# rally_controller

--- src/rtl/rally_controller.sv ---
// Rally controller: sequences serve / rally / point / game-over for a two-player
// paddle game, detects wall and paddle contacts and keeps the score.
module rally_controller #(
  parameter int Y_MAX          = 319,
  parameter int LEFT_PADDLE_X  = 10,
  parameter int RIGHT_PADDLE_X = 229,
  parameter int PADDLE_HEIGHT  = 40,
  parameter int WIN_SCORE      = 7,
  parameter int SERVE_DELAY    = 30,
  parameter int POINT_DELAY    = 60
) (
  input  logic       clock,
  input  logic       reset,
  input  logic       tick,
  input  logic       serveButton,
  input  logic [7:0] ballXValue,
  input  logic [8:0] ballYValue,
  input  logic       direction,
  input  logic [8:0] leftPaddleY,
  input  logic [8:0] rightPaddleY,
  output logic       changeXDirection,
  output logic       changeYDirection,
  output logic       ballRun,
  output logic       ballRecentre,
  output logic [3:0] leftScore,
  output logic [3:0] rightScore,
  output logic       gameOver,
  output logic [2:0] state
);

  typedef enum logic [2:0] {
    S_IDLE      = 3'd0,
    S_SERVE     = 3'd1,
    S_RALLY     = 3'd2,
    S_POINT     = 3'd3,
    S_GAME_OVER = 3'd4
  } state_t;

  localparam logic [9:0] Y_MAX_W   = 10'(Y_MAX);
  localparam logic [7:0] LEFT_X_W  = 8'(LEFT_PADDLE_X);
  localparam logic [7:0] RIGHT_X_W = 8'(RIGHT_PADDLE_X);
  localparam logic [9:0] HEIGHT_W  = 10'(PADDLE_HEIGHT);
  localparam logic [3:0] WIN_W     = 4'(WIN_SCORE);
  localparam logic [7:0] SERVE_W   = 8'(SERVE_DELAY);
  localparam logic [7:0] POINT_W   = 8'(POINT_DELAY);

  state_t     state_q, state_d;
  logic [7:0] cnt_q, cnt_d;
  logic       xlock_q, xlock_d;
  logic       ylock_q, ylock_d;
  logic [3:0] lscore_q, lscore_d;
  logic [3:0] rscore_q, rscore_d;
  logic       cx_q, cx_d;
  logic       cy_q, cy_d;
  logic       run_q, run_d;
  logic       rec_q, rec_d;
  logic       go_q, go_d;

  // Contact geometry, widened to 10 bits so paddleY+height never wraps.
  logic [9:0] y10, pad_lo, pad_hi;
  logic       y_edge, y_inner, wall_evt;
  logic       contact_l, contact_r, contact, in_range, x_inner;

  // Combinational contact, wall and paddle-range evaluation.
  always_comb begin
    y10       = {1'b0, ballYValue};
    y_edge    = (ballYValue == 9'd0) || (y10 >= Y_MAX_W);
    y_inner   = (ballYValue != 9'd0) && (y10 < Y_MAX_W);
    wall_evt  = y_edge && !ylock_q;
    contact_l = !direction && (ballXValue <= LEFT_X_W) && !xlock_q;
    contact_r = direction && (ballXValue >= RIGHT_X_W) && !xlock_q;
    contact   = contact_l || contact_r;
    pad_lo    = direction ? {1'b0, rightPaddleY} : {1'b0, leftPaddleY};
    pad_hi    = pad_lo + HEIGHT_W - 10'd1;
    in_range  = (y10 >= pad_lo) && (y10 <= pad_hi);
    x_inner   = (ballXValue > LEFT_X_W) && (ballXValue < RIGHT_X_W);
  end

  // Next-state, counter, lock, score and output decisions.
  always_comb begin
    state_d  = state_q;
    cnt_d    = cnt_q;
    xlock_d  = xlock_q;
    ylock_d  = ylock_q;
    lscore_d = lscore_q;
    rscore_d = rscore_q;
    cx_d     = 1'b0;
    cy_d     = 1'b0;
    rec_d    = 1'b0;
    unique case (state_q)
      S_IDLE, S_GAME_OVER: begin
        if (serveButton) begin
          lscore_d = '0;
          rscore_d = '0;
          state_d  = S_SERVE;
          cnt_d    = SERVE_W;
          rec_d    = 1'b1;
        end
      end
      S_SERVE: begin
        if (tick) begin
          if (cnt_q == 8'd0) begin
            state_d = S_RALLY;
            xlock_d = 1'b0;
            ylock_d = 1'b0;
          end else begin
            cnt_d = cnt_q - 8'd1;
          end
        end
      end
      S_RALLY: begin
        if (tick) begin
          if (wall_evt) begin
            ylock_d = 1'b1;
          end else if (y_inner) begin
            ylock_d = 1'b0;
          end
          if (contact && !in_range) begin
            // A miss suppresses any wall pulse decided on the same tick.
            if (contact_l) begin
              rscore_d = (rscore_q == WIN_W) ? rscore_q : rscore_q + 4'd1;
            end else begin
              lscore_d = (lscore_q == WIN_W) ? lscore_q : lscore_q + 4'd1;
            end
            state_d = S_POINT;
            cnt_d   = POINT_W;
          end else begin
            cy_d = wall_evt;
            if (contact) begin
              cx_d    = 1'b1;
              xlock_d = 1'b1;
            end else if (x_inner) begin
              xlock_d = 1'b0;
            end
          end
        end
      end
      S_POINT: begin
        if (tick) begin
          if (cnt_q == 8'd0) begin
            if ((lscore_q == WIN_W) || (rscore_q == WIN_W)) begin
              state_d = S_GAME_OVER;
            end else begin
              state_d = S_SERVE;
              cnt_d   = SERVE_W;
              rec_d   = 1'b1;
            end
          end else begin
            cnt_d = cnt_q - 8'd1;
          end
        end
      end
      default: state_d = S_IDLE;
    endcase
    run_d = (state_d == S_RALLY);
    go_d  = (state_d == S_GAME_OVER);
  end

  // State and registered outputs with synchronous reset.
  always_ff @(posedge clock) begin
    if (reset) begin
      state_q  <= S_IDLE;
      cnt_q    <= '0;
      xlock_q  <= 1'b0;
      ylock_q  <= 1'b0;
      lscore_q <= '0;
      rscore_q <= '0;
      cx_q     <= 1'b0;
      cy_q     <= 1'b0;
      run_q    <= 1'b0;
      rec_q    <= 1'b0;
      go_q     <= 1'b0;
    end else begin
      state_q  <= state_d;
      cnt_q    <= cnt_d;
      xlock_q  <= xlock_d;
      ylock_q  <= ylock_d;
      lscore_q <= lscore_d;
      rscore_q <= rscore_d;
      cx_q     <= cx_d;
      cy_q     <= cy_d;
      run_q    <= run_d;
      rec_q    <= rec_d;
      go_q     <= go_d;
    end
  end

  assign changeXDirection = cx_q;
  assign changeYDirection = cy_q;
  assign ballRun          = run_q;
  assign ballRecentre     = rec_q;
  assign leftScore        = lscore_q;
  assign rightScore       = rscore_q;
  assign gameOver         = go_q;
  assign state            = state_q;

endmodule

--- config.mk ---
export PLATFORM = sky130hd
export DESIGN_NAME = rally_controller
export DESIGN_NICKNAME = d
export VERILOG_FILES = /design/src/rtl/rally_controller.sv
export SDC_FILE = /design/constraint.sdc
export NUM_CORES = 1
export LEC_CHECK = 0
export ABC_AREA = 0
export CAP_MARGIN = 20
export CORE_ASPECT_RATIO = 0.7
export CORE_UTILIZATION = 54
export CTS_BUF_LIST = sky130_fd_sc_hd__clkbuf_8
export DETAILED_ROUTE_END_ITERATION = 7
export PLACE_DENSITY = 0.85
export SYNTH_ARGS = -nofsm -noshare
export SYNTH_HDL_FRONTEND = slang
export SYNTH_SLANG_ARGS = --single-unit
--- constraint.sdc ---
create_clock -name clock -period 8.9 [get_ports clock]
set_input_delay 1.78 -clock clock [delete_from_list [all_inputs] [get_ports clock]]
set_output_delay 1.78 -clock clock [all_outputs]
set_load 0.01 [all_outputs]
rally_controller/layer_met1.png
Bar = 20 um. Supply wires on this layer in gray.
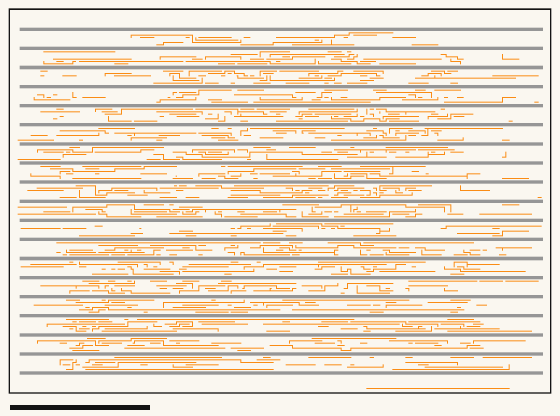
share of all routed wire: 51%
wire length on this layer: 2950 um
main direction: horizontal
longest straight run: 30.8 um
nets with wire on the layer: 337

rally_controller/layer_met2.png
Bar = 20 um.
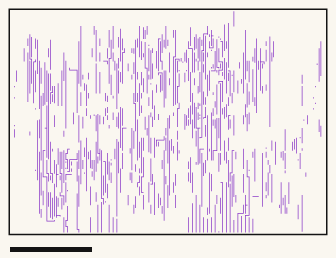
wire length on this layer: 2180 um
share of all routed wire: 38%

rally_controller/layer_met3.png
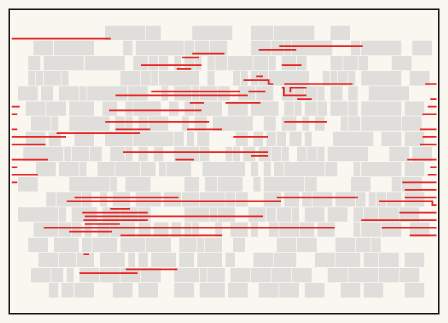
main direction: horizontal
share of all routed wire: 10%
nets with wire on the layer: 64
wire length on this layer: 593 um

==> out/qor.yml <==
outcome:
  status: "finished, final reports clean"
drt:
  viasPerCell: 6.061
  detailedRoute.firstPassIterationCount: 5
  remaining_drc_errors: 0
power_and_ir_drop:
  design_power_total_mw: 0.3432
clock_tree:
  cts-root-to-sink-buffers: 2
  postCtsHoldBufs: 0
global_route:
  vias_in_the_first_global_route: 1945
flow_run:
  timing.max_cap.violations: 0
finish:
  final_area_um2: 2755
  largest_register_ff_count: 8
  nFlopsAndLatches: 26
  top_area_cell_class: "combinational gates"
  final_cell_count_no_fill: 362
  seq_share_pct: 18.89
worst_setup_path:
  critPathBufInv: 1
  criticalPathCategory: "input pin to flop"
  reg2reg_to: "cnt_q[4]"
floorplan:
  std_cell_rows: 18
  taps: 50
  core_area_um2: 3649
place:
  port_buffers: 55
synthesis:
  yosys_warnings: 0
  floorplan.nets: 323
  synth-main-ff-cell: "sky130_fd_sc_hd__dfxtp_1"
  postSynthSeqShare_pct: 24.54
sta:
  setup_repair_after_global_routing_missed_its_margin: "false"
## Yosys cell counts, types with 5 or more instances
cell                       number  area, um2
sky130_fd_sc_hd__nor2_1        30      112.6
sky130_fd_sc_hd__nor3_1         8      40.04
sky130_fd_sc_hd__nor2b_1        5      31.28
sky130_fd_sc_hd__xor2_1         6      52.55
sky130_fd_sc_hd__mux2i_1       12      120.1
sky130_fd_sc_hd__dfxtp_1       26      520.5
sky130_fd_sc_hd__or3_1          6      37.54
sky130_fd_sc_hd__nand4_1        6      37.54
sky130_fd_sc_hd__inv_1          7      26.28
sky130_fd_sc_hd__a21oi_1       21      105.1
sky130_fd_sc_hd__nand3_1        8      40.04
sky130_fd_sc_hd__nand3b_1       7      52.55
sky130_fd_sc_hd__ha_1          22      275.3
sky130_fd_sc_hd__nand2_1       20      75.07
sky130_fd_sc_hd__xnor2_1        5      43.79
sky130_fd_sc_hd__o21ai_0        9      45.04
## power breakdown
group,switching [mW],internal [mW]
Sequential,0.00828,0.123
Combinational,0.0728,0.0623
Clock,0.0376,0.0396
Total,0.119,0.224

# kway_priority_scheduler

`config.mk`:
```
export PLATFORM = sky130hd
export DESIGN_NAME = kway_priority_scheduler
export DESIGN_NICKNAME = d
export VERILOG_FILES = /design/src/rtl/sched_pkg.sv /design/src/rtl/kway_pick.sv /design/src/rtl/kway_priority_scheduler.sv
export SDC_FILE = /design/constraint.sdc
export NUM_CORES = 1
export LEC_CHECK = 0
export CAP_MARGIN = 20
export CELL_PAD_IN_SITES_DETAIL_PLACEMENT = 2
export CELL_PAD_IN_SITES_GLOBAL_PLACEMENT = 2
export CORE_MARGIN = 2
export CORE_UTILIZATION = 29
export CTS_CLUSTER_DIAMETER = 100
export CTS_CLUSTER_SIZE = 16
export DETAILED_ROUTE_END_ITERATION = 12
export PLACE_DENSITY_LB_ADDON = 0.25
export SYNTH_ARGS = -nofsm -noshare
export SYNTH_HDL_FRONTEND = slang
export SYNTH_SLANG_ARGS = --single-unit
```
`constraint.sdc`:
```
create_clock -name clk -period 2.1 [get_ports clk]
set_input_delay 0.42 -clock clk [delete_from_list [all_inputs] [get_ports clk]]
set_output_delay 0.42 -clock clk [all_outputs]
set_load 0.005 [all_outputs]
```
`src/rtl/sched_pkg.sv`:
```
// Shared constants and helpers for the k-way priority scheduler.
// Mode selectors and the modulo-N pointer predecessor.
package sched_pkg;

  localparam int SCHED_FIXED = 0;
  localparam int SCHED_RR    = 1;

  function automatic int wrap_prev(input int idx, input int n);
    return (idx == 0) ? n - 1 : idx - 1;
  endfunction

endpackage

```
`src/rtl/kway_pick.sv`:
```
// Combinational K-way picker: first K set bits of pending,
// scanning downward from start and wrapping at N (not 2^W).
module kway_pick
  import sched_pkg::*;
#(
  parameter  int N = 8,
  parameter  int K = 2,
  localparam int W = $clog2(N)
) (
  input  logic [N-1:0]        pending,
  input  logic [W-1:0]        start,
  output logic [K-1:0]        valid,
  output logic [K-1:0][W-1:0] idx,
  output logic [N-1:0]        mask
);

  logic [N-1:0] rem;
  logic [W-1:0] pi;
  logic         found;
  int           p;

  always_comb begin
    valid = '0;
    idx   = '0;
    mask  = '0;
    rem   = pending;
    pi    = '0;
    found = 1'b0;
    p     = 0;
    for (int j = 0; j < K; j++) begin
      found = 1'b0;
      for (int i = 0; i < N; i++) begin
        p = int'(start) - i;
        if (p < 0) p = p + N;
        pi = W'(p);
        if (!found && rem[pi]) begin
          found    = 1'b1;
          valid[j] = 1'b1;
          idx[j]   = pi;
          rem[pi]  = 1'b0;
          mask[pi] = 1'b1;
        end
      end
    end
  end

endmodule

```
`src/rtl/kway_priority_scheduler.sv`:
```
// Buffered multi-grant priority scheduler: loads a request vector,
// then drains it K grants per cycle under valid/ready backpressure.
module kway_priority_scheduler
  import sched_pkg::*;
#(
  parameter  int N  = 8,
  parameter  int K  = 2,
  parameter  int RR = 0,
  localparam int W  = $clog2(N)
) (
  input  logic                clk,
  input  logic                rst_n,
  input  logic                flush,
  input  logic                req_valid,
  output logic                req_ready,
  input  logic [N-1:0]        req_vec,
  output logic [K-1:0]        grant_valid,
  output logic [K-1:0][W-1:0] grant_dir,
  input  logic                grant_ready,
  output logic                busy
);

  localparam bit       IS_RR = (RR != SCHED_FIXED) && (RR == SCHED_RR);
  localparam [W-1:0]   TOP   = W'(N - 1);

  logic [N-1:0]        pending;
  logic [W-1:0]        ptr;
  logic [W-1:0]        start;
  logic [K-1:0]        pick_valid;
  logic [K-1:0][W-1:0] pick_idx;
  logic [N-1:0]        pick_mask;
  logic [W-1:0]        last_idx;
  logic                adv;

  assign start     = IS_RR ? ptr : TOP;
  assign adv       = !(|grant_valid) || grant_ready;
  assign req_ready = (pending == '0);
  assign busy      = (|pending) || (|grant_valid);

  kway_pick #(.N(N), .K(K)) u_pick (
    .pending (pending),
    .start   (start),
    .valid   (pick_valid),
    .idx     (pick_idx),
    .mask    (pick_mask)
  );

  always_comb begin
    last_idx = pick_idx[0];
    for (int j = 1; j < K; j++) begin
      if (pick_valid[j]) last_idx = pick_idx[j];
    end
  end

  // Load and issue are exclusive: load needs pending == 0, issue needs != 0.
  always_ff @(posedge clk or negedge rst_n) begin
    if (!rst_n) begin
      pending     <= '0;
      grant_valid <= '0;
      grant_dir   <= '0;
      ptr         <= TOP;
    end else if (flush) begin
      pending     <= '0;
      grant_valid <= '0;
      grant_dir   <= '0;
      ptr         <= TOP;
    end else begin
      if (adv) begin
        if (|pending) begin
          grant_valid <= pick_valid;
          grant_dir   <= pick_idx;
          pending     <= pending & ~pick_mask;
          if (IS_RR) ptr <= W'(wrap_prev(int'(last_idx), N));
        end else begin
          grant_valid <= '0;
          grant_dir   <= '0;
        end
      end
      if (req_valid && req_ready) pending <= req_vec;
    end
  end

endmodule

```
kway_priority_scheduler/layer_met1.png
Bar = 20 um. Supply wires on this layer in gray.
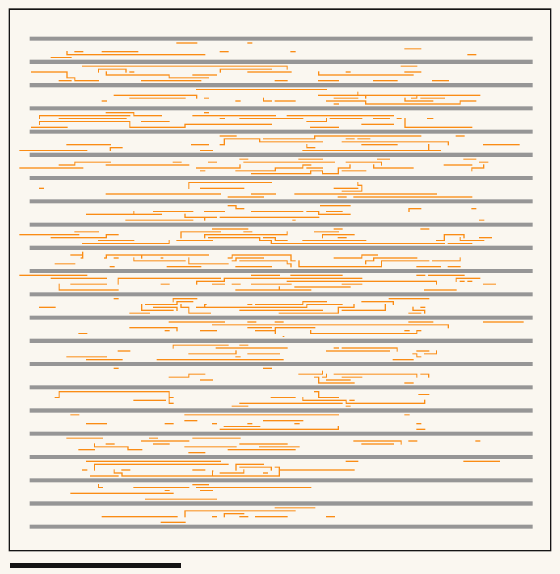
longest straight run: 27.6 um
wire length on this layer: 1600 um
main direction: horizontal
share of all routed wire: 46%

registers in the layout (all words and copies together) (netlist names):
signal       flops
pending          8
grant_dir        6
grant_valid      2
worst min-delay path by stage:
| stage | cells past startpoint | endpoint | startpoint | slack, ns |
|---|---|---|---|---|
| finish | 2 | grant_dir[1] | rst_n | 0.44 |
| global route | 2 | pending[0] | rst_n | 0.46 |
| CTS | 2 | grant_dir[1] | rst_n | 0.46 |
| detailed placement | 2 | grant_dir[3] | grant_dir[3] | 0.52 |
| global placement | 2 | grant_dir[5] | grant_dir[5] | 0.50 |
| floorplan | 0 | grant_dir[0] | rst_n | 0.12 |
layer usage:
| metal | wire length [um] | up-vias |
|---|---|---|
| met1 | 1596 | 529 |
| met4 | 33 | 0 |
| met3 | 97 | 5 |
| met5 | 0 | - |
| met2 | 1710 | 20 |
| li1 | - | 492 |
power groups by stage:
stage,registers (mW),clock network [mW],logic (mW)
after global routing,0.389,0.192,0.602
after CTS,0.383,0.179,0.522
after global placement,0.384,0,0.503
after floorplan,0.390,0,0.278
final,0.383,0.173,0.549
after detailed placement,0.389,0,0.517
==> out/qor.yml <==
flow_run:
  stage_log_warnings: 26
global_route:
  globalRouteMet1Util_pct: 24.19
  vias_in_the_first_global_route: 1153
  number_of_antenna_violations_at_the_first_check_in_global_routing: 0
drt:
  via_count: 1046
  routed_wirelength_mm: 3.438
sta:
  finalCriticalPeriod_ns: 1.988
  fmax_mhz: 503.1
  timing.hold.ws_ns: 0.4421
floorplan:
  floorplanUtilization_pct: 30.21
  std_cell_rows: 21
  io_pins: 23
  taps: 46
synthesis:
  synth.most_common_cell: "sky130_fd_sc_hd__a21oi_1"
  post_synth_mux_area_share_pct: 2.217
  avgSynthCellArea_um2: 8.610
clock_tree:
  postCtsHoldBufs: 0
worst_setup_path:
  regToRegStartpoint: "pending[7]"
  worstPathCellList: "nor4_4 > nand3_4 > inv_2 > nand2_1 > clkdlybuf4s15_1"
  setup.worst_path.end_class: "primary output"
power_and_ir_drop:
  switching_share_pct: 38.26
finish:
  seq_share_pct: 28.82
outcome:
  status: "finished, final reports clean"

# decimal_to_flp

<file path="config.mk">
export PLATFORM = sky130hd
export DESIGN_NAME = decimal_to_flp
export DESIGN_NICKNAME = d
export VERILOG_FILES = /design/src/rtl/decimal_to_flp.sv
export SDC_FILE = /design/constraint.sdc
export NUM_CORES = 1
export LEC_CHECK = 0
export CAP_MARGIN = 10
export CORE_UTILIZATION = 30
export CTS_BUF_LIST = sky130_fd_sc_hd__clkbuf_16
export CTS_CLUSTER_DIAMETER = 60
export CTS_CLUSTER_SIZE = 25
export DETAILED_ROUTE_END_ITERATION = 7
export PLACE_DENSITY_LB_ADDON = 0.12
export SLEW_MARGIN = 20
export SYNTH_ARGS = -nofsm -noshare
export SYNTH_HDL_FRONTEND = slang
export SYNTH_SLANG_ARGS = --single-unit
</file>
<file path="constraint.sdc">
create_clock -name clk -period 7.35 [get_ports clk]
set_input_delay 1.1025 -clock clk [delete_from_list [all_inputs] [get_ports clk]]
set_output_delay 1.1025 -clock clk [all_outputs]
set_load 0.01 [all_outputs]
</file>
<file path="src/rtl/decimal_to_flp.sv">
// -----------------------------------------------------------------------------
// decimal_to_flp
//   Multi-cycle converter from sign + integer part (nguyen) + binary fraction
//   (thapphan) to IEEE-754 single precision. The accepted operand is loaded
//   into a work register W = {nguyen, thapphan}. W is normalised by left
//   shifts until its MSB is set. The result is then rounded to nearest-even
//   and packed. There are no denormal, infinity or NaN outputs.
//
//   Optional feature macro: FAST_NORM_EN
//     defined   : a leading-zero count taken at accept lets NORM do a single
//                 barrel shift (nonzero latency fixed at 2 cycles)
//     undefined : one-bit-per-cycle serial shifter (latency N+2 cycles)
//   Both builds produce bit-identical results.
//
// Ports
//   clk       in   1       clock, rising edge
//   rst       in   1       asynchronous active-high reset (aborts conversion)
//   start     in   1       request, accepted only while busy=0
//   sign      in   1       sign of the result
//   nguyen    in   INT_W   integer magnitude
//   thapphan  in   FRAC_W  fraction magnitude, MSB weighs 2^-1
//   busy      out  1       high from the accept edge until done
//   done      out  1       one-cycle completion pulse
//   A         out  32      {sign, exp[7:0], mant[22:0]}, held until next done
// -----------------------------------------------------------------------------
module decimal_to_flp #(
    parameter int INT_W  = 24,
    parameter int FRAC_W = 24
) (
    input  logic              clk,
    input  logic              rst,
    input  logic              start,
    input  logic              sign,
    input  logic [INT_W-1:0]  nguyen,
    input  logic [FRAC_W-1:0] thapphan,
    output logic              busy,
    output logic              done,
    output logic [31:0]       A
);

    localparam int W_W   = INT_W + FRAC_W;
    localparam int W_MSB = W_W - 1;
    localparam int N_W   = $clog2(W_W);
    localparam logic [8:0] E_INIT = 9'(127 + INT_W - 1);
    // Bits below the guard bit; empty when W is exactly 25 bits wide.
    localparam logic [W_W-1:0] STICKY_MASK = {W_W{1'b1}} >> 25;

    typedef enum logic [1:0] {
        S_IDLE,
        S_NORM,
        S_ROUND
    } state_t;

    state_t           state_q, state_d;
    logic             done_q, done_d;
    logic [31:0]      a_q, a_d;
    logic [W_W-1:0]   w_q, w_d;
    logic [8:0]       e_q, e_d;
    logic             sign_q, sign_d;
    logic             zero_q, zero_d;
`ifdef FAST_NORM_EN
    logic [N_W-1:0]   n_q, n_d;
`endif

    // Round-to-nearest-even on a normalised W (MSB is the hidden one).
    function automatic logic [31:0] round_pack(input logic s,
                                               input logic [W_W-1:0] w,
                                               input logic [8:0] e);
        logic        g, st, lsb, up;
        logic [23:0] mant_r;
        logic [8:0]  exp_r;
        g      = w[W_MSB-24];
        st     = |(w & STICKY_MASK);
        lsb    = w[W_MSB-23];
        up     = g & (st | lsb);
        mant_r = {1'b0, w[W_MSB-1 -: 23]} + 24'(up);
        // A carry out of the 23-bit mantissa leaves mant_r[22:0] all zero.
        exp_r  = e + 9'(mant_r[23]);
        return {s, exp_r[7:0], mant_r[22:0]};
    endfunction

`ifdef FAST_NORM_EN
    // Leading-zero count; the value for an all-zero word is never used.
    function automatic logic [N_W-1:0] lzc(input logic [W_W-1:0] w);
        logic [N_W-1:0] n;
        n = '0;
        for (int i = 0; i < W_W; i++) begin
            if (w[i]) n = N_W'(W_MSB - i);
        end
        return n;
    endfunction
`endif

    always_comb begin
        state_d = state_q;
        done_d  = 1'b0;
        a_d     = a_q;
        w_d     = w_q;
        e_d     = e_q;
        sign_d  = sign_q;
        zero_d  = zero_q;
`ifdef FAST_NORM_EN
        n_d     = n_q;
`endif
        case (state_q)
            // Accept: sample operand, zero operands skip normalisation.
            S_IDLE: begin
                if (start) begin
                    w_d    = {nguyen, thapphan};
                    e_d    = E_INIT;
                    sign_d = sign;
                    zero_d = ~|{nguyen, thapphan};
`ifdef FAST_NORM_EN
                    n_d    = lzc({nguyen, thapphan});
`endif
                    state_d = zero_d ? S_ROUND : S_NORM;
                end
            end
            // Normalise: bring the leading one to the MSB of W.
            S_NORM: begin
`ifdef FAST_NORM_EN
                w_d     = w_q << n_q;
                e_d     = e_q - 9'(n_q);
                state_d = S_ROUND;
`else
                if (w_q[W_MSB]) begin
                    state_d = S_ROUND;
                end else begin
                    w_d = w_q << 1;
                    e_d = e_q - 9'd1;
                end
`endif
            end
            // Round and pack; done is seen the cycle after, back in IDLE.
            S_ROUND: begin
                a_d     = zero_q ? {sign_q, 31'b0} : round_pack(sign_q, w_q, e_q);
                done_d  = 1'b1;
                state_d = S_IDLE;
            end
            default: state_d = S_IDLE;
        endcase
    end

    always_ff @(posedge clk or posedge rst) begin
        if (rst) begin
            state_q <= S_IDLE;
            done_q  <= 1'b0;
            a_q     <= 32'h0;
        end else begin
            state_q <= state_d;
            done_q  <= done_d;
            a_q     <= a_d;
        end
    end

    // Work registers are only meaningful once loaded at accept.
    always_ff @(posedge clk) begin
        w_q    <= w_d;
        e_q    <= e_d;
        sign_q <= sign_d;
        zero_q <= zero_d;
`ifdef FAST_NORM_EN
        n_q    <= n_d;
`endif
    end

    assign busy = (state_q != S_IDLE);
    assign done = done_q;
    assign A    = a_q;

endmodule
</file>
decimal_to_flp/layer_met1.png
Bar = 50 um. Supply wires on this layer in gray.
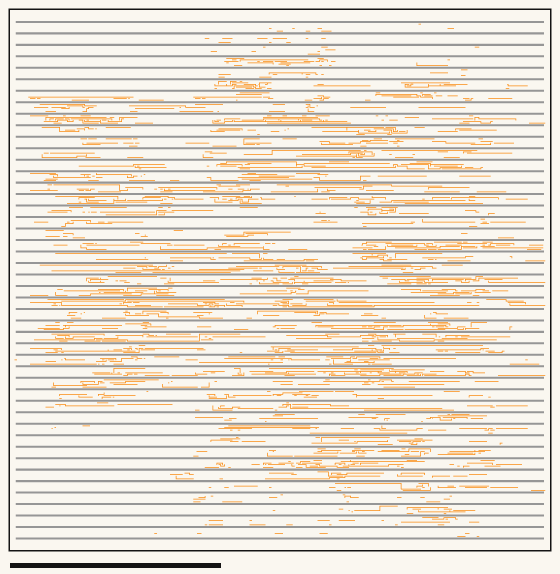
share of all routed wire: 47%
nets with wire on the layer: 539

==> out/qor.yml <==
global_route:
  grt_max_degree: 61
sta:
  report.final.slew_viol_count: 0
  report.final.hold_viol_count: 0
  finClkSkew_ns: 0.01206
  timing.max_slew.rel_slack_pct: 42.24
  finalClockPeriodUsage_pct: 37.71
outcome:
  status: "finished, final reports clean"
place:
  dp.final_hpwl_mm: 8.519
  postPlaceCellArea_um2: 5828
drt:
  remaining_drc_errors: 0
  via_count: 3788
  initialDrtViolationCount: 258
worst_hold_path:
  worst_hold_path_type: "flop to flop"
finish:
  area.growth.synth_to_final_pct: 28.45
  utilization_pct: 39.91
synthesis:
  post_synth_instance_area_um2: 4758
  area_reported_by_yosys_stat_um2: 4758
  synth_area_leader_cell: "sky130_fd_sc_hd__edfxtp_1"
  cell_types_with_the_highest_counts_after_synthesis: "sky130_fd_sc_hd__nand2_1, sky130_fd_sc_hd__edfxtp_1, sky130_fd_sc_hd__nand3b_1"
floorplan:
  std_cell_rows: 45
  io_pins: 86
  die_area_um2: 16370
worst_setup_path:
  startpoint: "w_q[26]"
  worst_path_largest_cell_delay_ns: 0.74
decimal_to_flp/layer_met2.png
Bar = 50 um.
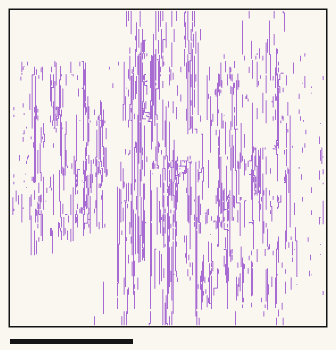
main direction: vertical
nets with wire on the layer: 493
longest straight run: 72.8 um
wire length on this layer: 5870 um

[where the power goes]
group          internal [mW]  switching [mW]  total, mW  leakage [nW]
clock                  0.248           0.203      0.452         0.146
sequential             0.907           0.228       1.14          1.01
combinational          0.413           0.545      0.958          1.18
total                   1.57           0.977       2.55          2.33
[final cells by class]
cell class | count | area, um2 | area share (%)
Clock buffer | 10 | 250.2 | 4.094
Clock inverter | 6 | 33.78 | 0.5527
Inverter | 13 | 48.80 | 0.7984
Multi-Input combinational cell | 346 | 1994 | 32.63
Sequential cell | 93 | 2618 | 42.82
Tap cell | 211 | 264.0 | 4.319
Timing Repair Buffer | 92 | 903.4 | 14.78
[metal layers]
| metal | wire (um) | track usage (%) | up-vias |
|---|---|---|---|
| met5 | 0 | 0 | - |
| met4 | 61 | 4.360 | 0 |
| met3 | 631 | 4.048 | 4 |
| met2 | 5873 | 26.28 | 97 |
| met1 | 5817 | 20.99 | 1805 |
| li1 | - | - | 1882 |
[cell families after synthesis]
group / count (synthesis) / share of synthesized area (%)
flops: 93 / 55.01
simple gates: 268 / 28.95
mux: 1 / 0.2366
buf+inv: 43 / 3.418
fa+ha+maj: 4 / 1.052
compound gates: 50 / 7.100
xor+xnor: 23 / 4.234

# reg_transfer_sequencer

reg_transfer_sequencer/layer_met1.png
Bar = 20 um. Supply wires on this layer in gray.
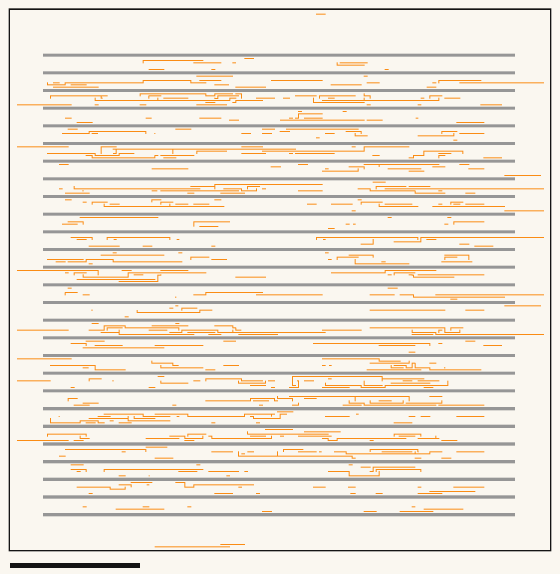
reg_transfer_sequencer/layer_met2.png
Bar = 20 um.
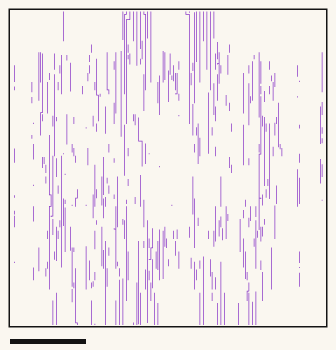
reg_transfer_sequencer/layer_met3.png
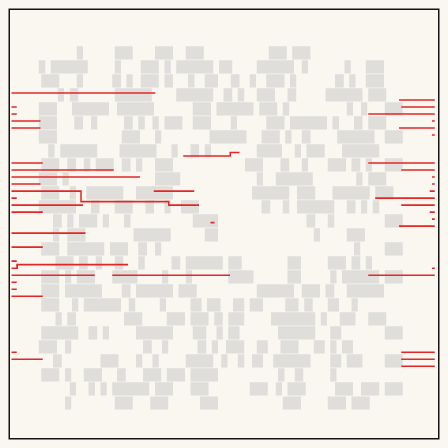
$ cat src/rtl/reg_transfer_pkg.sv
// Shared types, opcode/ALU constants and opcode-class helpers for the
// register-transfer sequencer and its step decoder.
package reg_transfer_pkg;

  typedef enum logic [2:0] {
    IDLE   = 3'd0,
    DECODE = 3'd1,
    T0     = 3'd2,
    T1     = 3'd3,
    T2     = 3'd4
  } state_e;

  localparam logic [4:0] OP_ADD  = 5'b00000;
  localparam logic [4:0] OP_SUB  = 5'b00001;
  localparam logic [4:0] OP_AND  = 5'b00010;
  localparam logic [4:0] OP_OR   = 5'b00011;
  localparam logic [4:0] OP_ADDI = 5'b01000;
  localparam logic [4:0] OP_ANDI = 5'b01001;
  localparam logic [4:0] OP_ORI  = 5'b01010;

  localparam logic [3:0] ALU_ADD = 4'b0000;
  localparam logic [3:0] ALU_SUB = 4'b0001;
  localparam logic [3:0] ALU_AND = 4'b0010;
  localparam logic [3:0] ALU_OR  = 4'b0011;

  typedef struct packed {
    logic       busy;
    logic       done;
    logic       illegal;
    logic       gra;
    logic       grb;
    logic       grc;
    logic       rin;
    logic       rout;
    logic       baout;
    logic       yin;
    logic       zin;
    logic       zlowout;
    logic       cout;
    logic [3:0] alu_func;
  } ctrl_t;

  function automatic logic is_alu_r(input logic [4:0] op);
    case (op)
      OP_ADD, OP_SUB, OP_AND, OP_OR: return 1'b1;
      default:                       return 1'b0;
    endcase
  endfunction

  function automatic logic is_alu_i(input logic [4:0] op);
    case (op)
      OP_ADDI, OP_ANDI, OP_ORI: return 1'b1;
      default:                  return 1'b0;
    endcase
  endfunction

  function automatic logic [3:0] alu_func_of(input logic [4:0] op);
    case (op)
      OP_SUB:         return ALU_SUB;
      OP_AND, OP_ANDI: return ALU_AND;
      OP_OR,  OP_ORI:  return ALU_OR;
      default:        return ALU_ADD;
    endcase
  endfunction

endpackage

$ cat src/rtl/reg_transfer_sequencer_step_decoder.sv
// Combinational map from sequencer state and latched opcode to the
// register-select / datapath strobe bundle.
module step_decoder
  import reg_transfer_pkg::*;
(
  input  state_e     state_i,
  input  logic       is_r_i,
  input  logic       is_i_i,
  input  logic [4:0] opcode_i,
  output ctrl_t      ctrl_o
);

  always_comb begin
    ctrl_o = '0;
    case (state_i)
      DECODE: begin
        ctrl_o.busy    = 1'b1;
        ctrl_o.illegal = ~(is_r_i | is_i_i);
      end
      T0: begin
        ctrl_o.busy = 1'b1;
        ctrl_o.grb  = 1'b1;
        ctrl_o.rout = 1'b1;
        ctrl_o.yin  = 1'b1;
      end
      T1: begin
        ctrl_o.busy     = 1'b1;
        ctrl_o.zin      = 1'b1;
        ctrl_o.alu_func = alu_func_of(opcode_i);
        // Second operand: immediate C for I-type, register Rc for R-type.
        if (is_i_i) begin
          ctrl_o.cout = 1'b1;
        end else if (is_r_i) begin
          ctrl_o.grc  = 1'b1;
          ctrl_o.rout = 1'b1;
        end
      end
      T2: begin
        ctrl_o.busy    = 1'b1;
        ctrl_o.zlowout = 1'b1;
        ctrl_o.gra     = 1'b1;
        ctrl_o.rin     = 1'b1;
        ctrl_o.done    = 1'b1;
      end
      default: ctrl_o = '0;
    endcase
  end

endmodule

$ cat src/rtl/reg_transfer_sequencer.sv
// Moore control-step sequencer: latches an ALU instruction on start and
// walks it through DECODE, T0, T1, T2 driving the register-select strobes.
module reg_transfer_sequencer
  import reg_transfer_pkg::*;
#(
  parameter int unsigned ALU_OP_W = 4
) (
  input  logic                clk,
  input  logic                clr,
  input  logic                start,
  input  logic                stall,
  input  logic [31:0]         ir_in,
  output logic                busy,
  output logic                done,
  output logic                illegal,
  output logic                Gra,
  output logic                Grb,
  output logic                Grc,
  output logic                Rin,
  output logic                Rout,
  output logic                BAout,
  output logic                Yin,
  output logic                Zin,
  output logic                Zlowout,
  output logic                Cout,
  output logic [ALU_OP_W-1:0] alu_op,
  output logic [31:0]         ir_latched
);

  state_e      state_q, state_d;
  logic [31:0] ir_q, ir_d;
  logic [4:0]  opcode;
  logic        cls_r, cls_i;
  ctrl_t       ctrl;

  assign opcode = ir_q[31:27];
  assign cls_r  = is_alu_r(opcode);
  assign cls_i  = is_alu_i(opcode);

  always_comb begin
    state_d = state_q;
    ir_d    = ir_q;
    case (state_q)
      IDLE: begin
        if (start) begin
          ir_d    = ir_in;
          state_d = DECODE;
        end
      end
      DECODE: if (!stall) state_d = (cls_r || cls_i) ? T0 : IDLE;
      T0:     if (!stall) state_d = T1;
      T1:     if (!stall) state_d = T2;
      T2:     if (!stall) state_d = IDLE;
      default: state_d = IDLE;
    endcase
  end

  always_ff @(posedge clk) begin
    if (clr) begin
      state_q <= IDLE;
      ir_q    <= '0;
    end else begin
      state_q <= state_d;
      ir_q    <= ir_d;
    end
  end

  step_decoder u_step_decoder (
    .state_i  (state_q),
    .is_r_i   (cls_r),
    .is_i_i   (cls_i),
    .opcode_i (opcode),
    .ctrl_o   (ctrl)
  );

  assign busy       = ctrl.busy;
  assign done       = ctrl.done;
  assign illegal    = ctrl.illegal;
  assign Gra        = ctrl.gra;
  assign Grb        = ctrl.grb;
  assign Grc        = ctrl.grc;
  assign Rin        = ctrl.rin;
  assign Rout       = ctrl.rout;
  assign BAout      = ctrl.baout;
  assign Yin        = ctrl.yin;
  assign Zin        = ctrl.zin;
  assign Zlowout    = ctrl.zlowout;
  assign Cout       = ctrl.cout;
  assign alu_op     = ALU_OP_W'(ctrl.alu_func);
  assign ir_latched = ir_q;

endmodule

$ cat config.mk
export PLATFORM = sky130hd
export DESIGN_NAME = reg_transfer_sequencer
export DESIGN_NICKNAME = d
export VERILOG_FILES = /design/src/rtl/reg_transfer_pkg.sv /design/src/rtl/reg_transfer_sequencer_step_decoder.sv /design/src/rtl/reg_transfer_sequencer.sv
export SDC_FILE = /design/constraint.sdc
export NUM_CORES = 1
export LEC_CHECK = 0
export CELL_PAD_IN_SITES_DETAIL_PLACEMENT = 1
export CELL_PAD_IN_SITES_GLOBAL_PLACEMENT = 1
export CORE_MARGIN = 5
export CORE_UTILIZATION = 28
export DETAILED_ROUTE_END_ITERATION = 8
export PLACE_DENSITY_LB_ADDON = 0.08
export SYNTH_ARGS = -nofsm -noshare
export SYNTH_HDL_FRONTEND = slang
export SYNTH_HIERARCHICAL = 1
export SYNTH_SLANG_ARGS = --single-unit
$ cat constraint.sdc
create_clock -name clk -period 3 [get_ports clk]
set_input_delay 0.6 -clock clk [delete_from_list [all_inputs] [get_ports clk]]
set_output_delay 0.6 -clock clk [all_outputs]
set_load 0.01 [all_outputs]
==> out/qor.yml <==
global_route:
  global_route.usage.total_pct: 12.64
  leftover_overflow_at_the_end_of_global_routing: 0
floorplan:
  die.size.x_um: 83.11
synthesis:
  synthesis.instances: 189
  synth_top_area_share_pct: 46.82
  post_synth_num_cell_types: 28
  area_reported_by_yosys_stat_um2: 1496
  synth_xor_xnor_area_share_pct: 0.5853
  post_synth_mux_area_share_pct: 0
  avgSynthCellArea_um2: 7.918
worst_setup_path:
  regToRegStartpoint: "state_q[2]"
  critical_path_depth: 5
  family_with_the_most_delay_on_the_worst_path: "buffers and inverters"
  reg2reg_to: "ir_latched[6]"
  path_max_fanout: 6
place:
  dp.final_hpwl_mm: 3.241
sta:
  report.final.hold_viol_count: 0
  report.final.setup_viol: 0
  setup_repair_after_global_routing_missed_its_margin: "false"
  fmax_mhz: 405.1
worst_hold_path:
  timing.hold.worst_path_depth: 2
finish:
  drive_gt1_share_pct: 5.993
power_and_ir_drop:
  power.ir.vdd_worst_mv: 0.3081
  design_power_total_mw: 1.117
drt:
  initialDrtViolationCount: 21
outcome:
  status: "finished, final reports clean"
## Picture notes: reg_transfer_sequencer/layer_met1.png
share of all routed wire: 46%
main direction: horizontal
longest straight run: 28.1 um
wire length on this layer: 1990 um

## Picture notes: reg_transfer_sequencer/layer_met2.png
longest straight run: 29.2 um
wire length on this layer: 1950 um

## Picture notes: reg_transfer_sequencer/layer_met3.png
main direction: horizontal
wire length on this layer: 377 um
share of all routed wire: 8.7%
nets with wire on the layer: 45

-- flip-flops by register name, summed over array words and instances, names as in the netlist --
register and cells:
ir_latched 32, state_q 3
-- layout make-up --
class                   instances  area [um2]  area share [%]
repair buffers                 86       848.3           35.17
well taps                      70       87.58           3.631
multi-input cells             136       683.2           28.32
flip-flops and latches         35       700.7           29.05
inverters                       2       7.507          0.3112
clock inverters                 2       12.51          0.5187
clock buffers                   6       72.57           3.008
-- layer usage --
layer  wire length (um)  track usage, %
met5                  0               0
met4                 29           3.120
met3                377           5.842
met2               1953           20.34
met1               1985           15.29
-- power breakdown --
part / leakage, nW / internal, mW / switching [mW]
combinational: 0.565 / 0.144 / 0.113
sequential: 0.287 / 0.498 / 0.0293
clock: 0.0412 / 0.162 / 0.171
-- per-stage QoR --
step / std cells / setup WS (ns)
floorplan: 191 / 1.233
global placement: 329 / 0.8223
detailed placement: 329 / 0.8081
CTS: 337 / 0.4926
global route: 337 / 0.3644
finish: 337 / 0.5316
-- tightest hold or removal path: cells and delay by family (launching register included) --
| kind | cells | cell delay (ns) |
|---|---|---|
| AND/OR/NAND/NOR | 1 | 0.05 |
| AND-OR/OR-AND | 1 | 0.05 |
| flip-flops | 1 | 0.31 |

# dsp_conv_responder

[src/rtl/dsp_conv_responder.sv]
// ----------------------------------------------------------------------------
// dsp_conv_responder
//
// Memory-mapped DSP coprocessor slave. The CPU loads samples, coefficients
// and lengths, writes START, polls STATUS and reads back the signed 1-D
// linear convolution RESULT[n] = sum_k COEF[k] * SAMPLE[n-k], computed by a
// single-MAC FSM (one cycle per tap plus one store cycle per output).
//
// Register map (word offsets):
//   0x00 CTRL   W  bit0 START, bit1 CLEAR (self-clearing, reads 0)
//   0x01 STATUS R  bit0 BUSY, bit1 DONE, bit2 ERR
//   0x02 LEN    RW N, bits[4:0]
//   0x03 TAPS   RW K, bits[3:0]
//   0x10-0x1F SAMPLE[i] RW, 0x20-0x27 COEF[j] RW, 0x28-0x3F RESULT[n] R
//   Anything else reads 0, writes ignored.
//
// Ports:
//   clock        system clock, rising edge
//   reset        synchronous, active-high
//   bus_sel      access request, held until bus_ready
//   bus_write_en 1 = write, 0 = read
//   bus_addr     word offset within the DSP window
//   bus_wdata    write data
//   bus_rdata    read data, valid while bus_ready = 1, else 0
//   bus_ready    one-cycle access-complete pulse
//   busy         mirror of STATUS.BUSY
//
// Build option:
//   DSP_CONV_SAT_EN  when defined, STORE saturates the accumulator to the
//                    signed DATA_WIDTH range; otherwise it wraps.
// ----------------------------------------------------------------------------
module dsp_conv_responder #(
  parameter int DATA_WIDTH  = 32,
  parameter int MAX_SAMPLES = 16,
  parameter int MAX_TAPS    = 8
) (
  input  logic                  clock,
  input  logic                  reset,
  input  logic                  bus_sel,
  input  logic                  bus_write_en,
  input  logic [5:0]            bus_addr,
  input  logic [DATA_WIDTH-1:0] bus_wdata,
  output logic [DATA_WIDTH-1:0] bus_rdata,
  output logic                  bus_ready,
  output logic                  busy
);

  localparam int SIDX_W    = $clog2(MAX_SAMPLES);
  localparam int CIDX_W    = $clog2(MAX_TAPS);
  localparam int RES_DEPTH = 24;               // 0x28..0x3F
  localparam int ACC_W     = 2 * DATA_WIDTH;

  typedef enum logic [1:0] {IDLE, MAC, STORE, FIN} state_t;

  state_t state_q, state_d;

  logic [4:0]            len_q;
  logic [3:0]            taps_q;
  logic [DATA_WIDTH-1:0] sample_mem [MAX_SAMPLES];
  logic [DATA_WIDTH-1:0] coef_mem   [MAX_TAPS];
  logic [DATA_WIDTH-1:0] result_mem [RES_DEPTH];

  logic [4:0]            n_q;
  logic [3:0]            k_q;
  logic [ACC_W-1:0]      acc_q;
  logic                  done_q;
  logic                  err_q;

  // --------------------------------------------------------------------------
  // Bus decode. An access is taken only while no response is pending, so a
  // held bus_sel during the ready cycle is not taken twice.
  // --------------------------------------------------------------------------
  logic       access, wr, rd;
  logic       is_ctrl, is_status, is_len, is_taps, is_sample, is_coef, is_result;
  logic [4:0] res_idx;
  logic       start_req, clear_req, cfg_wr;

  assign access    = bus_sel && !bus_ready;
  assign wr        = access && bus_write_en;
  assign rd        = access && !bus_write_en;

  assign is_ctrl   = (bus_addr == 6'h00);
  assign is_status = (bus_addr == 6'h01);
  assign is_len    = (bus_addr == 6'h02);
  assign is_taps   = (bus_addr == 6'h03);
  assign is_sample = (bus_addr[5:4] == 2'b01) && ({1'b0, bus_addr[3:0]} < 5'(MAX_SAMPLES));
  assign is_coef   = (bus_addr[5:3] == 3'b100) && ({1'b0, bus_addr[2:0]} < 4'(MAX_TAPS));
  assign is_result = (bus_addr >= 6'h28);
  assign res_idx   = 5'(bus_addr - 6'h28);

  assign start_req = wr && is_ctrl && bus_wdata[0];
  assign clear_req = wr && is_ctrl && bus_wdata[1];
  assign cfg_wr    = wr && (is_len || is_taps || is_sample || is_coef);

  // Run control
  logic       params_ok, start_ok, k_is_last, n_is_last;
  logic [5:0] last_n;

  assign params_ok = (len_q != 5'd0) && (len_q <= 5'(MAX_SAMPLES)) &&
                     (taps_q != 4'd0) && (taps_q <= 4'(MAX_TAPS));
  // FIN is not busy, so a START landing there is treated like one in IDLE.
  assign start_ok  = start_req && params_ok && (state_q == IDLE || state_q == FIN);
  assign last_n    = {1'b0, len_q} + {2'b0, taps_q} - 6'd2;
  assign k_is_last = (k_q == taps_q - 4'd1);
  assign n_is_last = ({1'b0, n_q} == last_n);

  // --------------------------------------------------------------------------
  // FSM: state register / next state / outputs
  // --------------------------------------------------------------------------
  always_ff @(posedge clock) begin
    if (reset) state_q <= IDLE;
    else       state_q <= state_d;
  end

  // NOTE: every combinational output gets a default first so no path leaves
  // it unassigned, which would otherwise infer a latch.
  always_comb begin
    state_d = state_q;
    case (state_q)
      IDLE:    if (start_ok) state_d = MAC;
      MAC:     if (k_is_last) state_d = STORE;
      STORE:   state_d = n_is_last ? FIN : MAC;
      FIN:     state_d = start_ok ? MAC : IDLE;
      default: state_d = IDLE;
    endcase
  end

  logic mac_en, store_en;

  always_comb begin
    busy     = 1'b0;
    mac_en   = 1'b0;
    store_en = 1'b0;
    case (state_q)
      MAC:     begin busy = 1'b1; mac_en   = 1'b1; end
      STORE:   begin busy = 1'b1; store_en = 1'b1; end
      default: ;
    endcase
  end

  // --------------------------------------------------------------------------
  // MAC datapath. Terms whose sample index falls outside 0..N-1 contribute 0.
  // Operands are sign-extended so the product is the full signed 2W result.
  // --------------------------------------------------------------------------
  logic [5:0]            diff;
  logic                  term_valid;
  logic [DATA_WIDTH-1:0] s_val, c_val;
  logic [ACC_W-1:0]      prod;
  logic [DATA_WIDTH-1:0] store_val;

  always_comb begin
    diff       = {1'b0, n_q} - {2'b0, k_q};
    term_valid = !diff[5] && (diff[4:0] < len_q);
    s_val      = term_valid ? sample_mem[diff[SIDX_W-1:0]] : '0;
    c_val      = coef_mem[k_q[CIDX_W-1:0]];
    prod       = ACC_W'($signed({{DATA_WIDTH{c_val[DATA_WIDTH-1]}}, c_val}) *
                        $signed({{DATA_WIDTH{s_val[DATA_WIDTH-1]}}, s_val}));
  end

`ifdef DSP_CONV_SAT_EN
  // The value fits when all bits from the sign bit of the narrow result
  // upward agree; otherwise clamp towards the accumulator's sign.
  logic [DATA_WIDTH:0] acc_top;
  assign acc_top = acc_q[ACC_W-1:DATA_WIDTH-1];

  always_comb begin
    if (&acc_top || ~|acc_top)
      store_val = acc_q[DATA_WIDTH-1:0];
    else if (acc_q[ACC_W-1])
      store_val = {1'b1, {(DATA_WIDTH-1){1'b0}}};
    else
      store_val = {1'b0, {(DATA_WIDTH-1){1'b1}}};
  end
`else
  assign store_val = acc_q[DATA_WIDTH-1:0];
`endif

  // NOTE: sequential state uses non-blocking assignments only, so every
  // always_ff sees the pre-edge values of the others regardless of order.
  always_ff @(posedge clock) begin
    if (reset) begin
      n_q   <= '0;
      k_q   <= '0;
      acc_q <= '0;
    end else if (start_ok) begin
      n_q   <= '0;
      k_q   <= '0;
      acc_q <= '0;
    end else if (mac_en) begin
      acc_q <= acc_q + prod;
      k_q   <= k_q + 4'd1;
    end else if (store_en && !n_is_last) begin
      n_q   <= n_q + 5'd1;
      k_q   <= '0;
      acc_q <= '0;
    end
  end

  // --------------------------------------------------------------------------
  // Register file. Configuration is frozen while busy.
  // NOTE: these small buffers are flop arrays and must read as zero after
  // reset, so they are cleared on reset like any other register.
  // --------------------------------------------------------------------------
  always_ff @(posedge clock) begin
    if (reset) begin
      len_q  <= '0;
      taps_q <= '0;
      for (int i = 0; i < MAX_SAMPLES; i++) sample_mem[i] <= '0;
      for (int i = 0; i < MAX_TAPS; i++)    coef_mem[i]   <= '0;
      for (int i = 0; i < RES_DEPTH; i++)   result_mem[i] <= '0;
    end else begin
      if (cfg_wr && !busy) begin
        if (is_len)    len_q  <= bus_wdata[4:0];
        if (is_taps)   taps_q <= bus_wdata[3:0];
        if (is_sample) sample_mem[bus_addr[SIDX_W-1:0]] <= bus_wdata;
        if (is_coef)   coef_mem[bus_addr[CIDX_W-1:0]]   <= bus_wdata;
      end
      if (store_en) result_mem[n_q] <= store_val;
    end
  end

  // Status flags. CLEAR is applied first, so a CLEAR+START write ends with
  // the flags produced by the START evaluation.
  always_ff @(posedge clock) begin
    if (reset) begin
      done_q <= 1'b0;
      err_q  <= 1'b0;
    end else begin
      if (clear_req) begin
        done_q <= 1'b0;
        err_q  <= 1'b0;
      end
      if (store_en && n_is_last) done_q <= 1'b1;
      if (start_req) begin
        if (busy || !params_ok) begin
          err_q <= 1'b1;
        end else begin
          done_q <= 1'b0;
          err_q  <= 1'b0;
        end
      end
      if (cfg_wr && busy) err_q <= 1'b1;
    end
  end

  // --------------------------------------------------------------------------
  // Read mux and bus response
  // --------------------------------------------------------------------------
  logic [DATA_WIDTH-1:0] rd_val;

  always_comb begin
    rd_val = '0;
    if (is_status)      rd_val[2:0] = {err_q, done_q, busy};
    else if (is_len)    rd_val[4:0] = len_q;
    else if (is_taps)   rd_val[3:0] = taps_q;
    else if (is_sample) rd_val      = sample_mem[bus_addr[SIDX_W-1:0]];
    else if (is_coef)   rd_val      = coef_mem[bus_addr[CIDX_W-1:0]];
    else if (is_result) rd_val      = result_mem[res_idx];
  end

  always_ff @(posedge clock) begin
    if (reset) begin
      bus_ready <= 1'b0;
      bus_rdata <= '0;
    end else begin
      bus_ready <= access;
      bus_rdata <= rd ? rd_val : '0;
    end
  end

endmodule

[config.mk]
export PLATFORM = sky130hd
export DESIGN_NAME = dsp_conv_responder
export DESIGN_NICKNAME = d
export VERILOG_FILES = /design/src/rtl/dsp_conv_responder.sv
export SDC_FILE = /design/constraint.sdc
export NUM_CORES = 2
export LEC_CHECK = 0
export ABC_AREA = 1
export CAP_MARGIN = 20
export CORE_MARGIN = 5
export CORE_UTILIZATION = 45
export DETAILED_ROUTE_END_ITERATION = 8
export GPL_TIMING_DRIVEN = 1
export HOLD_SLACK_MARGIN = 0.08
export PLACE_DENSITY = 0.71
export SLEW_MARGIN = 40
export SYNTH_ARGS = -nofsm -noshare
export SYNTH_HDL_FRONTEND = slang
export SYNTH_SLANG_ARGS = --single-unit
[constraint.sdc]
create_clock -name clock -period 13.5 [get_ports clock]
set_input_delay 2.7 -clock clock [delete_from_list [all_inputs] [get_ports clock]]
set_output_delay 2.7 -clock clock [all_outputs]
set_load 0.005 [all_outputs]
dsp_conv_responder/layer_met1.png
Bar = 100 um. Supply wires on this layer in gray.
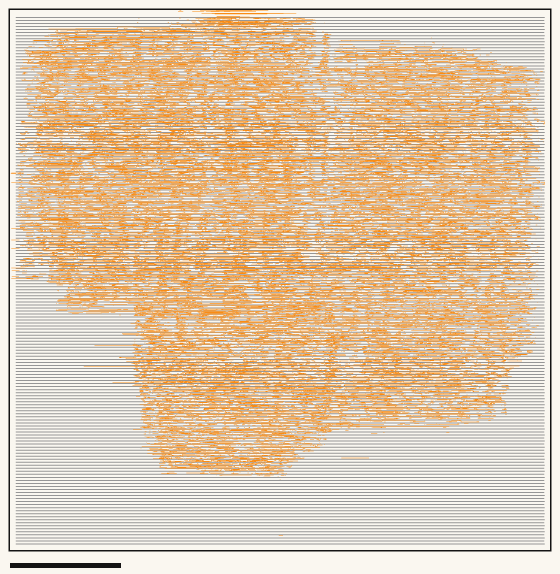
main direction: horizontal
nets with wire on the layer: 9879
share of all routed wire: 34%

dsp_conv_responder/layer_met2.png
Bar = 100 um.
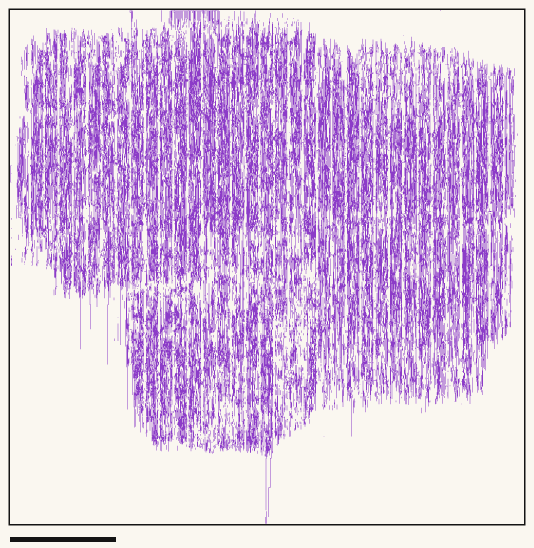
nets with wire on the layer: 8582
wire length on this layer: 155 mm
longest straight run: 214 um
share of all routed wire: 43%
main direction: vertical

dsp_conv_responder/layer_met3.png
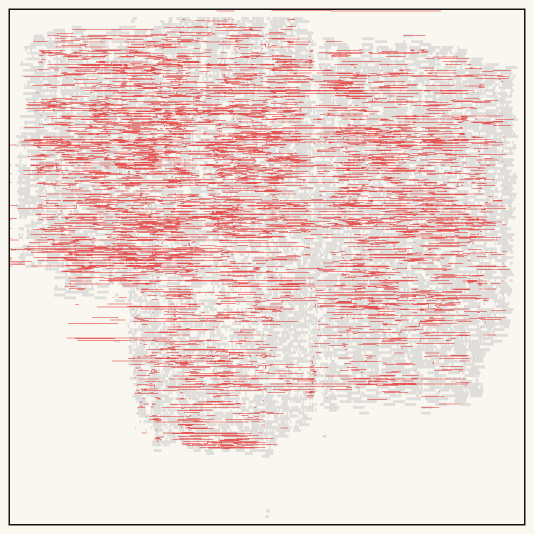
main direction: horizontal
wire length on this layer: 53.8 mm
share of all routed wire: 15%
longest straight run: 254 um
nets with wire on the layer: 1109

-- cell usage after synthesis (29+ instances only) --
cell / number / area [um2]
sky130_fd_sc_hd__buf_1: 80 / 300.3
sky130_fd_sc_hd__buf_4: 49 / 367.9
sky130_fd_sc_hd__nor4_1: 44 / 275.3
sky130_fd_sc_hd__nor3_1: 29 / 145.1
sky130_fd_sc_hd__a22oi_1: 781 / 5863
sky130_fd_sc_hd__nand3_1: 567 / 2838
sky130_fd_sc_hd__nand2_1: 1594 / 5983
sky130_fd_sc_hd__ha_1: 179 / 2240
sky130_fd_sc_hd__buf_2: 119 / 595.6
sky130_fd_sc_hd__nand4_1: 40 / 250.2
sky130_fd_sc_hd__o22ai_1: 33 / 206.5
sky130_fd_sc_hd__clkbuf_1: 491 / 1843
sky130_fd_sc_hd__a31oi_1: 65 / 406.6
sky130_fd_sc_hd__edfxtp_1: 1792 / 53810
sky130_fd_sc_hd__o21ai_0: 186 / 930.9
sky130_fd_sc_hd__inv_1: 783 / 2939
sky130_fd_sc_hd__fa_1: 440 / 8808
sky130_fd_sc_hd__nor2_1: 1998 / 7500
sky130_fd_sc_hd__a21oi_1: 480 / 2402
sky130_fd_sc_hd__dfxtp_1: 90 / 1802
==> out/qor.yml <==
outcome:
  status: "finished, final reports clean"
worst_hold_path:
  hold-path-endpoint: "err_q"
  hold_sp: "err_q"
synthesis:
  synth_xor_xnor_area_share_pct: 0.2411
  post_synth_num_cell_types: 62
drt:
  wl_met1_mm: 124.4
worst_setup_path:
  cp_startpoint_kind: "flop"
  critPathBufInv: 10
finish:
  nFlopsAndLatches: 1882
  layout_buffering_overhead_excluding_clock_cells_pct: 2.170
  insertedDiodeCount: 11
global_route:
  number_of_antenna_violations_at_the_first_check_in_global_routing: 15
  busiest_layer: "met2"
  grt_use_met3_pct: 8.945
  leftover_overflow_at_the_end_of_global_routing: 0
sta:
  setup_tns_ns: 0
  timing.max_slew.rel_slack_pct: 36.19
  setup_repair_after_global_routing_missed_its_margin: "false"
power_and_ir_drop:
  power_clock_mw: 5.06
  group_drawing_the_most_power: "combinational logic"
flow_run:
  timing.max_cap.violations: 0
clock_tree:
  postCtsHoldBufs: 0
  post-cts-setup-buffer-count: 0
place:
  port_buffers: 75
floorplan:
  height_of_the_die_um: 485.4

# seq_detector_prog

**src/rtl/seq_det_pkg.sv**
```systemverilog
// Shared types for the programmable serial pattern detector.
package seq_det_pkg;
  typedef enum logic [1:0] {
    UNCFG = 2'd0,
    FILL  = 2'd1,
    HUNT  = 2'd2,
    HIT   = 2'd3
  } state_t;
endpackage

```
**src/rtl/sat_counter.sv**
```systemverilog
// Saturating up-counter; a clear coinciding with an increment leaves the count at one.
module sat_counter #(
  parameter int WIDTH = 8
) (
  input  logic             clk,
  input  logic             rst,
  input  logic             clr,
  input  logic             inc,
  output logic [WIDTH-1:0] count
);

  function automatic logic [WIDTH-1:0] sat_inc(input logic [WIDTH-1:0] v);
    return (&v) ? v : v + WIDTH'(1);
  endfunction

  always_ff @(posedge clk) begin
    if (rst)
      count <= '0;
    else if (clr)
      count <= inc ? WIDTH'(1) : '0;
    else if (inc)
      count <= sat_inc(count);
  end

endmodule

```
**src/rtl/seq_detector_prog.sv**
```systemverilog
// Runtime-programmable serial pattern detector (1..MAX_LEN bits) with
// overlap control, qualified input stream and a saturating hit counter.
module seq_detector_prog
  import seq_det_pkg::*;
#(
  parameter int MAX_LEN = 8,
  parameter int CNT_W   = 8
) (
  input  logic                         clk,
  input  logic                         rst,
  input  logic                         in_valid,
  input  logic                         in_bit,
  input  logic                         cfg_load,
  input  logic [MAX_LEN-1:0]           cfg_pattern,
  input  logic [$clog2(MAX_LEN+1)-1:0] cfg_len,
  input  logic                         cfg_overlap,
  input  logic                         cnt_clr,
  output logic                         match,
  output logic [CNT_W-1:0]             match_count,
  output logic                         cfg_err,
  output logic                         armed
);

  localparam int LEN_W = $clog2(MAX_LEN + 1);

  state_t             state, state_n, b_state;
  logic [MAX_LEN-1:0] pattern, pattern_n;
  logic [LEN_W-1:0]   len, len_n;
  logic               overlap, overlap_n;
  logic [MAX_LEN-1:0] window, window_n, b_window, win_sh, mask;
  logic [LEN_W-1:0]   fill, fill_n, b_fill, fill_inc;
  logic               cfg_err_n, cfg_legal, cmp;

  always_comb begin
    state_n   = state;
    pattern_n = pattern;
    len_n     = len;
    overlap_n = overlap;
    window_n  = window;
    fill_n    = fill;
    cfg_err_n = 1'b0;

    // A non-overlapping hit restarts from an empty window, exactly as FILL would.
    if (state == HIT && !overlap) begin
      b_state  = FILL;
      b_window = '0;
      b_fill   = '0;
    end else begin
      b_state  = state;
      b_window = window;
      b_fill   = fill;
    end

    win_sh    = (b_window << 1) | MAX_LEN'(in_bit);
    mask      = ~({MAX_LEN{1'b1}} << len);
    cmp       = ((win_sh ^ pattern) & mask) == '0;
    fill_inc  = b_fill + LEN_W'(1);
    cfg_legal = (cfg_len != '0) && (cfg_len <= LEN_W'(MAX_LEN));

    if (cfg_load) begin
      if (cfg_legal) begin
        pattern_n = cfg_pattern;
        len_n     = cfg_len;
        overlap_n = cfg_overlap;
        window_n  = '0;
        fill_n    = '0;
        state_n   = FILL;
      end else begin
        cfg_err_n = 1'b1;
      end
    end else if (state != UNCFG) begin
      state_n  = b_state;
      window_n = b_window;
      fill_n   = b_fill;
      if (in_valid) begin
        window_n = win_sh;
        if (b_state == FILL) begin
          fill_n = fill_inc;
          if (fill_inc == len)
            state_n = cmp ? HIT : HUNT;
        end else begin
          state_n = cmp ? HIT : HUNT;
        end
      end else if (b_state == HIT) begin
        state_n = HUNT;
      end
    end
  end

  always_ff @(posedge clk) begin
    if (rst) begin
      state   <= UNCFG;
      pattern <= '0;
      len     <= '0;
      overlap <= 1'b0;
      window  <= '0;
      fill    <= '0;
      match   <= 1'b0;
      cfg_err <= 1'b0;
      armed   <= 1'b0;
    end else begin
      state   <= state_n;
      pattern <= pattern_n;
      len     <= len_n;
      overlap <= overlap_n;
      window  <= window_n;
      fill    <= fill_n;
      match   <= (state_n == HIT);
      cfg_err <= cfg_err_n;
      armed   <= (state_n != UNCFG);
    end
  end

  // HIT is only ever entered on an accepted bit, so every cycle headed for HIT is a hit.
  sat_counter #(.WIDTH(CNT_W)) u_hits (
    .clk   (clk),
    .rst   (rst),
    .clr   (cnt_clr),
    .inc   (state_n == HIT),
    .count (match_count)
  );

endmodule

```
**config.mk**
```make
export PLATFORM = sky130hd
export DESIGN_NAME = seq_detector_prog
export DESIGN_NICKNAME = d
export VERILOG_FILES = /design/src/rtl/seq_det_pkg.sv /design/src/rtl/sat_counter.sv /design/src/rtl/seq_detector_prog.sv
export SDC_FILE = /design/constraint.sdc
export NUM_CORES = 1
export LEC_CHECK = 0
export CORE_ASPECT_RATIO = 1.4
export CORE_UTILIZATION = 53
export CTS_CLUSTER_SIZE = 14
export DETAILED_ROUTE_END_ITERATION = 10
export GPL_ROUTABILITY_DRIVEN = 0
export GPL_TIMING_DRIVEN = 0
export PLACE_DENSITY = 0.79
export SYNTH_ARGS = -nofsm -noshare
export SYNTH_HDL_FRONTEND = slang
export SYNTH_SLANG_ARGS = --single-unit
export TNS_END_PERCENT = 1
```
**constraint.sdc**
```tcl
create_clock -name clk -period 2.8 [get_ports clk]
set_input_delay 0.42 -clock clk [delete_from_list [all_inputs] [get_ports clk]]
set_output_delay 0.42 -clock clk [all_outputs]
set_load 0.03 [all_outputs]
```
seq_detector_prog/layer_met1.png
Bar = 20 um. Supply wires on this layer in gray.
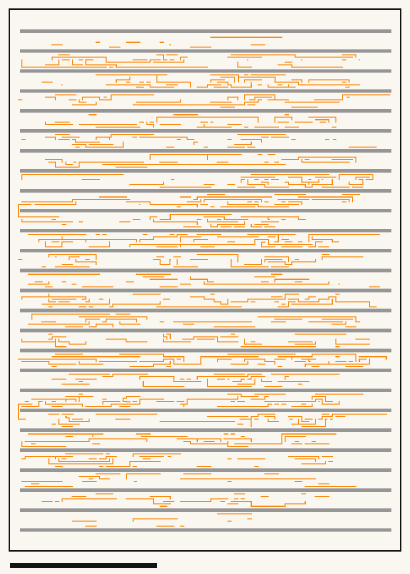
share of all routed wire: 44%
nets with wire on the layer: 273
longest straight run: 24.8 um
main direction: horizontal
wire length on this layer: 2050 um

seq_detector_prog/layer_met2.png
Bar = 20 um.
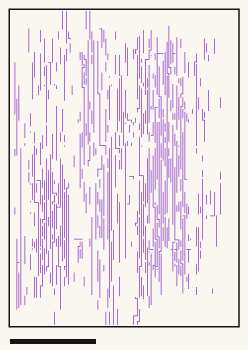
wire length on this layer: 2280 um
nets with wire on the layer: 247

seq_detector_prog/layer_met3.png
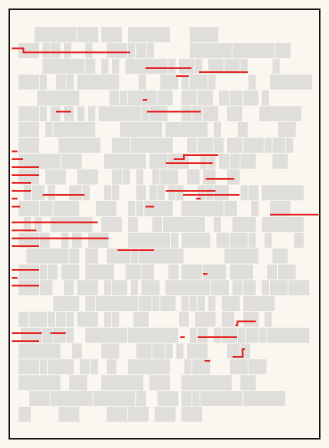
wire length on this layer: 204 um
main direction: horizontal
longest straight run: 18.2 um
share of all routed wire: 4.4%

registers in the layout (all words and copies together), names as in the netlist:
name	count
fill	4
armed	1
u_hits.count	8
cfg_err	1
overlap	1
pattern	8
state	2
window	7
match	1
len	4
power by group through the flow:
stage	sequential, mW	clock, mW	combinational (mW)
2_1_floorplan	0.565	0	0.0775
3_3_place_gp	0.564	0	0.132
3_5_place_dp	0.564	0	0.133
4_1_cts	0.552	0.379	0.138
5_1_grt	0.554	0.405	0.154
6_report	0.552	0.375	0.139
metrics by stage:
stage / power (mW) / setup TNS, ns / hold slack (ns)
6_report: 1.066 / 0 / 0.4785
5_1_grt: 1.114 / 0 / 0.5016
4_1_cts: 1.069 / 0 / 0.4784
3_5_place_dp: 0.6979 / -0.4987 / 0.4676
3_3_place_gp: 0.6958 / -0.3681 / 0.4572
2_1_floorplan: 0.6429 / 0 / 0.4440
per-layer routing:
layer,vias up,wire length (um),track usage [%]
li1,937,-,-
met1,859,2052,32.48
met2,57,2274,44.16
met3,10,203,6.211
met4,0,85,11.70
met5,-,0,0
==> out/qor.yml <==
finish:
  comb_share_pct: 47.28
  final-comb-area_um2: 1142
  area.growth.synth_to_final_pct: 24.50
  inv_count: 4
  nFlopsAndLatches: 37
global_route:
  grt_max_degree: 13
  global_route.usage.total_pct: 26.77
flow_run:
  stage_log_warnings: 26
synthesis:
  synth.most_common_cell: "sky130_fd_sc_hd__nand2_1"
  floorplan.nets: 261
  asyncSetResetFlopFracSynth_pct: 0
  synthTopCellsByArea: "sky130_fd_sc_hd__dfxtp_1, sky130_fd_sc_hd__nand2_1, sky130_fd_sc_hd__a21oi_1, sky130_fd_sc_hd__nor2_1, sky130_fd_sc_hd__a22oi_1"
  avgSynthCellArea_um2: 8.086
drt:
  remaining_drc_errors: 0
power_and_ir_drop:
  clkPwrFrac_pct: 35.2
  p_leak_nw: 0.9097
worst_hold_path:
  hold_sp: "pattern[0]"
outcome:
  status: "finished, final reports clean"
place:
  dpl.cell_count: 308
sta:
  tightest_slew_ns: 0.6660
worst_setup_path:
  critical_path_depth: 13
  cp_startpoint_kind: "flop"
  critPathBufInv: 2
  path_max_fanout: 10
  standard_cell_with_the_maximum_stage_delay_on_the_critical_path: "sky130_fd_sc_hd__dfxtp_4"
  worstPathCellList: "nand3b_4 > buf_6 > and2_1 > ha_2 > xnor2_2 > xnor2_1 > o21ai_1 > and4_4 > a31oi_4 > a211oi_4 > buf_6 > a21oi_1 > a31o_1"
  setup.worst_path.end_class: "flop"

# data_bus_bridge_flat

data_bus_bridge_flat/layer_met1.png
Bar = 20 um. Supply wires on this layer in gray.
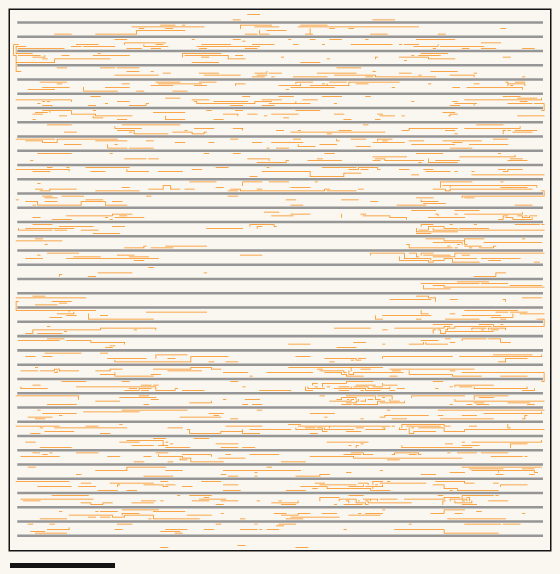
data_bus_bridge_flat/layer_met2.png
Bar = 20 um.
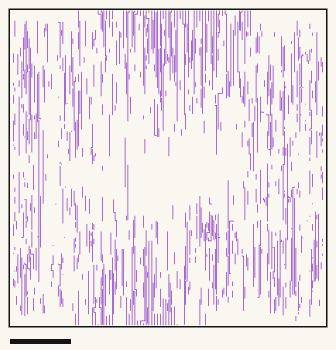
--- config.mk ---
export PLATFORM = sky130hd
export DESIGN_NAME = data_bus_bridge_flat
export DESIGN_NICKNAME = d
export VERILOG_FILES = /design/src/rtl/data_bus_bridge_if.sv /design/src/rtl/data_bus_bridge.sv /design/src/flat_wrapper.sv
export SDC_FILE = /design/constraint.sdc
export NUM_CORES = 1
export LEC_CHECK = 0
export CORE_MARGIN = 1
export CORE_UTILIZATION = 40
export CTS_CLUSTER_SIZE = 28
export DETAILED_ROUTE_END_ITERATION = 12
export HOLD_SLACK_MARGIN = 0.03
export PLACE_DENSITY = 0.77
export SLEW_MARGIN = 20
export SYNTH_ARGS = -nofsm -noshare
export SYNTH_HDL_FRONTEND = slang
export SYNTH_SLANG_ARGS = --single-unit
--- constraint.sdc ---
create_clock -name clk -period 5.69 [get_ports clk]
set_input_delay 1.707 -clock clk [delete_from_list [all_inputs] [get_ports clk]]
set_output_delay 1.707 -clock clk [all_outputs]
set_load 0.02 [all_outputs]
--- src/rtl/data_bus_bridge_if.sv ---
// External data bus seen by the bridge: request/acknowledge handshake with
// registered address, lane select and write data.
interface data_bus_bridge_if #(
  parameter int ADDR_WIDTH = 32,
  parameter int DATA_WIDTH = 32
) ();
  logic                  req;
  logic                  we;
  logic [ADDR_WIDTH-1:0] addr;
  logic [3:0]            sel;
  logic [DATA_WIDTH-1:0] wdata;
  logic                  ack;
  logic [DATA_WIDTH-1:0] rdata;

  modport master (
    output req, we, addr, sel, wdata,
    input  ack, rdata
  );

  modport slave (
    input  req, we, addr, sel, wdata,
    output ack, rdata
  );
endinterface

--- src/rtl/data_bus_bridge.sv ---
// Turns single-cycle MEM-stage accesses into req/ack bus transactions,
// stalling the CPU until completion or until the timeout forces it.
module data_bus_bridge #(
  parameter int ADDR_WIDTH = 32,
  parameter int DATA_WIDTH = 32,
  parameter int TIMEOUT    = 16
) (
  input  logic                  clk,
  input  logic                  rst,
  input  logic [ADDR_WIDTH-1:0] cpu_addr_i,
  input  logic [3:0]            cpu_byte_slct_i,
  input  logic [DATA_WIDTH-1:0] cpu_wdata_i,
  input  logic                  cpu_we_i,
  input  logic                  cpu_re_i,
  output logic [DATA_WIDTH-1:0] cpu_rdata_o,
  output logic                  stall_o,
  output logic                  timeout_err_o,
  data_bus_bridge_if.master     bus
);

  localparam int CNT_W = (TIMEOUT > 2) ? $clog2(TIMEOUT) : 1;
  localparam logic [CNT_W-1:0] CNT_LAST = CNT_W'(TIMEOUT - 1);

  typedef enum logic [1:0] {
    S_IDLE = 2'd0,
    S_REQ  = 2'd1,
    S_DONE = 2'd2
  } state_t;

  state_t                state_q, state_d;
  logic [CNT_W-1:0]      cnt_q, cnt_d;
  logic                  req_q, req_d;
  logic                  we_q, we_d;
  logic [ADDR_WIDTH-1:0] addr_q, addr_d;
  logic [3:0]            sel_q, sel_d;
  logic [DATA_WIDTH-1:0] wdata_q, wdata_d;
  logic [DATA_WIDTH-1:0] rdata_q, rdata_d;
  logic                  terr_q, terr_d;
  logic                  act;

  assign act           = cpu_we_i | cpu_re_i;
  // The single DONE cycle is what lets the CPU pipeline advance.
  assign stall_o       = act & (state_q != S_DONE);

  assign cpu_rdata_o   = rdata_q;
  assign timeout_err_o = terr_q;
  assign bus.req       = req_q;
  assign bus.we        = we_q;
  assign bus.addr      = addr_q;
  assign bus.sel       = sel_q;
  assign bus.wdata     = wdata_q;

  always_ff @(posedge clk or posedge rst) begin
    if (rst) begin
      state_q <= S_IDLE;
      cnt_q   <= '0;
      req_q   <= 1'b0;
      we_q    <= 1'b0;
      addr_q  <= '0;
      sel_q   <= '0;
      wdata_q <= '0;
      rdata_q <= '0;
      terr_q  <= 1'b0;
    end else begin
      state_q <= state_d;
      cnt_q   <= cnt_d;
      req_q   <= req_d;
      we_q    <= we_d;
      addr_q  <= addr_d;
      sel_q   <= sel_d;
      wdata_q <= wdata_d;
      rdata_q <= rdata_d;
      terr_q  <= terr_d;
    end
  end

  always_comb begin
    state_d = state_q;
    cnt_d   = cnt_q;
    req_d   = req_q;
    we_d    = we_q;
    addr_d  = addr_q;
    sel_d   = sel_q;
    wdata_d = wdata_q;
    rdata_d = rdata_q;
    terr_d  = 1'b0;

    case (state_q)
      S_IDLE: begin
        if (act) begin
          // A simultaneous load+store is issued as a store.
          addr_d  = cpu_addr_i;
          sel_d   = cpu_byte_slct_i;
          wdata_d = cpu_wdata_i;
          we_d    = cpu_we_i;
          req_d   = 1'b1;
          cnt_d   = '0;
          state_d = S_REQ;
        end else begin
          req_d = 1'b0;
        end
      end
      S_REQ: begin
        cnt_d = cnt_q + 1'b1;
        if (bus.ack) begin
          req_d   = 1'b0;
          if (!we_q) rdata_d = bus.rdata;
          state_d = S_DONE;
        end else if (cnt_q == CNT_LAST) begin
          req_d   = 1'b0;
          if (!we_q) rdata_d = '0;
          terr_d  = 1'b1;
          state_d = S_DONE;
        end
      end
      S_DONE: begin
        req_d   = 1'b0;
        state_d = S_IDLE;
      end
      default: begin
        req_d   = 1'b0;
        state_d = S_IDLE;
      end
    endcase
  end

endmodule

--- src/flat_wrapper.sv ---
// flat-port wrapper written by rule: the top's interface ports become plain ports
module data_bus_bridge_flat 
#(
  parameter int ADDR_WIDTH = 32,
  parameter int DATA_WIDTH = 32,
  parameter int TIMEOUT    = 16
)
  (clk, rst, cpu_addr_i, cpu_byte_slct_i, cpu_wdata_i, cpu_we_i, cpu_re_i, cpu_rdata_o, stall_o, timeout_err_o, bus_req, bus_we, bus_addr, bus_sel, bus_wdata, bus_ack, bus_rdata);
  data_bus_bridge_if #(.ADDR_WIDTH(ADDR_WIDTH), .DATA_WIDTH(DATA_WIDTH)) bus_i ();
  input  logic clk;
  input  logic rst;
  input  logic [ADDR_WIDTH-1:0] cpu_addr_i;
  input  logic [3:0] cpu_byte_slct_i;
  input  logic [DATA_WIDTH-1:0] cpu_wdata_i;
  input  logic cpu_we_i;
  input  logic cpu_re_i;
  output logic [DATA_WIDTH-1:0] cpu_rdata_o;
  output logic stall_o;
  output logic timeout_err_o;
  output wire logic [$bits(bus_i.req)-1:0] bus_req;
  output wire logic [$bits(bus_i.we)-1:0] bus_we;
  output wire logic [$bits(bus_i.addr)-1:0] bus_addr;
  output wire logic [$bits(bus_i.sel)-1:0] bus_sel;
  output wire logic [$bits(bus_i.wdata)-1:0] bus_wdata;
  input wire logic [$bits(bus_i.ack)-1:0] bus_ack;
  input wire logic [$bits(bus_i.rdata)-1:0] bus_rdata;
  assign bus_req = bus_i.req;
  assign bus_we = bus_i.we;
  assign bus_addr = bus_i.addr;
  assign bus_sel = bus_i.sel;
  assign bus_wdata = bus_i.wdata;
  assign bus_i.ack = bus_ack;
  assign bus_i.rdata = bus_rdata;
  data_bus_bridge #(.ADDR_WIDTH(ADDR_WIDTH), .DATA_WIDTH(DATA_WIDTH), .TIMEOUT(TIMEOUT)) u_core (.clk(clk), .rst(rst), .cpu_addr_i(cpu_addr_i), .cpu_byte_slct_i(cpu_byte_slct_i), .cpu_wdata_i(cpu_wdata_i), .cpu_we_i(cpu_we_i), .cpu_re_i(cpu_re_i), .cpu_rdata_o(cpu_rdata_o), .stall_o(stall_o), .timeout_err_o(timeout_err_o), .bus(bus_i));
endmodule
==> out/qor.yml <==
outcome:
  status: "finished, final reports clean"
place:
  port_buffers: 208
sta:
  tightest_slew_ns: 1.071
  timing.hold.ws_ns: 0.4959
  report.final.slew_viol_count: 0
power_and_ir_drop:
  power_combinational_mw: 1.94
  power_clock_mw: 0.464
  switching_share_pct: 35.89
synthesis:
  synth_top_area_share_pct: 66.83
  cell_types_with_the_highest_counts_after_synthesis: "sky130_fd_sc_hd__dfrtp_1, sky130_fd_sc_hd__mux2_2, sky130_fd_sc_hd__a22o_1"
  post_synth_num_cell_types: 27
  simple_share_synth_pct: 2.177
  synth.ff_latch_count: 109
  avgSynthCellArea_um2: 16.01
  synth_stat.cells: 255
finish:
  regArea_um2: 2728
  utilization_pct: 65.79
  drive_gt1_share_pct: 18.38
  final_cell_count_no_fill: 601
  filler_cell_count: 758
clock_tree:
  clock_pin_transition_on_the_worst_setup_and_hold_timing_paths_ns: 0.09
worst_hold_path:
  hold-path-endpoint: "u_core.bus.wdata[20]"
floorplan:
  std_cell_rows: 36
drt:
  viasPerCell: 4.824
global_route:
  number_of_antenna_violations_at_the_first_check_in_global_routing: 0
worst_setup_path:
  setup.worst_path.end_class: "primary output"
## Picture notes: data_bus_bridge_flat/layer_met1.png
nets with wire on the layer: 462
longest straight run: 23.0 um
wire length on this layer: 3760 um
share of all routed wire: 39%

## Picture notes: data_bus_bridge_flat/layer_met2.png
longest straight run: 52.7 um
main direction: vertical
nets with wire on the layer: 529
wire length on this layer: 4670 um

worst max-delay path, stage by stage:
cell and delay [ns]:
sky130_fd_sc_hd__clkdlybuf4s50_1 0.51, sky130_fd_sc_hd__nor2_1 0.10, sky130_fd_sc_hd__a21oi_1 0.12, sky130_fd_sc_hd__clkdlybuf4s50_1 0.61
per-layer routing:
| layer | share of wire, % | wire (um) | vias to the layer above | track usage [%] |
|---|---|---|---|---|
| met5 | 0 | 0 | - | 0 |
| met3 | 12 | 1202 | 8 | 7.593 |
| met2 | 48 | 4666 | 138 | 30.36 |
| met4 | 0.85 | 83 | 0 | 4.659 |
| li1 | - | - | 1340 | - |
| met1 | 39 | 3759 | 1413 | 20.38 |
registers in the layout (all words and copies together) (netlist names):
register	cells
u_core.bus.sel	4
u_core.cnt_q	4
u_core.bus.addr	32
u_core.bus.wdata	32
u_core.timeout_err_o	1
u_core.bus.we	1
u_core.bus.req	1
u_core.cpu_rdata_o	32
u_core.state_q	2
cell type report:
cell class                      count  area share [%]
Clock inverter                      5          0.9297
Timing Repair Buffer              212           32.69
Sequential cell                   109           42.22
Tap cell                          133           2.576
Multi-Input combinational cell    129           19.23
Inverter                            3          0.2131
Clock buffer                       10           2.131

# onehot_request_arbiter

onehot_request_arbiter/layer_met1.png
Bar = 20 um. Supply wires on this layer in gray.
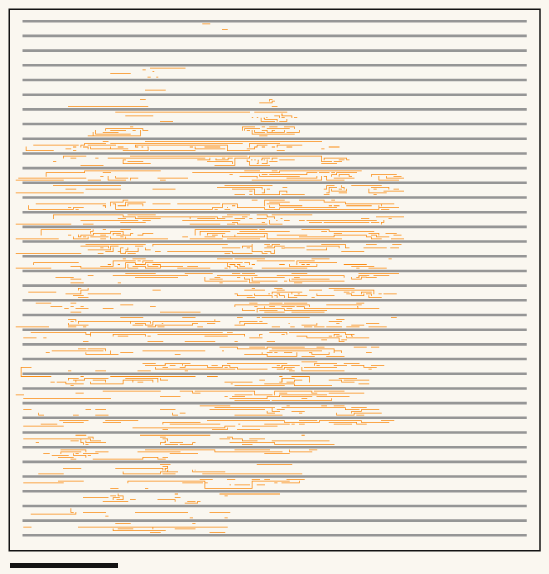
onehot_request_arbiter/layer_met2.png
Bar = 20 um.
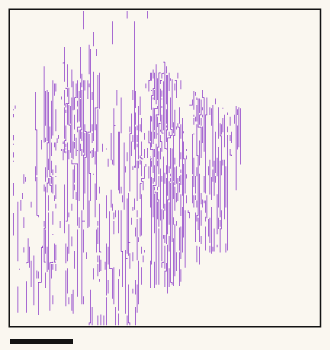
==> src/rtl/arb_pkg.sv <==
// Shared definitions for the one-hot request arbiter.
//   NUM_REQ : number of request lines (fixed at 8, matches an 8-to-3 encoder)
//   PTR_W   : width of the round-robin pointer / grant index
//   state_t : arbiter FSM states (IDLE = 0, GRANT = 1)
package arb_pkg;
  localparam int NUM_REQ = 8;
  localparam int PTR_W   = 3;

  typedef enum logic {
    IDLE  = 1'b0,
    GRANT = 1'b1
  } state_t;
endpackage

==> src/rtl/onehot_request_arbiter_rr_pick.sv <==
// Combinational round-robin picker.
// Finds the first set bit of pending, searching upward from ptr and
// wrapping from the top bit back to bit 0.
// Ports:
//   pending : in  [NUM_REQ-1:0] candidate request bits
//   ptr     : in  [PTR_W-1:0]   search start position
//   onehot  : out [NUM_REQ-1:0] one-hot of the selected bit (0 if none)
//   index   : out [PTR_W-1:0]   binary index of the selected bit
//   any     : out               at least one pending bit was set
module rr_pick
  import arb_pkg::*;
(
  input  logic [NUM_REQ-1:0] pending,
  input  logic [PTR_W-1:0]   ptr,
  output logic [NUM_REQ-1:0] onehot,
  output logic [PTR_W-1:0]   index,
  output logic               any
);

  always_comb begin
    logic [PTR_W-1:0] cand;
    onehot = '0;
    index  = '0;
    any    = 1'b0;
    cand   = '0;
    // Offsets are added modulo 2**PTR_W, which gives the 7->0 wrap for free.
    for (int off = 0; off < NUM_REQ; off++) begin
      cand = ptr + off[PTR_W-1:0];
      if (!any && pending[cand]) begin
        any           = 1'b1;
        index         = cand;
        onehot[cand]  = 1'b1;
      end
    end
  end

endmodule

==> src/rtl/onehot_request_arbiter.sv <==
// Round-robin arbiter producing a one-hot grant from edge-detected
// request events.
// Ports:
//   clk         : in       system clock, rising edge
//   rst         : in       asynchronous active-high reset
//   req [7:0]   : in       level request lines; a 0->1 change is one event
//   grant_ack   : in       consumer accepted the current grant
//   ovf_clr     : in       clear the sticky overflow flag
//   grant [7:0] : out      one-hot grant (or zero when idle)
//   grant_valid : out      grant holds a valid request
//   pending[7:0]: out      latched request events not yet granted
//   overflow    : out      sticky: a request event was lost
module onehot_request_arbiter #(
  parameter int NUM_REQ = 8
) (
  input  logic               clk,
  input  logic               rst,
  input  logic [NUM_REQ-1:0] req,
  input  logic               grant_ack,
  input  logic               ovf_clr,
  output logic [NUM_REQ-1:0] grant,
  output logic               grant_valid,
  output logic [NUM_REQ-1:0] pending,
  output logic               overflow
);
  import arb_pkg::*;

  state_t                   state_reg,    state_next;
  logic [NUM_REQ-1:0]       grant_reg,    grant_next;
  logic [PTR_W-1:0]         gidx_reg,     gidx_next;
  logic [PTR_W-1:0]         ptr_reg,      ptr_next;
  logic [NUM_REQ-1:0]       pending_reg,  pending_next;
  logic                     overflow_reg, overflow_next;
  logic [NUM_REQ-1:0]       req_q_reg;

  logic [NUM_REQ-1:0]       rise;
  logic [NUM_REQ-1:0]       clear_mask;
  logic                     ovf_event;
  logic [NUM_REQ-1:0]       pick_onehot;
  logic [PTR_W-1:0]         pick_index;
  logic                     pick_any;

  rr_pick u_rr_pick (
    .pending (pending_reg),
    .ptr     (ptr_reg),
    .onehot  (pick_onehot),
    .index   (pick_index),
    .any     (pick_any)
  );

  assign rise = req & ~req_q_reg;

  always_ff @(posedge clk or posedge rst) begin
    if (rst) begin
      state_reg    <= IDLE;
      grant_reg    <= '0;
      gidx_reg     <= '0;
      ptr_reg      <= '0;
      pending_reg  <= '0;
      overflow_reg <= 1'b0;
      req_q_reg    <= '0;
    end else begin
      state_reg    <= state_next;
      grant_reg    <= grant_next;
      gidx_reg     <= gidx_next;
      ptr_reg      <= ptr_next;
      pending_reg  <= pending_next;
      overflow_reg <= overflow_next;
      req_q_reg    <= req;
    end
  end

  always_comb begin
    state_next = state_reg;
    grant_next = grant_reg;
    gidx_next  = gidx_reg;
    ptr_next   = ptr_reg;
    clear_mask = '0;

    case (state_reg)
      IDLE: begin
        // Every grant is preceded by at least one cycle here, which caps
        // throughput at one grant per two cycles.
        if (pick_any) begin
          grant_next = pick_onehot;
          gidx_next  = pick_index;
          state_next = GRANT;
        end else begin
          grant_next = '0;
        end
      end
      GRANT: begin
        if (grant_ack) begin
          clear_mask = grant_reg;
          ptr_next   = gidx_reg + PTR_W'(1);
          grant_next = '0;
          state_next = IDLE;
        end
      end
      default: begin
        state_next = IDLE;
        grant_next = '0;
      end
    endcase

    // A rise on the bit being retired this cycle re-arms it cleanly; a rise
    // on any bit still pending after the clear is a lost event.
    pending_next  = (pending_reg & ~clear_mask) | rise;
    ovf_event     = |(rise & pending_reg & ~clear_mask);
    overflow_next = ovf_event | (overflow_reg & ~ovf_clr);
  end

  assign grant       = grant_reg;
  assign grant_valid = (state_reg == GRANT);
  assign pending     = pending_reg;
  assign overflow    = overflow_reg;

endmodule

==> config.mk <==
export PLATFORM = sky130hd
export DESIGN_NAME = onehot_request_arbiter
export DESIGN_NICKNAME = d
export VERILOG_FILES = /design/src/rtl/arb_pkg.sv /design/src/rtl/onehot_request_arbiter_rr_pick.sv /design/src/rtl/onehot_request_arbiter.sv
export SDC_FILE = /design/constraint.sdc
export NUM_CORES = 1
export LEC_CHECK = 0
export CORE_AREA = 2 2 96 98
export CTS_BUF_LIST = sky130_fd_sc_hd__clkbuf_16
export DETAILED_ROUTE_END_ITERATION = 16
export DIE_AREA = 0 0 98 100
export SLEW_MARGIN = 20
export SYNTH_ARGS = -nofsm -noshare
export SYNTH_HDL_FRONTEND = slang
export SYNTH_SLANG_ARGS = --single-unit
==> constraint.sdc <==
create_clock -name clk -period 3.3 [get_ports clk]
set_input_delay 0.495 -clock clk [delete_from_list [all_inputs] [get_ports clk]]
set_output_delay 0.495 -clock clk [all_outputs]
set_load 0.05 [all_outputs]
==> out/qor.yml <==
clock_tree:
  cts-root-to-sink-buffers: 2
floorplan:
  floorplanUtilization_pct: 29.18
worst_hold_path:
  hold_sp: "req_q_reg[1]"
  worst_hold_path_type: "flop to flop"
sta:
  finalCriticalPeriod_ns: 3.133
  finClkSkew_ns: 0.004573
outcome:
  status: "finished, final reports clean"
worst_setup_path:
  reg2reg_to: "grant[7]"
  critPathBufInv: 1
finish:
  fin_nets: 319
  clockNetworkAreaShare_pct: 5.132
  inv_count: 12
  top_area_cell_class: "combinational gates"
synthesis:
  enable_flop_cells: 0
  area_reported_by_yosys_stat_um2: 2594
power_and_ir_drop:
  power_combinational_mw: 2.21
drt:
  wl_met3_um: 275
Notes on onehot_request_arbiter/layer_met1.png above:
wire length on this layer: 3210 um
main direction: horizontal
share of all routed wire: 44%

Notes on onehot_request_arbiter/layer_met2.png above:
wire length on this layer: 3650 um
share of all routed wire: 50%
main direction: vertical
longest straight run: 40.5 um

[metrics by stage]
step,hold slack [ns],worst slack [ns]
after floorplan,0.4256,0.1167
final,0.4455,0.1669
after detailed placement,0.4398,0.2006
after CTS,0.4509,0.2178
after global placement,0.4306,0.2702
after global routing,0.4645,0.009251
[cell families (layout without fill, tap and decap cells)]
family | count (synthesis) | after routing | share of synthesized area (%)
flip-flops | 32 | 32 | 30.87
buffers and inverters | 25 | 60 | 5.547
multiplexers | 28 | 28 | 18.43
adder cells (fa/ha/maj) | 7 | 7 | 3.377
XOR/XNOR | 4 | 4 | 1.351
AND-OR/OR-AND | 70 | 70 | 20.89
AND/OR/NAND/NOR | 100 | 100 | 19.54
[worst max-delay path by stage]
stage	endpoint	start	slack (ns)	depth (start not counted)
2_1_floorplan	grant[1]	ptr_reg[0]	0.12	14
3_3_place_gp	grant[7]	ptr_reg[0]	0.27	8
3_5_place_dp	grant[7]	ptr_reg[0]	0.20	8
4_1_cts	grant[7]	ptr_reg[0]	0.22	8
5_1_grt	grant[7]	ptr_reg[0]	0.009	8
6_report	grant[7]	ptr_reg[0]	0.17	8

# code_loader_flat

--- config.mk ---
export PLATFORM = sky130hd
export DESIGN_NAME = code_loader_flat
export DESIGN_NICKNAME = d
export VERILOG_FILES = /design/src/rtl/code_loader_if.sv /design/src/rtl/code_loader.sv /design/src/flat_wrapper.sv
export SDC_FILE = /design/constraint.sdc
export NUM_CORES = 1
export LEC_CHECK = 0
export CELL_PAD_IN_SITES_DETAIL_PLACEMENT = 2
export CELL_PAD_IN_SITES_GLOBAL_PLACEMENT = 2
export CORE_ASPECT_RATIO = 0.6
export CORE_MARGIN = 5
export CORE_UTILIZATION = 35
export DETAILED_ROUTE_END_ITERATION = 12
export PLACE_DENSITY_LB_ADDON = 0.1
export SYNTH_ARGS = -nofsm -noshare
export SYNTH_HDL_FRONTEND = slang
export SYNTH_SLANG_ARGS = --single-unit
--- constraint.sdc ---
create_clock -name clock -period 6.2 [get_ports clock]
set_input_delay 1.24 -clock clock [delete_from_list [all_inputs] [get_ports clock]]
set_output_delay 1.24 -clock clock [all_outputs]
set_load 0.02 [all_outputs]
--- src/rtl/code_loader_if.sv ---
// ---------------------------------------------------------------------------
// code_loader_if
//   Byte-stream handshake between an upstream byte source and the code
//   loader. A byte moves on a clock edge where rx_valid and rx_ready are
//   both high; the source holds rx_valid/rx_data until that happens.
//
//   Signals:
//     rx_valid  byte available on rx_data (source -> loader)
//     rx_data   8-bit incoming byte       (source -> loader)
//     rx_ready  loader can take a byte    (loader -> source)
//
//   Modports:
//     master  the byte source
//     slave   the loader
// ---------------------------------------------------------------------------
interface code_loader_if;
  logic       rx_valid;
  logic [7:0] rx_data;
  logic       rx_ready;

  modport master (output rx_valid, output rx_data, input rx_ready);
  modport slave  (input rx_valid, input rx_data, output rx_ready);
endinterface

--- src/rtl/code_loader.sv ---
// ---------------------------------------------------------------------------
// code_loader
//   Boot-time program loader placed in front of the processor's code RAM.
//   It receives a framed byte stream, packs every three payload bytes into
//   one 18-bit instruction word, writes each word into the code RAM, and
//   holds the processor in reset until a complete image with a matching
//   checksum has been written.
//
//   Frame: 0xA5, LEN_LO, LEN_HI, N x (B0, B1, B2), CHK
//     word = {B2[1:0], B1, B0}, B2[7:2] must be zero,
//     CHK  = XOR of LEN_LO, LEN_HI and every payload byte.
//
//   Ports:
//     clock       system clock
//     reset       synchronous, active-high
//     rx          byte-stream handshake (code_loader_if.slave)
//     code_we     code RAM write strobe, one cycle per word
//     code_waddr  code RAM word address
//     code_wdata  code RAM write data
//     cpu_reset   processor reset, active-high, low only once loaded
//     load_done   image loaded and verified
//     load_error  last frame rejected
//
//   Optional feature macro: CODE_LOADER_RELOAD_EN
//     defined   : a 0xA5 accepted after a successful load starts a new load
//                 at address 0 and puts the processor back into reset.
//     undefined : a successful load is terminal until reset.
// ---------------------------------------------------------------------------
module code_loader #(
  parameter int ADDR_SIZE = 18,
  parameter int WORD_SIZE = 18,
  parameter int MEM_SIZE  = 1024
) (
  input  logic                 clock,
  input  logic                 reset,
  code_loader_if.slave         rx,
  output logic                 code_we,
  output logic [ADDR_SIZE-1:0] code_waddr,
  output logic [WORD_SIZE-1:0] code_wdata,
  output logic                 cpu_reset,
  output logic                 load_done,
  output logic                 load_error
);

  localparam logic [7:0]  SyncByte = 8'hA5;
  // One bit wider than the length field so MEM_SIZE = 65536 still compares correctly.
  localparam logic [16:0] MemLimit = 17'(MEM_SIZE);

  typedef enum logic [3:0] {
    IDLE,
    LEN_LO,
    LEN_HI,
    B0,
    B1,
    B2,
    WR,
    CHK,
    DONE,
    ERROR
  } state_t;

  state_t      state_q,    state_d;
  logic [15:0] frameLen_q, frameLen_d;
  logic [15:0] wordCnt_q,  wordCnt_d;
  logic [7:0]  checksum_q, checksum_d;
  logic [17:0] wordBuf_q,  wordBuf_d;

  logic        rxReady;
  logic        rxAccept;
  logic        rxSync;
  logic [15:0] lenFull;
  logic [15:0] cntInc;

  assign rxReady  = (state_q != WR);
  assign rxAccept = rx.rx_valid && rxReady;
  assign rxSync   = (rx.rx_data == SyncByte);
  assign lenFull  = {rx.rx_data, frameLen_q[7:0]};
  assign cntInc   = wordCnt_q + 16'd1;

  // State register and datapath registers.
  always_ff @(posedge clock) begin
    if (reset) begin
      state_q    <= IDLE;
      frameLen_q <= '0;
      wordCnt_q  <= '0;
      checksum_q <= '0;
      wordBuf_q  <= '0;
    end else begin
      state_q    <= state_d;
      frameLen_q <= frameLen_d;
      wordCnt_q  <= wordCnt_d;
      checksum_q <= checksum_d;
      wordBuf_q  <= wordBuf_d;
    end
  end

  // Frame parser: next-state and datapath updates.
  always_comb begin
    state_d    = state_q;
    frameLen_d = frameLen_q;
    wordCnt_d  = wordCnt_q;
    checksum_d = checksum_q;
    wordBuf_d  = wordBuf_q;

    case (state_q)
      // ERROR behaves exactly like IDLE except that load_error stays up
      // until the next sync byte arrives.
      IDLE, ERROR: begin
        if (rxAccept && rxSync) begin
          checksum_d = '0;
          wordCnt_d  = '0;
          state_d    = LEN_LO;
        end
      end

      LEN_LO: begin
        if (rxAccept) begin
          frameLen_d[7:0] = rx.rx_data;
          checksum_d      = checksum_q ^ rx.rx_data;
          state_d         = LEN_HI;
        end
      end

      LEN_HI: begin
        if (rxAccept) begin
          frameLen_d[15:8] = rx.rx_data;
          checksum_d       = checksum_q ^ rx.rx_data;
          if ({1'b0, lenFull} > MemLimit) begin
            state_d = ERROR;
          end else if (lenFull == 16'd0) begin
            state_d = CHK;
          end else begin
            state_d = B0;
          end
        end
      end

      B0: begin
        if (rxAccept) begin
          wordBuf_d[7:0] = rx.rx_data;
          checksum_d     = checksum_q ^ rx.rx_data;
          state_d        = B1;
        end
      end

      B1: begin
        if (rxAccept) begin
          wordBuf_d[15:8] = rx.rx_data;
          checksum_d      = checksum_q ^ rx.rx_data;
          state_d         = B2;
        end
      end

      // Only the two low bits of B2 carry data; anything above them marks a
      // corrupt stream and the word is never written.
      B2: begin
        if (rxAccept) begin
          wordBuf_d[17:16] = rx.rx_data[1:0];
          checksum_d       = checksum_q ^ rx.rx_data;
          state_d          = (rx.rx_data[7:2] != 6'd0) ? ERROR : WR;
        end
      end

      // Single write cycle; input is stalled so no byte can be taken here.
      WR: begin
        wordCnt_d = cntInc;
        state_d   = (cntInc == frameLen_q) ? CHK : B0;
      end

      CHK: begin
        if (rxAccept) begin
          state_d = (rx.rx_data == checksum_q) ? DONE : ERROR;
        end
      end

      DONE: begin
`ifdef CODE_LOADER_RELOAD_EN
        if (rxAccept && rxSync) begin
          checksum_d = '0;
          wordCnt_d  = '0;
          state_d    = LEN_LO;
        end
`endif
      end

      default: state_d = IDLE;
    endcase
  end

  // All outputs decode directly from registered state, so cpu_reset and
  // load_done change on the very edge that enters or leaves DONE.
  assign rx.rx_ready = rxReady;
  assign code_we     = (state_q == WR);
  assign code_waddr  = ADDR_SIZE'(wordCnt_q);
  assign code_wdata  = WORD_SIZE'(wordBuf_q);
  assign cpu_reset   = (state_q != DONE);
  assign load_done   = (state_q == DONE);
  assign load_error  = (state_q == ERROR);

endmodule

--- src/flat_wrapper.sv ---
// flat-port wrapper written by rule: the top's interface ports become plain ports
module code_loader_flat 
#(
  parameter int ADDR_SIZE = 18,
  parameter int WORD_SIZE = 18,
  parameter int MEM_SIZE  = 1024
)
  (clock, reset, code_we, code_waddr, code_wdata, cpu_reset, load_done, load_error, rx_rx_valid, rx_rx_data, rx_rx_ready);
  code_loader_if rx_i ();
  input  logic clock;
  input  logic reset;
  output logic code_we;
  output logic [ADDR_SIZE-1:0] code_waddr;
  output logic [WORD_SIZE-1:0] code_wdata;
  output logic cpu_reset;
  output logic load_done;
  output logic load_error;
  input wire logic [$bits(rx_i.rx_valid)-1:0] rx_rx_valid;
  input wire logic [$bits(rx_i.rx_data)-1:0] rx_rx_data;
  output wire logic [$bits(rx_i.rx_ready)-1:0] rx_rx_ready;
  assign rx_i.rx_valid = rx_rx_valid;
  assign rx_i.rx_data = rx_rx_data;
  assign rx_rx_ready = rx_i.rx_ready;
  code_loader #(.ADDR_SIZE(ADDR_SIZE), .WORD_SIZE(WORD_SIZE), .MEM_SIZE(MEM_SIZE)) u_core (.clock(clock), .reset(reset), .rx(rx_i), .code_we(code_we), .code_waddr(code_waddr), .code_wdata(code_wdata), .cpu_reset(cpu_reset), .load_done(load_done), .load_error(load_error));
endmodule
code_loader_flat/layer_met1.png
Bar = 50 um. Supply wires on this layer in gray.
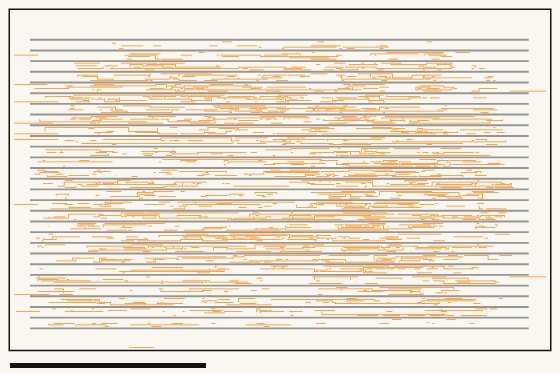
longest straight run: 40.5 um
wire length on this layer: 5900 um
main direction: horizontal
share of all routed wire: 49%

==> out/qor.yml <==
worst_setup_path:
  setup.worst_path.end_class: "flop"
clock_tree:
  ctsRootBufferMaster: "sky130_fd_sc_hd__clkbuf_16"
place:
  postPlaceCellArea_um2: 3924
drt:
  met2WireLength_mm: 5.452
  detailedRoute.firstPassIterationCount: 4
synthesis:
  avgSynthCellArea_um2: 8.296
  synth_stat.cells: 411
sta:
  setup_tns_ns: 0
  finalClockPeriodUsage_pct: 63.73
  finalCriticalPeriod_ns: 3.952
global_route:
  busiest_layer: "met2"
  vias_in_the_first_global_route: 3426
floorplan:
  floorplanUtilization_pct: 36.57
  std_cell_rows: 27
  taps: 130
finish:
  fin_nets: 452
  nFlopsAndLatches: 62
  utilization_pct: 45.20
worst_hold_path:
  worst_hold_path_type: "flop to flop"
outcome:
  status: "finished, final reports clean"
code_loader_flat/layer_met2.png
Bar = 50 um.
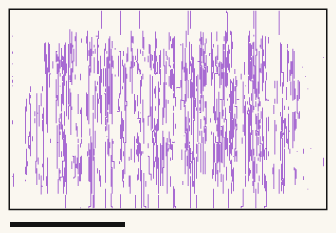
nets with wire on the layer: 419
share of all routed wire: 46%

-- flip-flops by register name, indices dropped and copies added (netlist names) --
register	count
u_core.frameLen_q	16
u_core.state_q	4
u_core.wordCnt_q	16
u_core.code_wdata	18
u_core.checksum_q	8
-- logic make-up after synthesis --
logic type,Yosys count,synth area share [%]
buffers and inverters,38,5.027
muxes,43,12.62
DFF,62,36.40
xor gates and xnor gates,31,7.963
adders and majority gates,1,0.3669
other,1,0.1100
AOI/OAI and AO/OA,78,15.27
and+or+nand+nor,157,22.24
-- where the power goes --
| part | total, mW | internal [mW] | switching, mW |
|---|---|---|---|
| Sequential | 0.399 | 0.399 | 0.000192 |
| Clock | 0.500 | 0.318 | 0.181 |
| Combinational | 0.0362 | 0.0116 | 0.0246 |
| Total | 0.935 | 0.729 | 0.206 |
-- cells in the final DEF, fill, tap and decap left out, drive strengths merged, types with 5 or more instances in the layout --
cell	instances
and3	5
nand2b	6
xor2	8
nand2	29
xnor2	23
nor2	70
clkdlybuf4s50	48
mux2i	43
o21ai	17
nand3	11
a31oi	6
clkbuf	11
a21oi	19
dfxtp	62
nand3b	6
a22oi	10
nand4	5

# note_arbiter_flat

### src/rtl/note_arbiter_if.sv
// note_arbiter_if: bus between the key scanner side and the note arbiter.
//   keys_raw   : raw key levels, 1 = pressed (bit31 = DO4 .. bit0 = SOL6)
//   tick_ms    : 1-cycle strobe once per millisecond
//   note       : one-hot note to the tone generator, 0 = silent
//   note_idx   : bit position of the set bit in note, 0 when silent
//   gate       : 1 while a key is sounding
//   note_start : 1-cycle pulse on every (re)start of a nonzero note
//   sustain    : pedal level, present only with SUSTAIN_PEDAL_EN
// Modports: master = stimulus side, slave = note_arbiter.
interface note_arbiter_if;
    logic [31:0] keys_raw;
    logic        tick_ms;
    logic [31:0] note;
    logic [4:0]  note_idx;
    logic        gate;
    logic        note_start;
`ifdef SUSTAIN_PEDAL_EN
    logic        sustain;

    modport master (output keys_raw, tick_ms, sustain,
                    input  note, note_idx, gate, note_start);
    modport slave  (input  keys_raw, tick_ms, sustain,
                    output note, note_idx, gate, note_start);
`else
    modport master (output keys_raw, tick_ms,
                    input  note, note_idx, gate, note_start);
    modport slave  (input  keys_raw, tick_ms,
                    output note, note_idx, gate, note_start);
`endif
endinterface

### src/rtl/note_arbiter.sv
// note_arbiter: debounces a 32-key vector, selects one key to sound
// (monophonic, newest press wins, highest pitch among simultaneous presses),
// and drives a one-hot note with gate/retrigger strobes and a timed release.
// Optional feature macro: SUSTAIN_PEDAL_EN (adds bus.sustain; pedal down
// holds the note and gate after all keys are released).
// Ports:
//   clk  : system clock
//   rst  : synchronous active-high reset
//   bus  : note_arbiter_if.slave (keys_raw, tick_ms in; note, note_idx,
//          gate, note_start out; sustain in when the feature is enabled)
module note_arbiter #(
    parameter int unsigned DEBOUNCE_MS = 10,
    parameter int unsigned RELEASE_MS  = 200,
    parameter int unsigned CNT_W       = 10
) (
    input  logic           clk,
    input  logic           rst,
    note_arbiter_if.slave  bus
);
    localparam int unsigned KEY_W = 32;
    localparam int unsigned IDX_W = 5;

    typedef enum logic [1:0] {
        S_IDLE    = 2'd0,
        S_PLAYING = 2'd1,
        S_RELEASE = 2'd2
    } state_t;

    state_t             state, state_n;
    logic [KEY_W-1:0]   keys_last, keys_db, keys_prev;
    logic [CNT_W-1:0]   cnt, rcnt, rcnt_d;
    logic [KEY_W-1:0]   note_q, note_d;
    logic [IDX_W-1:0]   idx_q, idx_d, sel_idx;
    logic               gate_q, gate_d;
    logic               start_q, start_d;
    logic [KEY_W-1:0]   new_press;
    logic               any_press, keys_any, cur_held, sustain_c;

    // Index of the lowest set bit (highest pitch); 0 for an empty vector.
    function automatic logic [IDX_W-1:0] lowest_idx(input logic [KEY_W-1:0] v);
        lowest_idx = '0;
        for (int i = int'(KEY_W) - 1; i >= 0; i--) begin
            if (v[i]) lowest_idx = IDX_W'(i);
        end
    endfunction

`ifdef SUSTAIN_PEDAL_EN
    assign sustain_c = bus.sustain;
`else
    assign sustain_c = 1'b0;
`endif

    // Whole-vector debounce; a changed sample restarts the count and beats a tick.
    always_ff @(posedge clk) begin
        if (rst) begin
            keys_last <= '0;
            keys_db   <= '0;
            keys_prev <= '0;
            cnt       <= '0;
        end else begin
            keys_prev <= keys_db;
            if (bus.keys_raw != keys_last) begin
                keys_last <= bus.keys_raw;
                cnt       <= '0;
            end else if (cnt == CNT_W'(DEBOUNCE_MS)) begin
                keys_db <= keys_last;
            end else if (bus.tick_ms) begin
                cnt <= cnt + CNT_W'(1);
            end
        end
    end

    assign new_press = keys_db & ~keys_prev;
    assign any_press = |new_press;
    assign keys_any  = |keys_db;
    assign cur_held  = |(keys_db & note_q);
    assign sel_idx   = any_press ? lowest_idx(new_press) : lowest_idx(keys_db);

    // State register together with the registered outputs and release counter.
    always_ff @(posedge clk) begin
        if (rst) begin
            state   <= S_IDLE;
            note_q  <= '0;
            idx_q   <= '0;
            gate_q  <= 1'b0;
            start_q <= 1'b0;
            rcnt    <= '0;
        end else begin
            state   <= state_n;
            note_q  <= note_d;
            idx_q   <= idx_d;
            gate_q  <= gate_d;
            start_q <= start_d;
            rcnt    <= rcnt_d;
        end
    end

    // Next-state logic.
    always_comb begin
        state_n = state;
        case (state)
            S_IDLE: begin
                if (any_press) state_n = S_PLAYING;
            end
            S_PLAYING: begin
                if (!any_press && !keys_any && !sustain_c) state_n = S_RELEASE;
            end
            S_RELEASE: begin
                if (any_press)                            state_n = S_PLAYING;
                else if (rcnt == CNT_W'(RELEASE_MS))      state_n = S_IDLE;
            end
            default: state_n = S_IDLE;
        endcase
    end

    // Next values of the registered outputs and the release counter.
    always_comb begin
        note_d  = note_q;
        idx_d   = idx_q;
        start_d = 1'b0;
        rcnt_d  = rcnt;
        gate_d  = (state_n == S_PLAYING);
        case (state)
            S_IDLE: begin
                if (any_press) begin
                    note_d  = KEY_W'(1) << sel_idx;
                    idx_d   = sel_idx;
                    start_d = 1'b1;
                end
            end
            S_PLAYING: begin
                if (any_press) begin
                    note_d  = KEY_W'(1) << sel_idx;
                    idx_d   = sel_idx;
                    start_d = 1'b1;
                end else if (!keys_any) begin
                    if (!sustain_c) rcnt_d = '0;
                end else if (!cur_held && !sustain_c) begin
                    // Sounding key let go while others remain: fall back.
                    note_d  = KEY_W'(1) << sel_idx;
                    idx_d   = sel_idx;
                    start_d = 1'b1;
                end
            end
            S_RELEASE: begin
                if (any_press) begin
                    note_d  = KEY_W'(1) << sel_idx;
                    idx_d   = sel_idx;
                    start_d = 1'b1;
                end else if (rcnt == CNT_W'(RELEASE_MS)) begin
                    note_d = '0;
                    idx_d  = '0;
                end else if (bus.tick_ms) begin
                    rcnt_d = rcnt + CNT_W'(1);
                end
            end
            default: begin
                note_d = '0;
                idx_d  = '0;
            end
        endcase
    end

    assign bus.note       = note_q;
    assign bus.note_idx   = idx_q;
    assign bus.gate       = gate_q;
    assign bus.note_start = start_q;

endmodule

### src/flat_wrapper.sv
// flat-port wrapper written by rule: the top's interface ports become plain ports
module note_arbiter_flat 
#(
    parameter int unsigned DEBOUNCE_MS = 10,
    parameter int unsigned RELEASE_MS  = 200,
    parameter int unsigned CNT_W       = 10
)
  (clk, rst, bus_keys_raw, bus_tick_ms, bus_note, bus_note_idx, bus_gate, bus_note_start);
  note_arbiter_if bus_i ();
  input  logic clk;
  input  logic rst;
  input wire logic [$bits(bus_i.keys_raw)-1:0] bus_keys_raw;
  input wire logic [$bits(bus_i.tick_ms)-1:0] bus_tick_ms;
  output wire logic [$bits(bus_i.note)-1:0] bus_note;
  output wire logic [$bits(bus_i.note_idx)-1:0] bus_note_idx;
  output wire logic [$bits(bus_i.gate)-1:0] bus_gate;
  output wire logic [$bits(bus_i.note_start)-1:0] bus_note_start;
  assign bus_i.keys_raw = bus_keys_raw;
  assign bus_i.tick_ms = bus_tick_ms;
  assign bus_note = bus_i.note;
  assign bus_note_idx = bus_i.note_idx;
  assign bus_gate = bus_i.gate;
  assign bus_note_start = bus_i.note_start;
  note_arbiter #(.DEBOUNCE_MS(DEBOUNCE_MS), .RELEASE_MS(RELEASE_MS), .CNT_W(CNT_W)) u_core (.clk(clk), .rst(rst), .bus(bus_i));
endmodule
### config.mk
export PLATFORM = sky130hd
export DESIGN_NAME = note_arbiter_flat
export DESIGN_NICKNAME = d
export VERILOG_FILES = /design/src/rtl/note_arbiter_if.sv /design/src/rtl/note_arbiter.sv /design/src/flat_wrapper.sv
export SDC_FILE = /design/constraint.sdc
export NUM_CORES = 1
export LEC_CHECK = 0
export ABC_CLOCK_PERIOD_IN_PS = 4600
export CAP_MARGIN = 20
export CELL_PAD_IN_SITES_DETAIL_PLACEMENT = 1
export CELL_PAD_IN_SITES_GLOBAL_PLACEMENT = 2
export CORE_MARGIN = 2
export CORE_UTILIZATION = 38
export DETAILED_ROUTE_END_ITERATION = 10
export PLACE_DENSITY = 0.83
export SLEW_MARGIN = 0
export SYNTH_ARGS = -nofsm -noshare
export SYNTH_HDL_FRONTEND = slang
export SYNTH_SLANG_ARGS = --single-unit
### constraint.sdc
create_clock -name clk -period 4.6 [get_ports clk]
set_input_delay 0.69 -clock clk [delete_from_list [all_inputs] [get_ports clk]]
set_output_delay 0.69 -clock clk [all_outputs]
set_load 0.005 [all_outputs]
note_arbiter_flat/layer_met1.png
Bar = 50 um. Supply wires on this layer in gray.
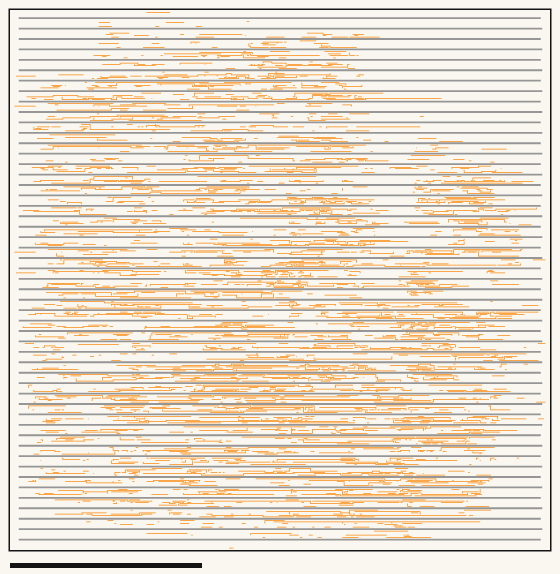
wire length on this layer: 9810 um
share of all routed wire: 45%
longest straight run: 53.8 um
nets with wire on the layer: 809
main direction: horizontal

==> out/qor.yml <==
outcome:
  status: "finished, final reports clean"
synthesis:
  synthTopCellsByArea: "sky130_fd_sc_hd__dfxtp_1, sky130_fd_sc_hd__nor2b_1, sky130_fd_sc_hd__nor2_1, sky130_fd_sc_hd__mux2i_1, sky130_fd_sc_hd__xnor2_1"
  synth.ff_latch_count: 157
  enable_flop_cells: 0
  synth_stat.cells: 765
  synth_adder_area_share_pct: 0.7034
  simple_share_synth_pct: 27.50
finish:
  nFlopsAndLatches: 157
  layout_buffering_overhead_excluding_clock_cells_pct: 9.116
  top_area_cell_class: "combinational gates"
  layout_top_cells_excl_fill_tap: "sky130_fd_sc_hd__dfxtp_1, sky130_fd_sc_hd__nor2_1, sky130_fd_sc_hd__nor2b_1"
clock_tree:
  cts_repair_resize_count: 0
  clkSinkCount: 157
floorplan:
  std_cell_rows: 50
  die.size.x_um: 140.8
worst_setup_path:
  setup.worst_path.end_class: "flop"
  path_max_fanout: 11
sta:
  fmax_mhz: 311.2
place:
  preCtsSetupSlack_ns: 1.098
global_route:
  number_of_antenna_violations_at_the_first_check_in_global_routing: 0
note_arbiter_flat/layer_met2.png
Bar = 50 um.
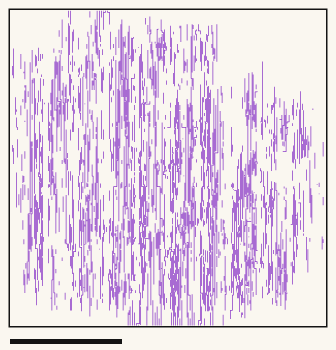
share of all routed wire: 48%
wire length on this layer: 10500 um
main direction: vertical
longest straight run: 67.5 um

[cells by family after synthesis]
group,after synthesis
AOI/OAI and AO/OA,129
adders and majority gates,4
xor gates and xnor gates,49
DFF,157
and+or+nand+nor,348
muxes,32
buffers and inverters,46
[layer usage]
metal,up-vias,global-route usage (%)
li1,2840,-
met1,2916,29.00
met2,135,37.59
met3,30,4.993
met4,0,7.632
met5,-,0
[registers in the layout, summed over array words and instances (netlist names), 2 cells and up]
register / flops
u_core.bus.note: 32
u_core.keys_db: 32
u_core.keys_last: 32
u_core.keys_prev: 32
u_core.cnt: 10
u_core.rcnt: 10
u_core.bus.note_idx: 5
u_core.state: 2
[final timing paths]
path,endpoint,slack (ns),cells after the start
worst min register to register,u_core.bus.note[26],0.48,2
worst max-delay path,u_core.bus.note[5],1.39,7
worst max register to register,u_core.bus.note[5],1.39,7
worst min-delay path,u_core.bus.note[26],0.48,2
[worst reg2reg max path, delay by kind of cell (launching register included)]
kind            cells  cell delay [ns]
simple gates        4             1.56
compound gates      3             1.11
flops               1             0.45
[where the power goes]
part	leakage, nW	internal, mW	switching, mW
clock	0.294	0.821	0.631
sequential	1.27	1.37	0.0153
combinational	1.55	0.0538	0.0509

# fetch_ctrl

File: config.mk
export PLATFORM = sky130hd
export DESIGN_NAME = fetch_ctrl
export DESIGN_NICKNAME = d
export VERILOG_FILES = /design/src/rtl/arm_pkg.sv /design/src/rtl/fetch_skid_buf.sv /design/src/rtl/fetch_ctrl.sv
export SDC_FILE = /design/constraint.sdc
export NUM_CORES = 1
export LEC_CHECK = 0
export CORE_UTILIZATION = 51
export CTS_CLUSTER_DIAMETER = 80
export DETAILED_ROUTE_END_ITERATION = 6
export PLACE_DENSITY = 0.85
export SETUP_SLACK_MARGIN = 0.1
export SYNTH_ARGS = -nofsm -noshare
export SYNTH_HDL_FRONTEND = slang
export SYNTH_SLANG_ARGS = --single-unit
File: constraint.sdc
create_clock -name clk -period 5.8 [get_ports clk]
set_clock_uncertainty 0.05 [all_clocks]
set_input_delay 0.87 -clock clk [delete_from_list [all_inputs] [get_ports clk]]
set_output_delay 0.87 -clock clk [all_outputs]
set_load 0.02 [all_outputs]
File: src/rtl/arm_pkg.sv
// Shared definitions for the ARM pipeline front end: fetch FSM state
// encoding, the NOP bubble word and PC stepping constants.
package arm_pkg;

  typedef enum logic [1:0] {
    FETCH = 2'd0,  // request outstanding at the current PC
    DROP  = 2'd1,  // squashed request in flight; its data will be thrown away
    FULL  = 2'd2   // one fetched instruction parked while decode is stalled
  } fetch_state_e;

  // MOV R0,R0 -- architecturally a no-op, used to fill IF/ID on a bubble.
  localparam logic [31:0] BUBBLE_INSTR = 32'hE1A0_0000;

  // Byte distance between consecutive ARM instructions.
  localparam logic [31:0] PC_INC = 32'd4;

  // Clears the byte-offset bits of an address so it points at a whole word.
  localparam logic [31:0] WORD_MASK = 32'hFFFF_FFFC;

endpackage

File: src/rtl/fetch_skid_buf.sv
// One-entry holding register for a fetched {instr, pc} pair that arrived
// while decode was stalled. Load takes priority over clear.
module fetch_skid_buf (
  input  logic        clk,
  input  logic        rst,
  input  logic        load_i,
  input  logic        clear_i,
  input  logic [31:0] instr_i,
  input  logic [31:0] pc_i,
  output logic        valid_o,
  output logic [31:0] instr_o,
  output logic [31:0] pc_o
);

  logic        valid_q;
  logic [31:0] instr_q;
  logic [31:0] pc_q;

  // Occupancy flag: set on load, cleared on drain/discard or reset.
  // NOTE: sequential state uses non-blocking (<=) so every register samples
  // pre-edge values, matching the hardware regardless of statement order.
  always_ff @(posedge clk) begin
    if (rst) begin
      valid_q <= 1'b0;
    end else if (load_i) begin
      valid_q <= 1'b1;
    end else if (clear_i) begin
      valid_q <= 1'b0;
    end
  end

  // Payload capture.
  // NOTE: the data registers are deliberately not reset; valid_q alone
  // says whether they mean anything, and a reset-free datapath is cheaper.
  always_ff @(posedge clk) begin
    if (load_i) begin
      instr_q <= instr_i;
      pc_q    <= pc_i;
    end
  end

  assign valid_o = valid_q;
  assign instr_o = instr_q;
  assign pc_o    = pc_q;

endmodule

File: src/rtl/fetch_ctrl.sv
// Instruction-fetch sequencer: owns the PC, runs the req/ack handshake to
// instruction memory, loads IF/ID, honours decode stalls and EX redirects,
// and discards responses to requests that a branch has squashed.
module fetch_ctrl #(
  parameter logic [31:0] RESET_PC     = 32'h0000_0000,
  parameter logic [31:0] BUBBLE_INSTR = arm_pkg::BUBBLE_INSTR
) (
  input  logic        clk,
  input  logic        rst,
  output logic        imem_req,
  output logic [29:0] imem_addr,
  input  logic        imem_ack,
  input  logic [31:0] imem_rdata,
  input  logic        id_stall,
  input  logic        br_taken,
  input  logic [31:0] br_target,
  output logic        if_id_valid,
  output logic [31:0] if_id_instr,
  output logic [31:0] if_id_pc,
  output logic [31:0] pc_out
);

  import arm_pkg::*;

  fetch_state_e state_q, state_d;
  logic [31:0]  pc_q, pc_d;
  logic [29:0]  drop_addr_q, drop_addr_d;   // address of the squashed request

  logic         if_id_valid_q, if_id_valid_d;
  logic [31:0]  if_id_instr_q, if_id_instr_d;
  logic [31:0]  if_id_pc_q, if_id_pc_d;

  logic         req_c;
  logic [29:0]  addr_c;
  logic         skid_load, skid_clear, skid_valid;
  logic [31:0]  skid_instr, skid_pc;

  // Candidate instruction for IF/ID this cycle (from memory or skid buffer).
  logic         new_valid;
  logic [31:0]  new_instr, new_pc;

  logic [31:0]  pc_plus4;
  logic [31:0]  br_pc;

  assign pc_plus4 = pc_q + PC_INC;          // wraps modulo 2^32
  assign br_pc    = br_target & WORD_MASK;

  fetch_skid_buf u_skid (
    .clk     (clk),
    .rst     (rst),
    .load_i  (skid_load),
    .clear_i (skid_clear),
    .instr_i (imem_rdata),
    .pc_i    (pc_plus4),
    .valid_o (skid_valid),
    .instr_o (skid_instr),
    .pc_o    (skid_pc)
  );

  // Next-state, PC and memory-port decode for the fetch FSM.
  // NOTE: every signal gets a default before the case so no path leaves a
  // value unassigned, which would otherwise infer a latch.
  always_comb begin
    state_d     = state_q;
    pc_d        = pc_q;
    drop_addr_d = drop_addr_q;
    req_c       = 1'b0;
    addr_c      = pc_q[31:2];
    skid_load   = 1'b0;
    skid_clear  = 1'b0;
    new_valid   = 1'b0;
    new_instr   = imem_rdata;
    new_pc      = pc_plus4;

    unique case (state_q)
      FETCH: begin
        req_c = 1'b1;
        if (br_taken) begin
          pc_d = br_pc;
          // Same-cycle ack retires the old request; otherwise wait it out.
          if (!imem_ack) begin
            state_d     = DROP;
            drop_addr_d = pc_q[31:2];
          end
        end else if (imem_ack) begin
          pc_d = pc_plus4;
          if (id_stall) begin
            skid_load = 1'b1;
            state_d   = FULL;
          end else begin
            new_valid = 1'b1;
          end
        end
      end

      DROP: begin
        // Keep presenting the squashed address until memory acknowledges it.
        req_c  = 1'b1;
        addr_c = drop_addr_q;
        if (br_taken) begin
          pc_d = br_pc;
        end
        if (imem_ack) begin
          state_d = FETCH;
        end
      end

      FULL: begin
        if (br_taken) begin
          pc_d       = br_pc;
          skid_clear = 1'b1;
          state_d    = FETCH;
        end else if (!id_stall) begin
          new_valid  = skid_valid;
          new_instr  = skid_instr;
          new_pc     = skid_pc;
          skid_clear = 1'b1;
          state_d    = FETCH;
        end
      end

      default: begin
        state_d = FETCH;
      end
    endcase
  end

  // IF/ID update: branch squash, then stall hold, then load, else bubble.
  always_comb begin
    if_id_valid_d = if_id_valid_q;
    if_id_instr_d = if_id_instr_q;
    if_id_pc_d    = if_id_pc_q;
    if (br_taken) begin
      if_id_valid_d = 1'b0;
      if_id_instr_d = BUBBLE_INSTR;
      if_id_pc_d    = 32'd0;
    end else if (id_stall) begin
      // hold
    end else if (new_valid) begin
      if_id_valid_d = 1'b1;
      if_id_instr_d = new_instr;
      if_id_pc_d    = new_pc;
    end else begin
      if_id_valid_d = 1'b0;
      if_id_instr_d = BUBBLE_INSTR;
      if_id_pc_d    = 32'd0;
    end
  end

  // FSM, PC and IF/ID registers; reset abandons any outstanding request.
  always_ff @(posedge clk) begin
    if (rst) begin
      state_q       <= FETCH;
      pc_q          <= RESET_PC;
      drop_addr_q   <= '0;
      if_id_valid_q <= 1'b0;
      if_id_instr_q <= BUBBLE_INSTR;
      if_id_pc_q    <= 32'd0;
    end else begin
      state_q       <= state_d;
      pc_q          <= pc_d;
      drop_addr_q   <= drop_addr_d;
      if_id_valid_q <= if_id_valid_d;
      if_id_instr_q <= if_id_instr_d;
      if_id_pc_q    <= if_id_pc_d;
    end
  end

  assign imem_req    = req_c & ~rst;
  assign imem_addr   = addr_c;
  assign if_id_valid = if_id_valid_q;
  assign if_id_instr = if_id_instr_q;
  assign if_id_pc    = if_id_pc_q;
  assign pc_out      = pc_q;

endmodule

fetch_ctrl/layer_met1.png
Bar = 50 um. Supply wires on this layer in gray.
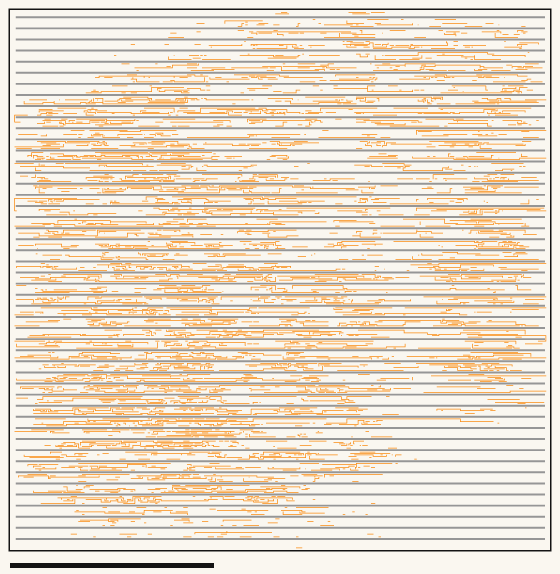
share of all routed wire: 44%
wire length on this layer: 10100 um
nets with wire on the layer: 1016
main direction: horizontal

==> out/qor.yml <==
outcome:
  status: "finished, final reports clean"
worst_setup_path:
  critPathBufInv: 1
  required_time_of_the_critical_path_ns: 6.13
  ff2ff_setup_slack_ns: 2.72
  standard_cell_with_the_maximum_stage_delay_on_the_critical_path: "sky130_fd_sc_hd__and3_1"
  worstPathCellList: "clkdlybuf4s50_1 > nor2_1 > and3_1 > nand3_1 > mux2_2 > nand2_1"
power_and_ir_drop:
  switching_share_pct: 30.14
  p_seq_mw: 1.53
synthesis:
  simple_share_synth_pct: 18.82
  largest_combinational_cell_category_by_area: "simple AND/OR/NAND/NOR gates"
  post_synth_ao_oa_area_fraction_pct: 15.06
  area_reported_by_yosys_stat_um2: 8665
  yosys_warnings: 0
  enable_flop_cells: 62
  synthTopCellsByArea: "sky130_fd_sc_hd__dfxtp_1, sky130_fd_sc_hd__edfxtp_1, sky130_fd_sc_hd__nand2_1, sky130_fd_sc_hd__a21oi_1, sky130_fd_sc_hd__mux2i_1"
worst_hold_path:
  worst_hold_path_type: "flop to flop"
floorplan:
  io_pins: 197
global_route:
  number_of_antenna_violations_at_the_first_check_in_global_routing: 1
  leftover_overflow_at_the_end_of_global_routing: 0
  vias_in_the_first_global_route: 7004
clock_tree:
  clock_pin_transition_on_the_worst_setup_and_hold_timing_paths_ns: 0.07
  insertion_delay_ns: 0.44
  cts-root-to-sink-buffers: 2
sta:
  tightest_slew_ns: 0.9881
drt:
  initialDrtViolationCount: 685
place:
  preCtsSetupSlack_ns: 2.067
finish:
  layout_top_cell_excl_fill_tap: "sky130_fd_sc_hd__clkdlybuf4s50_1"
fetch_ctrl/layer_met2.png
Bar = 50 um.
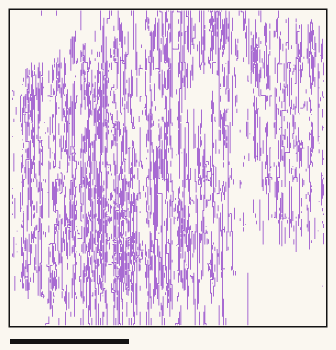
longest straight run: 56.1 um
wire length on this layer: 10700 um
share of all routed wire: 46%
main direction: vertical

flip-flops by register name, indices dropped and copies added, names as in the netlist:
name	cells
if_id_instr	32
if_id_valid	1
state_q	2
u_skid.valid_o	1
u_skid.pc_o	30
drop_addr_q	30
if_id_pc	30
u_skid.instr_o	32
pc_out	30
worst min-delay path, stage by stage, from the launching register on:
cell and delay (ns):
sky130_fd_sc_hd__dfxtp_1 0.32, sky130_fd_sc_hd__nand2_1 0.04, sky130_fd_sc_hd__o21ai_0 0.05
final timing paths:
check / end / start / cells past startpoint
worst max-delay path: if_id_pc[27] / br_taken / 6
worst min-delay path: if_id_pc[13] / if_id_pc[13] / 2
worst max register to register: if_id_pc[25] / state_q[0] / 6
worst min register to register: if_id_pc[13] / if_id_pc[13] / 2
cell type report:
type	count	area (um2)
antenna	1	2.502
clock buffer	19	452.9
clock inverter	13	156.4
fill	1290	5366
inverter	17	63.81
multi-input combinational	642	3910
sequential	188	4384
tap	220	275.3
timing repair buffer	200	1972
layer usage:
metal / up-vias / track usage (%) / part of all wire (%)
met3: 29 / 6.344 / 8.0
met2: 301 / 41.70 / 46
met4: 0 / 9.579 / 1.7
met1: 3583 / 35.62 / 44
li1: 3580 / - / -
met5: - / 0 / 0


==> screenshots <==
Signal wires on met3.
shot_01.png
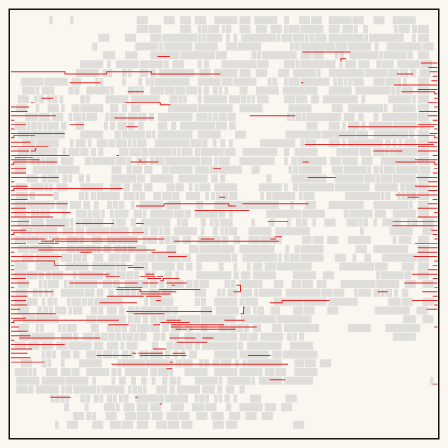
shot_02.png
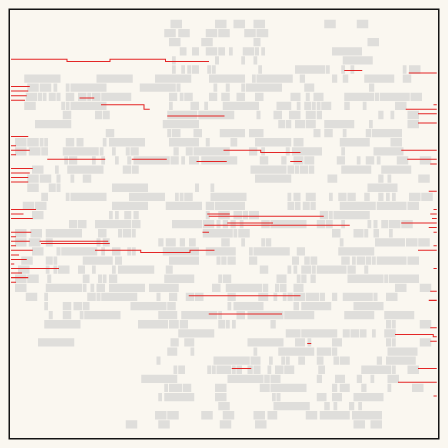
shot_03.png
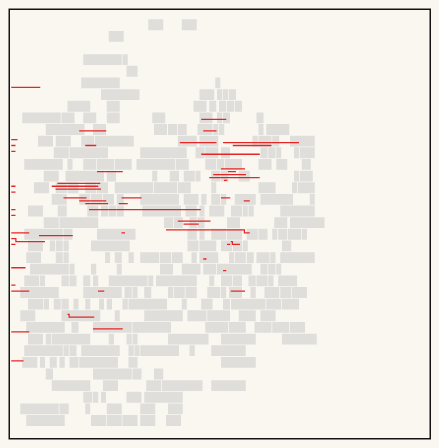
shot_04.png
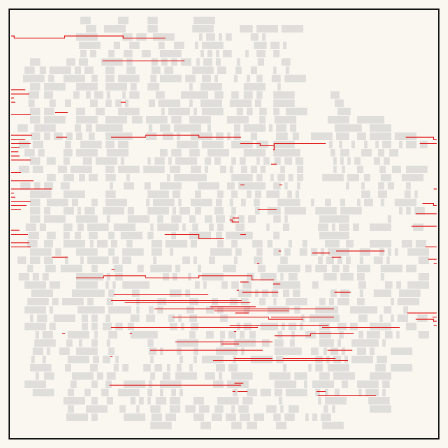
shot_05.png
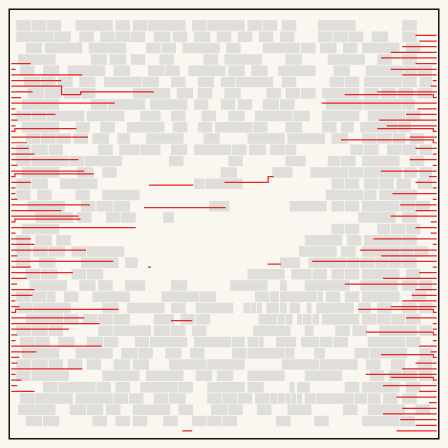
shot_06.png
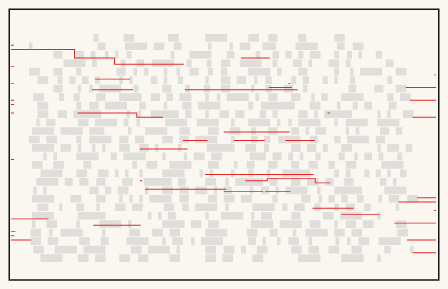
- shot_05.png = data_bus_bridge_flat
- shot_01.png = fetch_ctrl
- shot_04.png = note_arbiter_flat
- shot_03.png = onehot_request_arbiter
- shot_06.png = code_loader_flat
- shot_02.png = decimal_to_flp


==> screenshots <==
Track usage over the die.
image #1
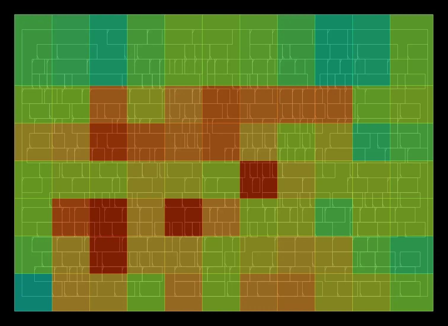
image #2
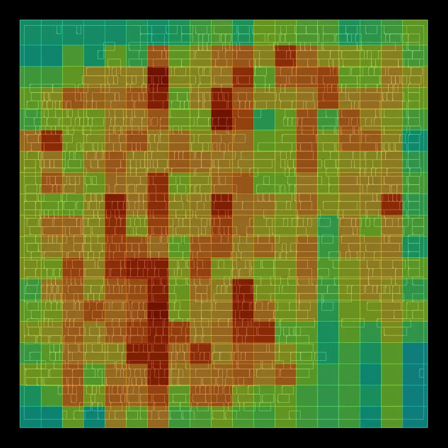
image #3
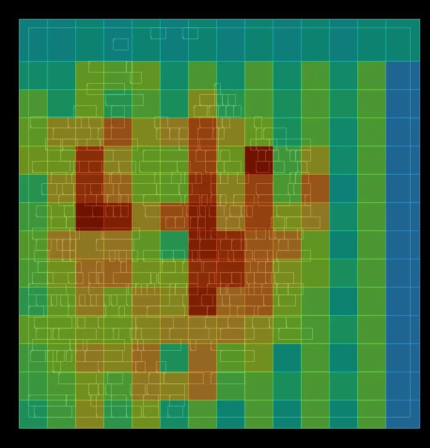
image #4
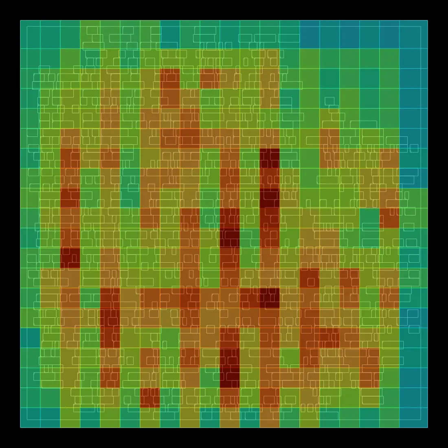
image #5
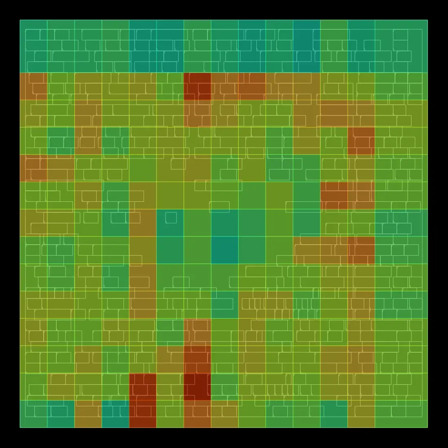
image #6
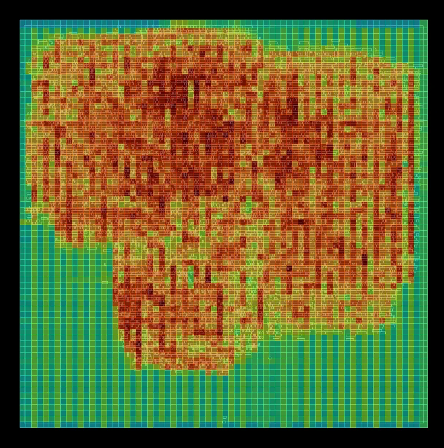
Of these, lowest utilization: image #3
rally_controller -> image #1
dsp_conv_responder -> image #6
onehot_request_arbiter -> image #3
fetch_ctrl -> image #2
data_bus_bridge_flat -> image #5
note_arbiter_flat -> image #4

Power is estimated from default activity; no workload was simulated.
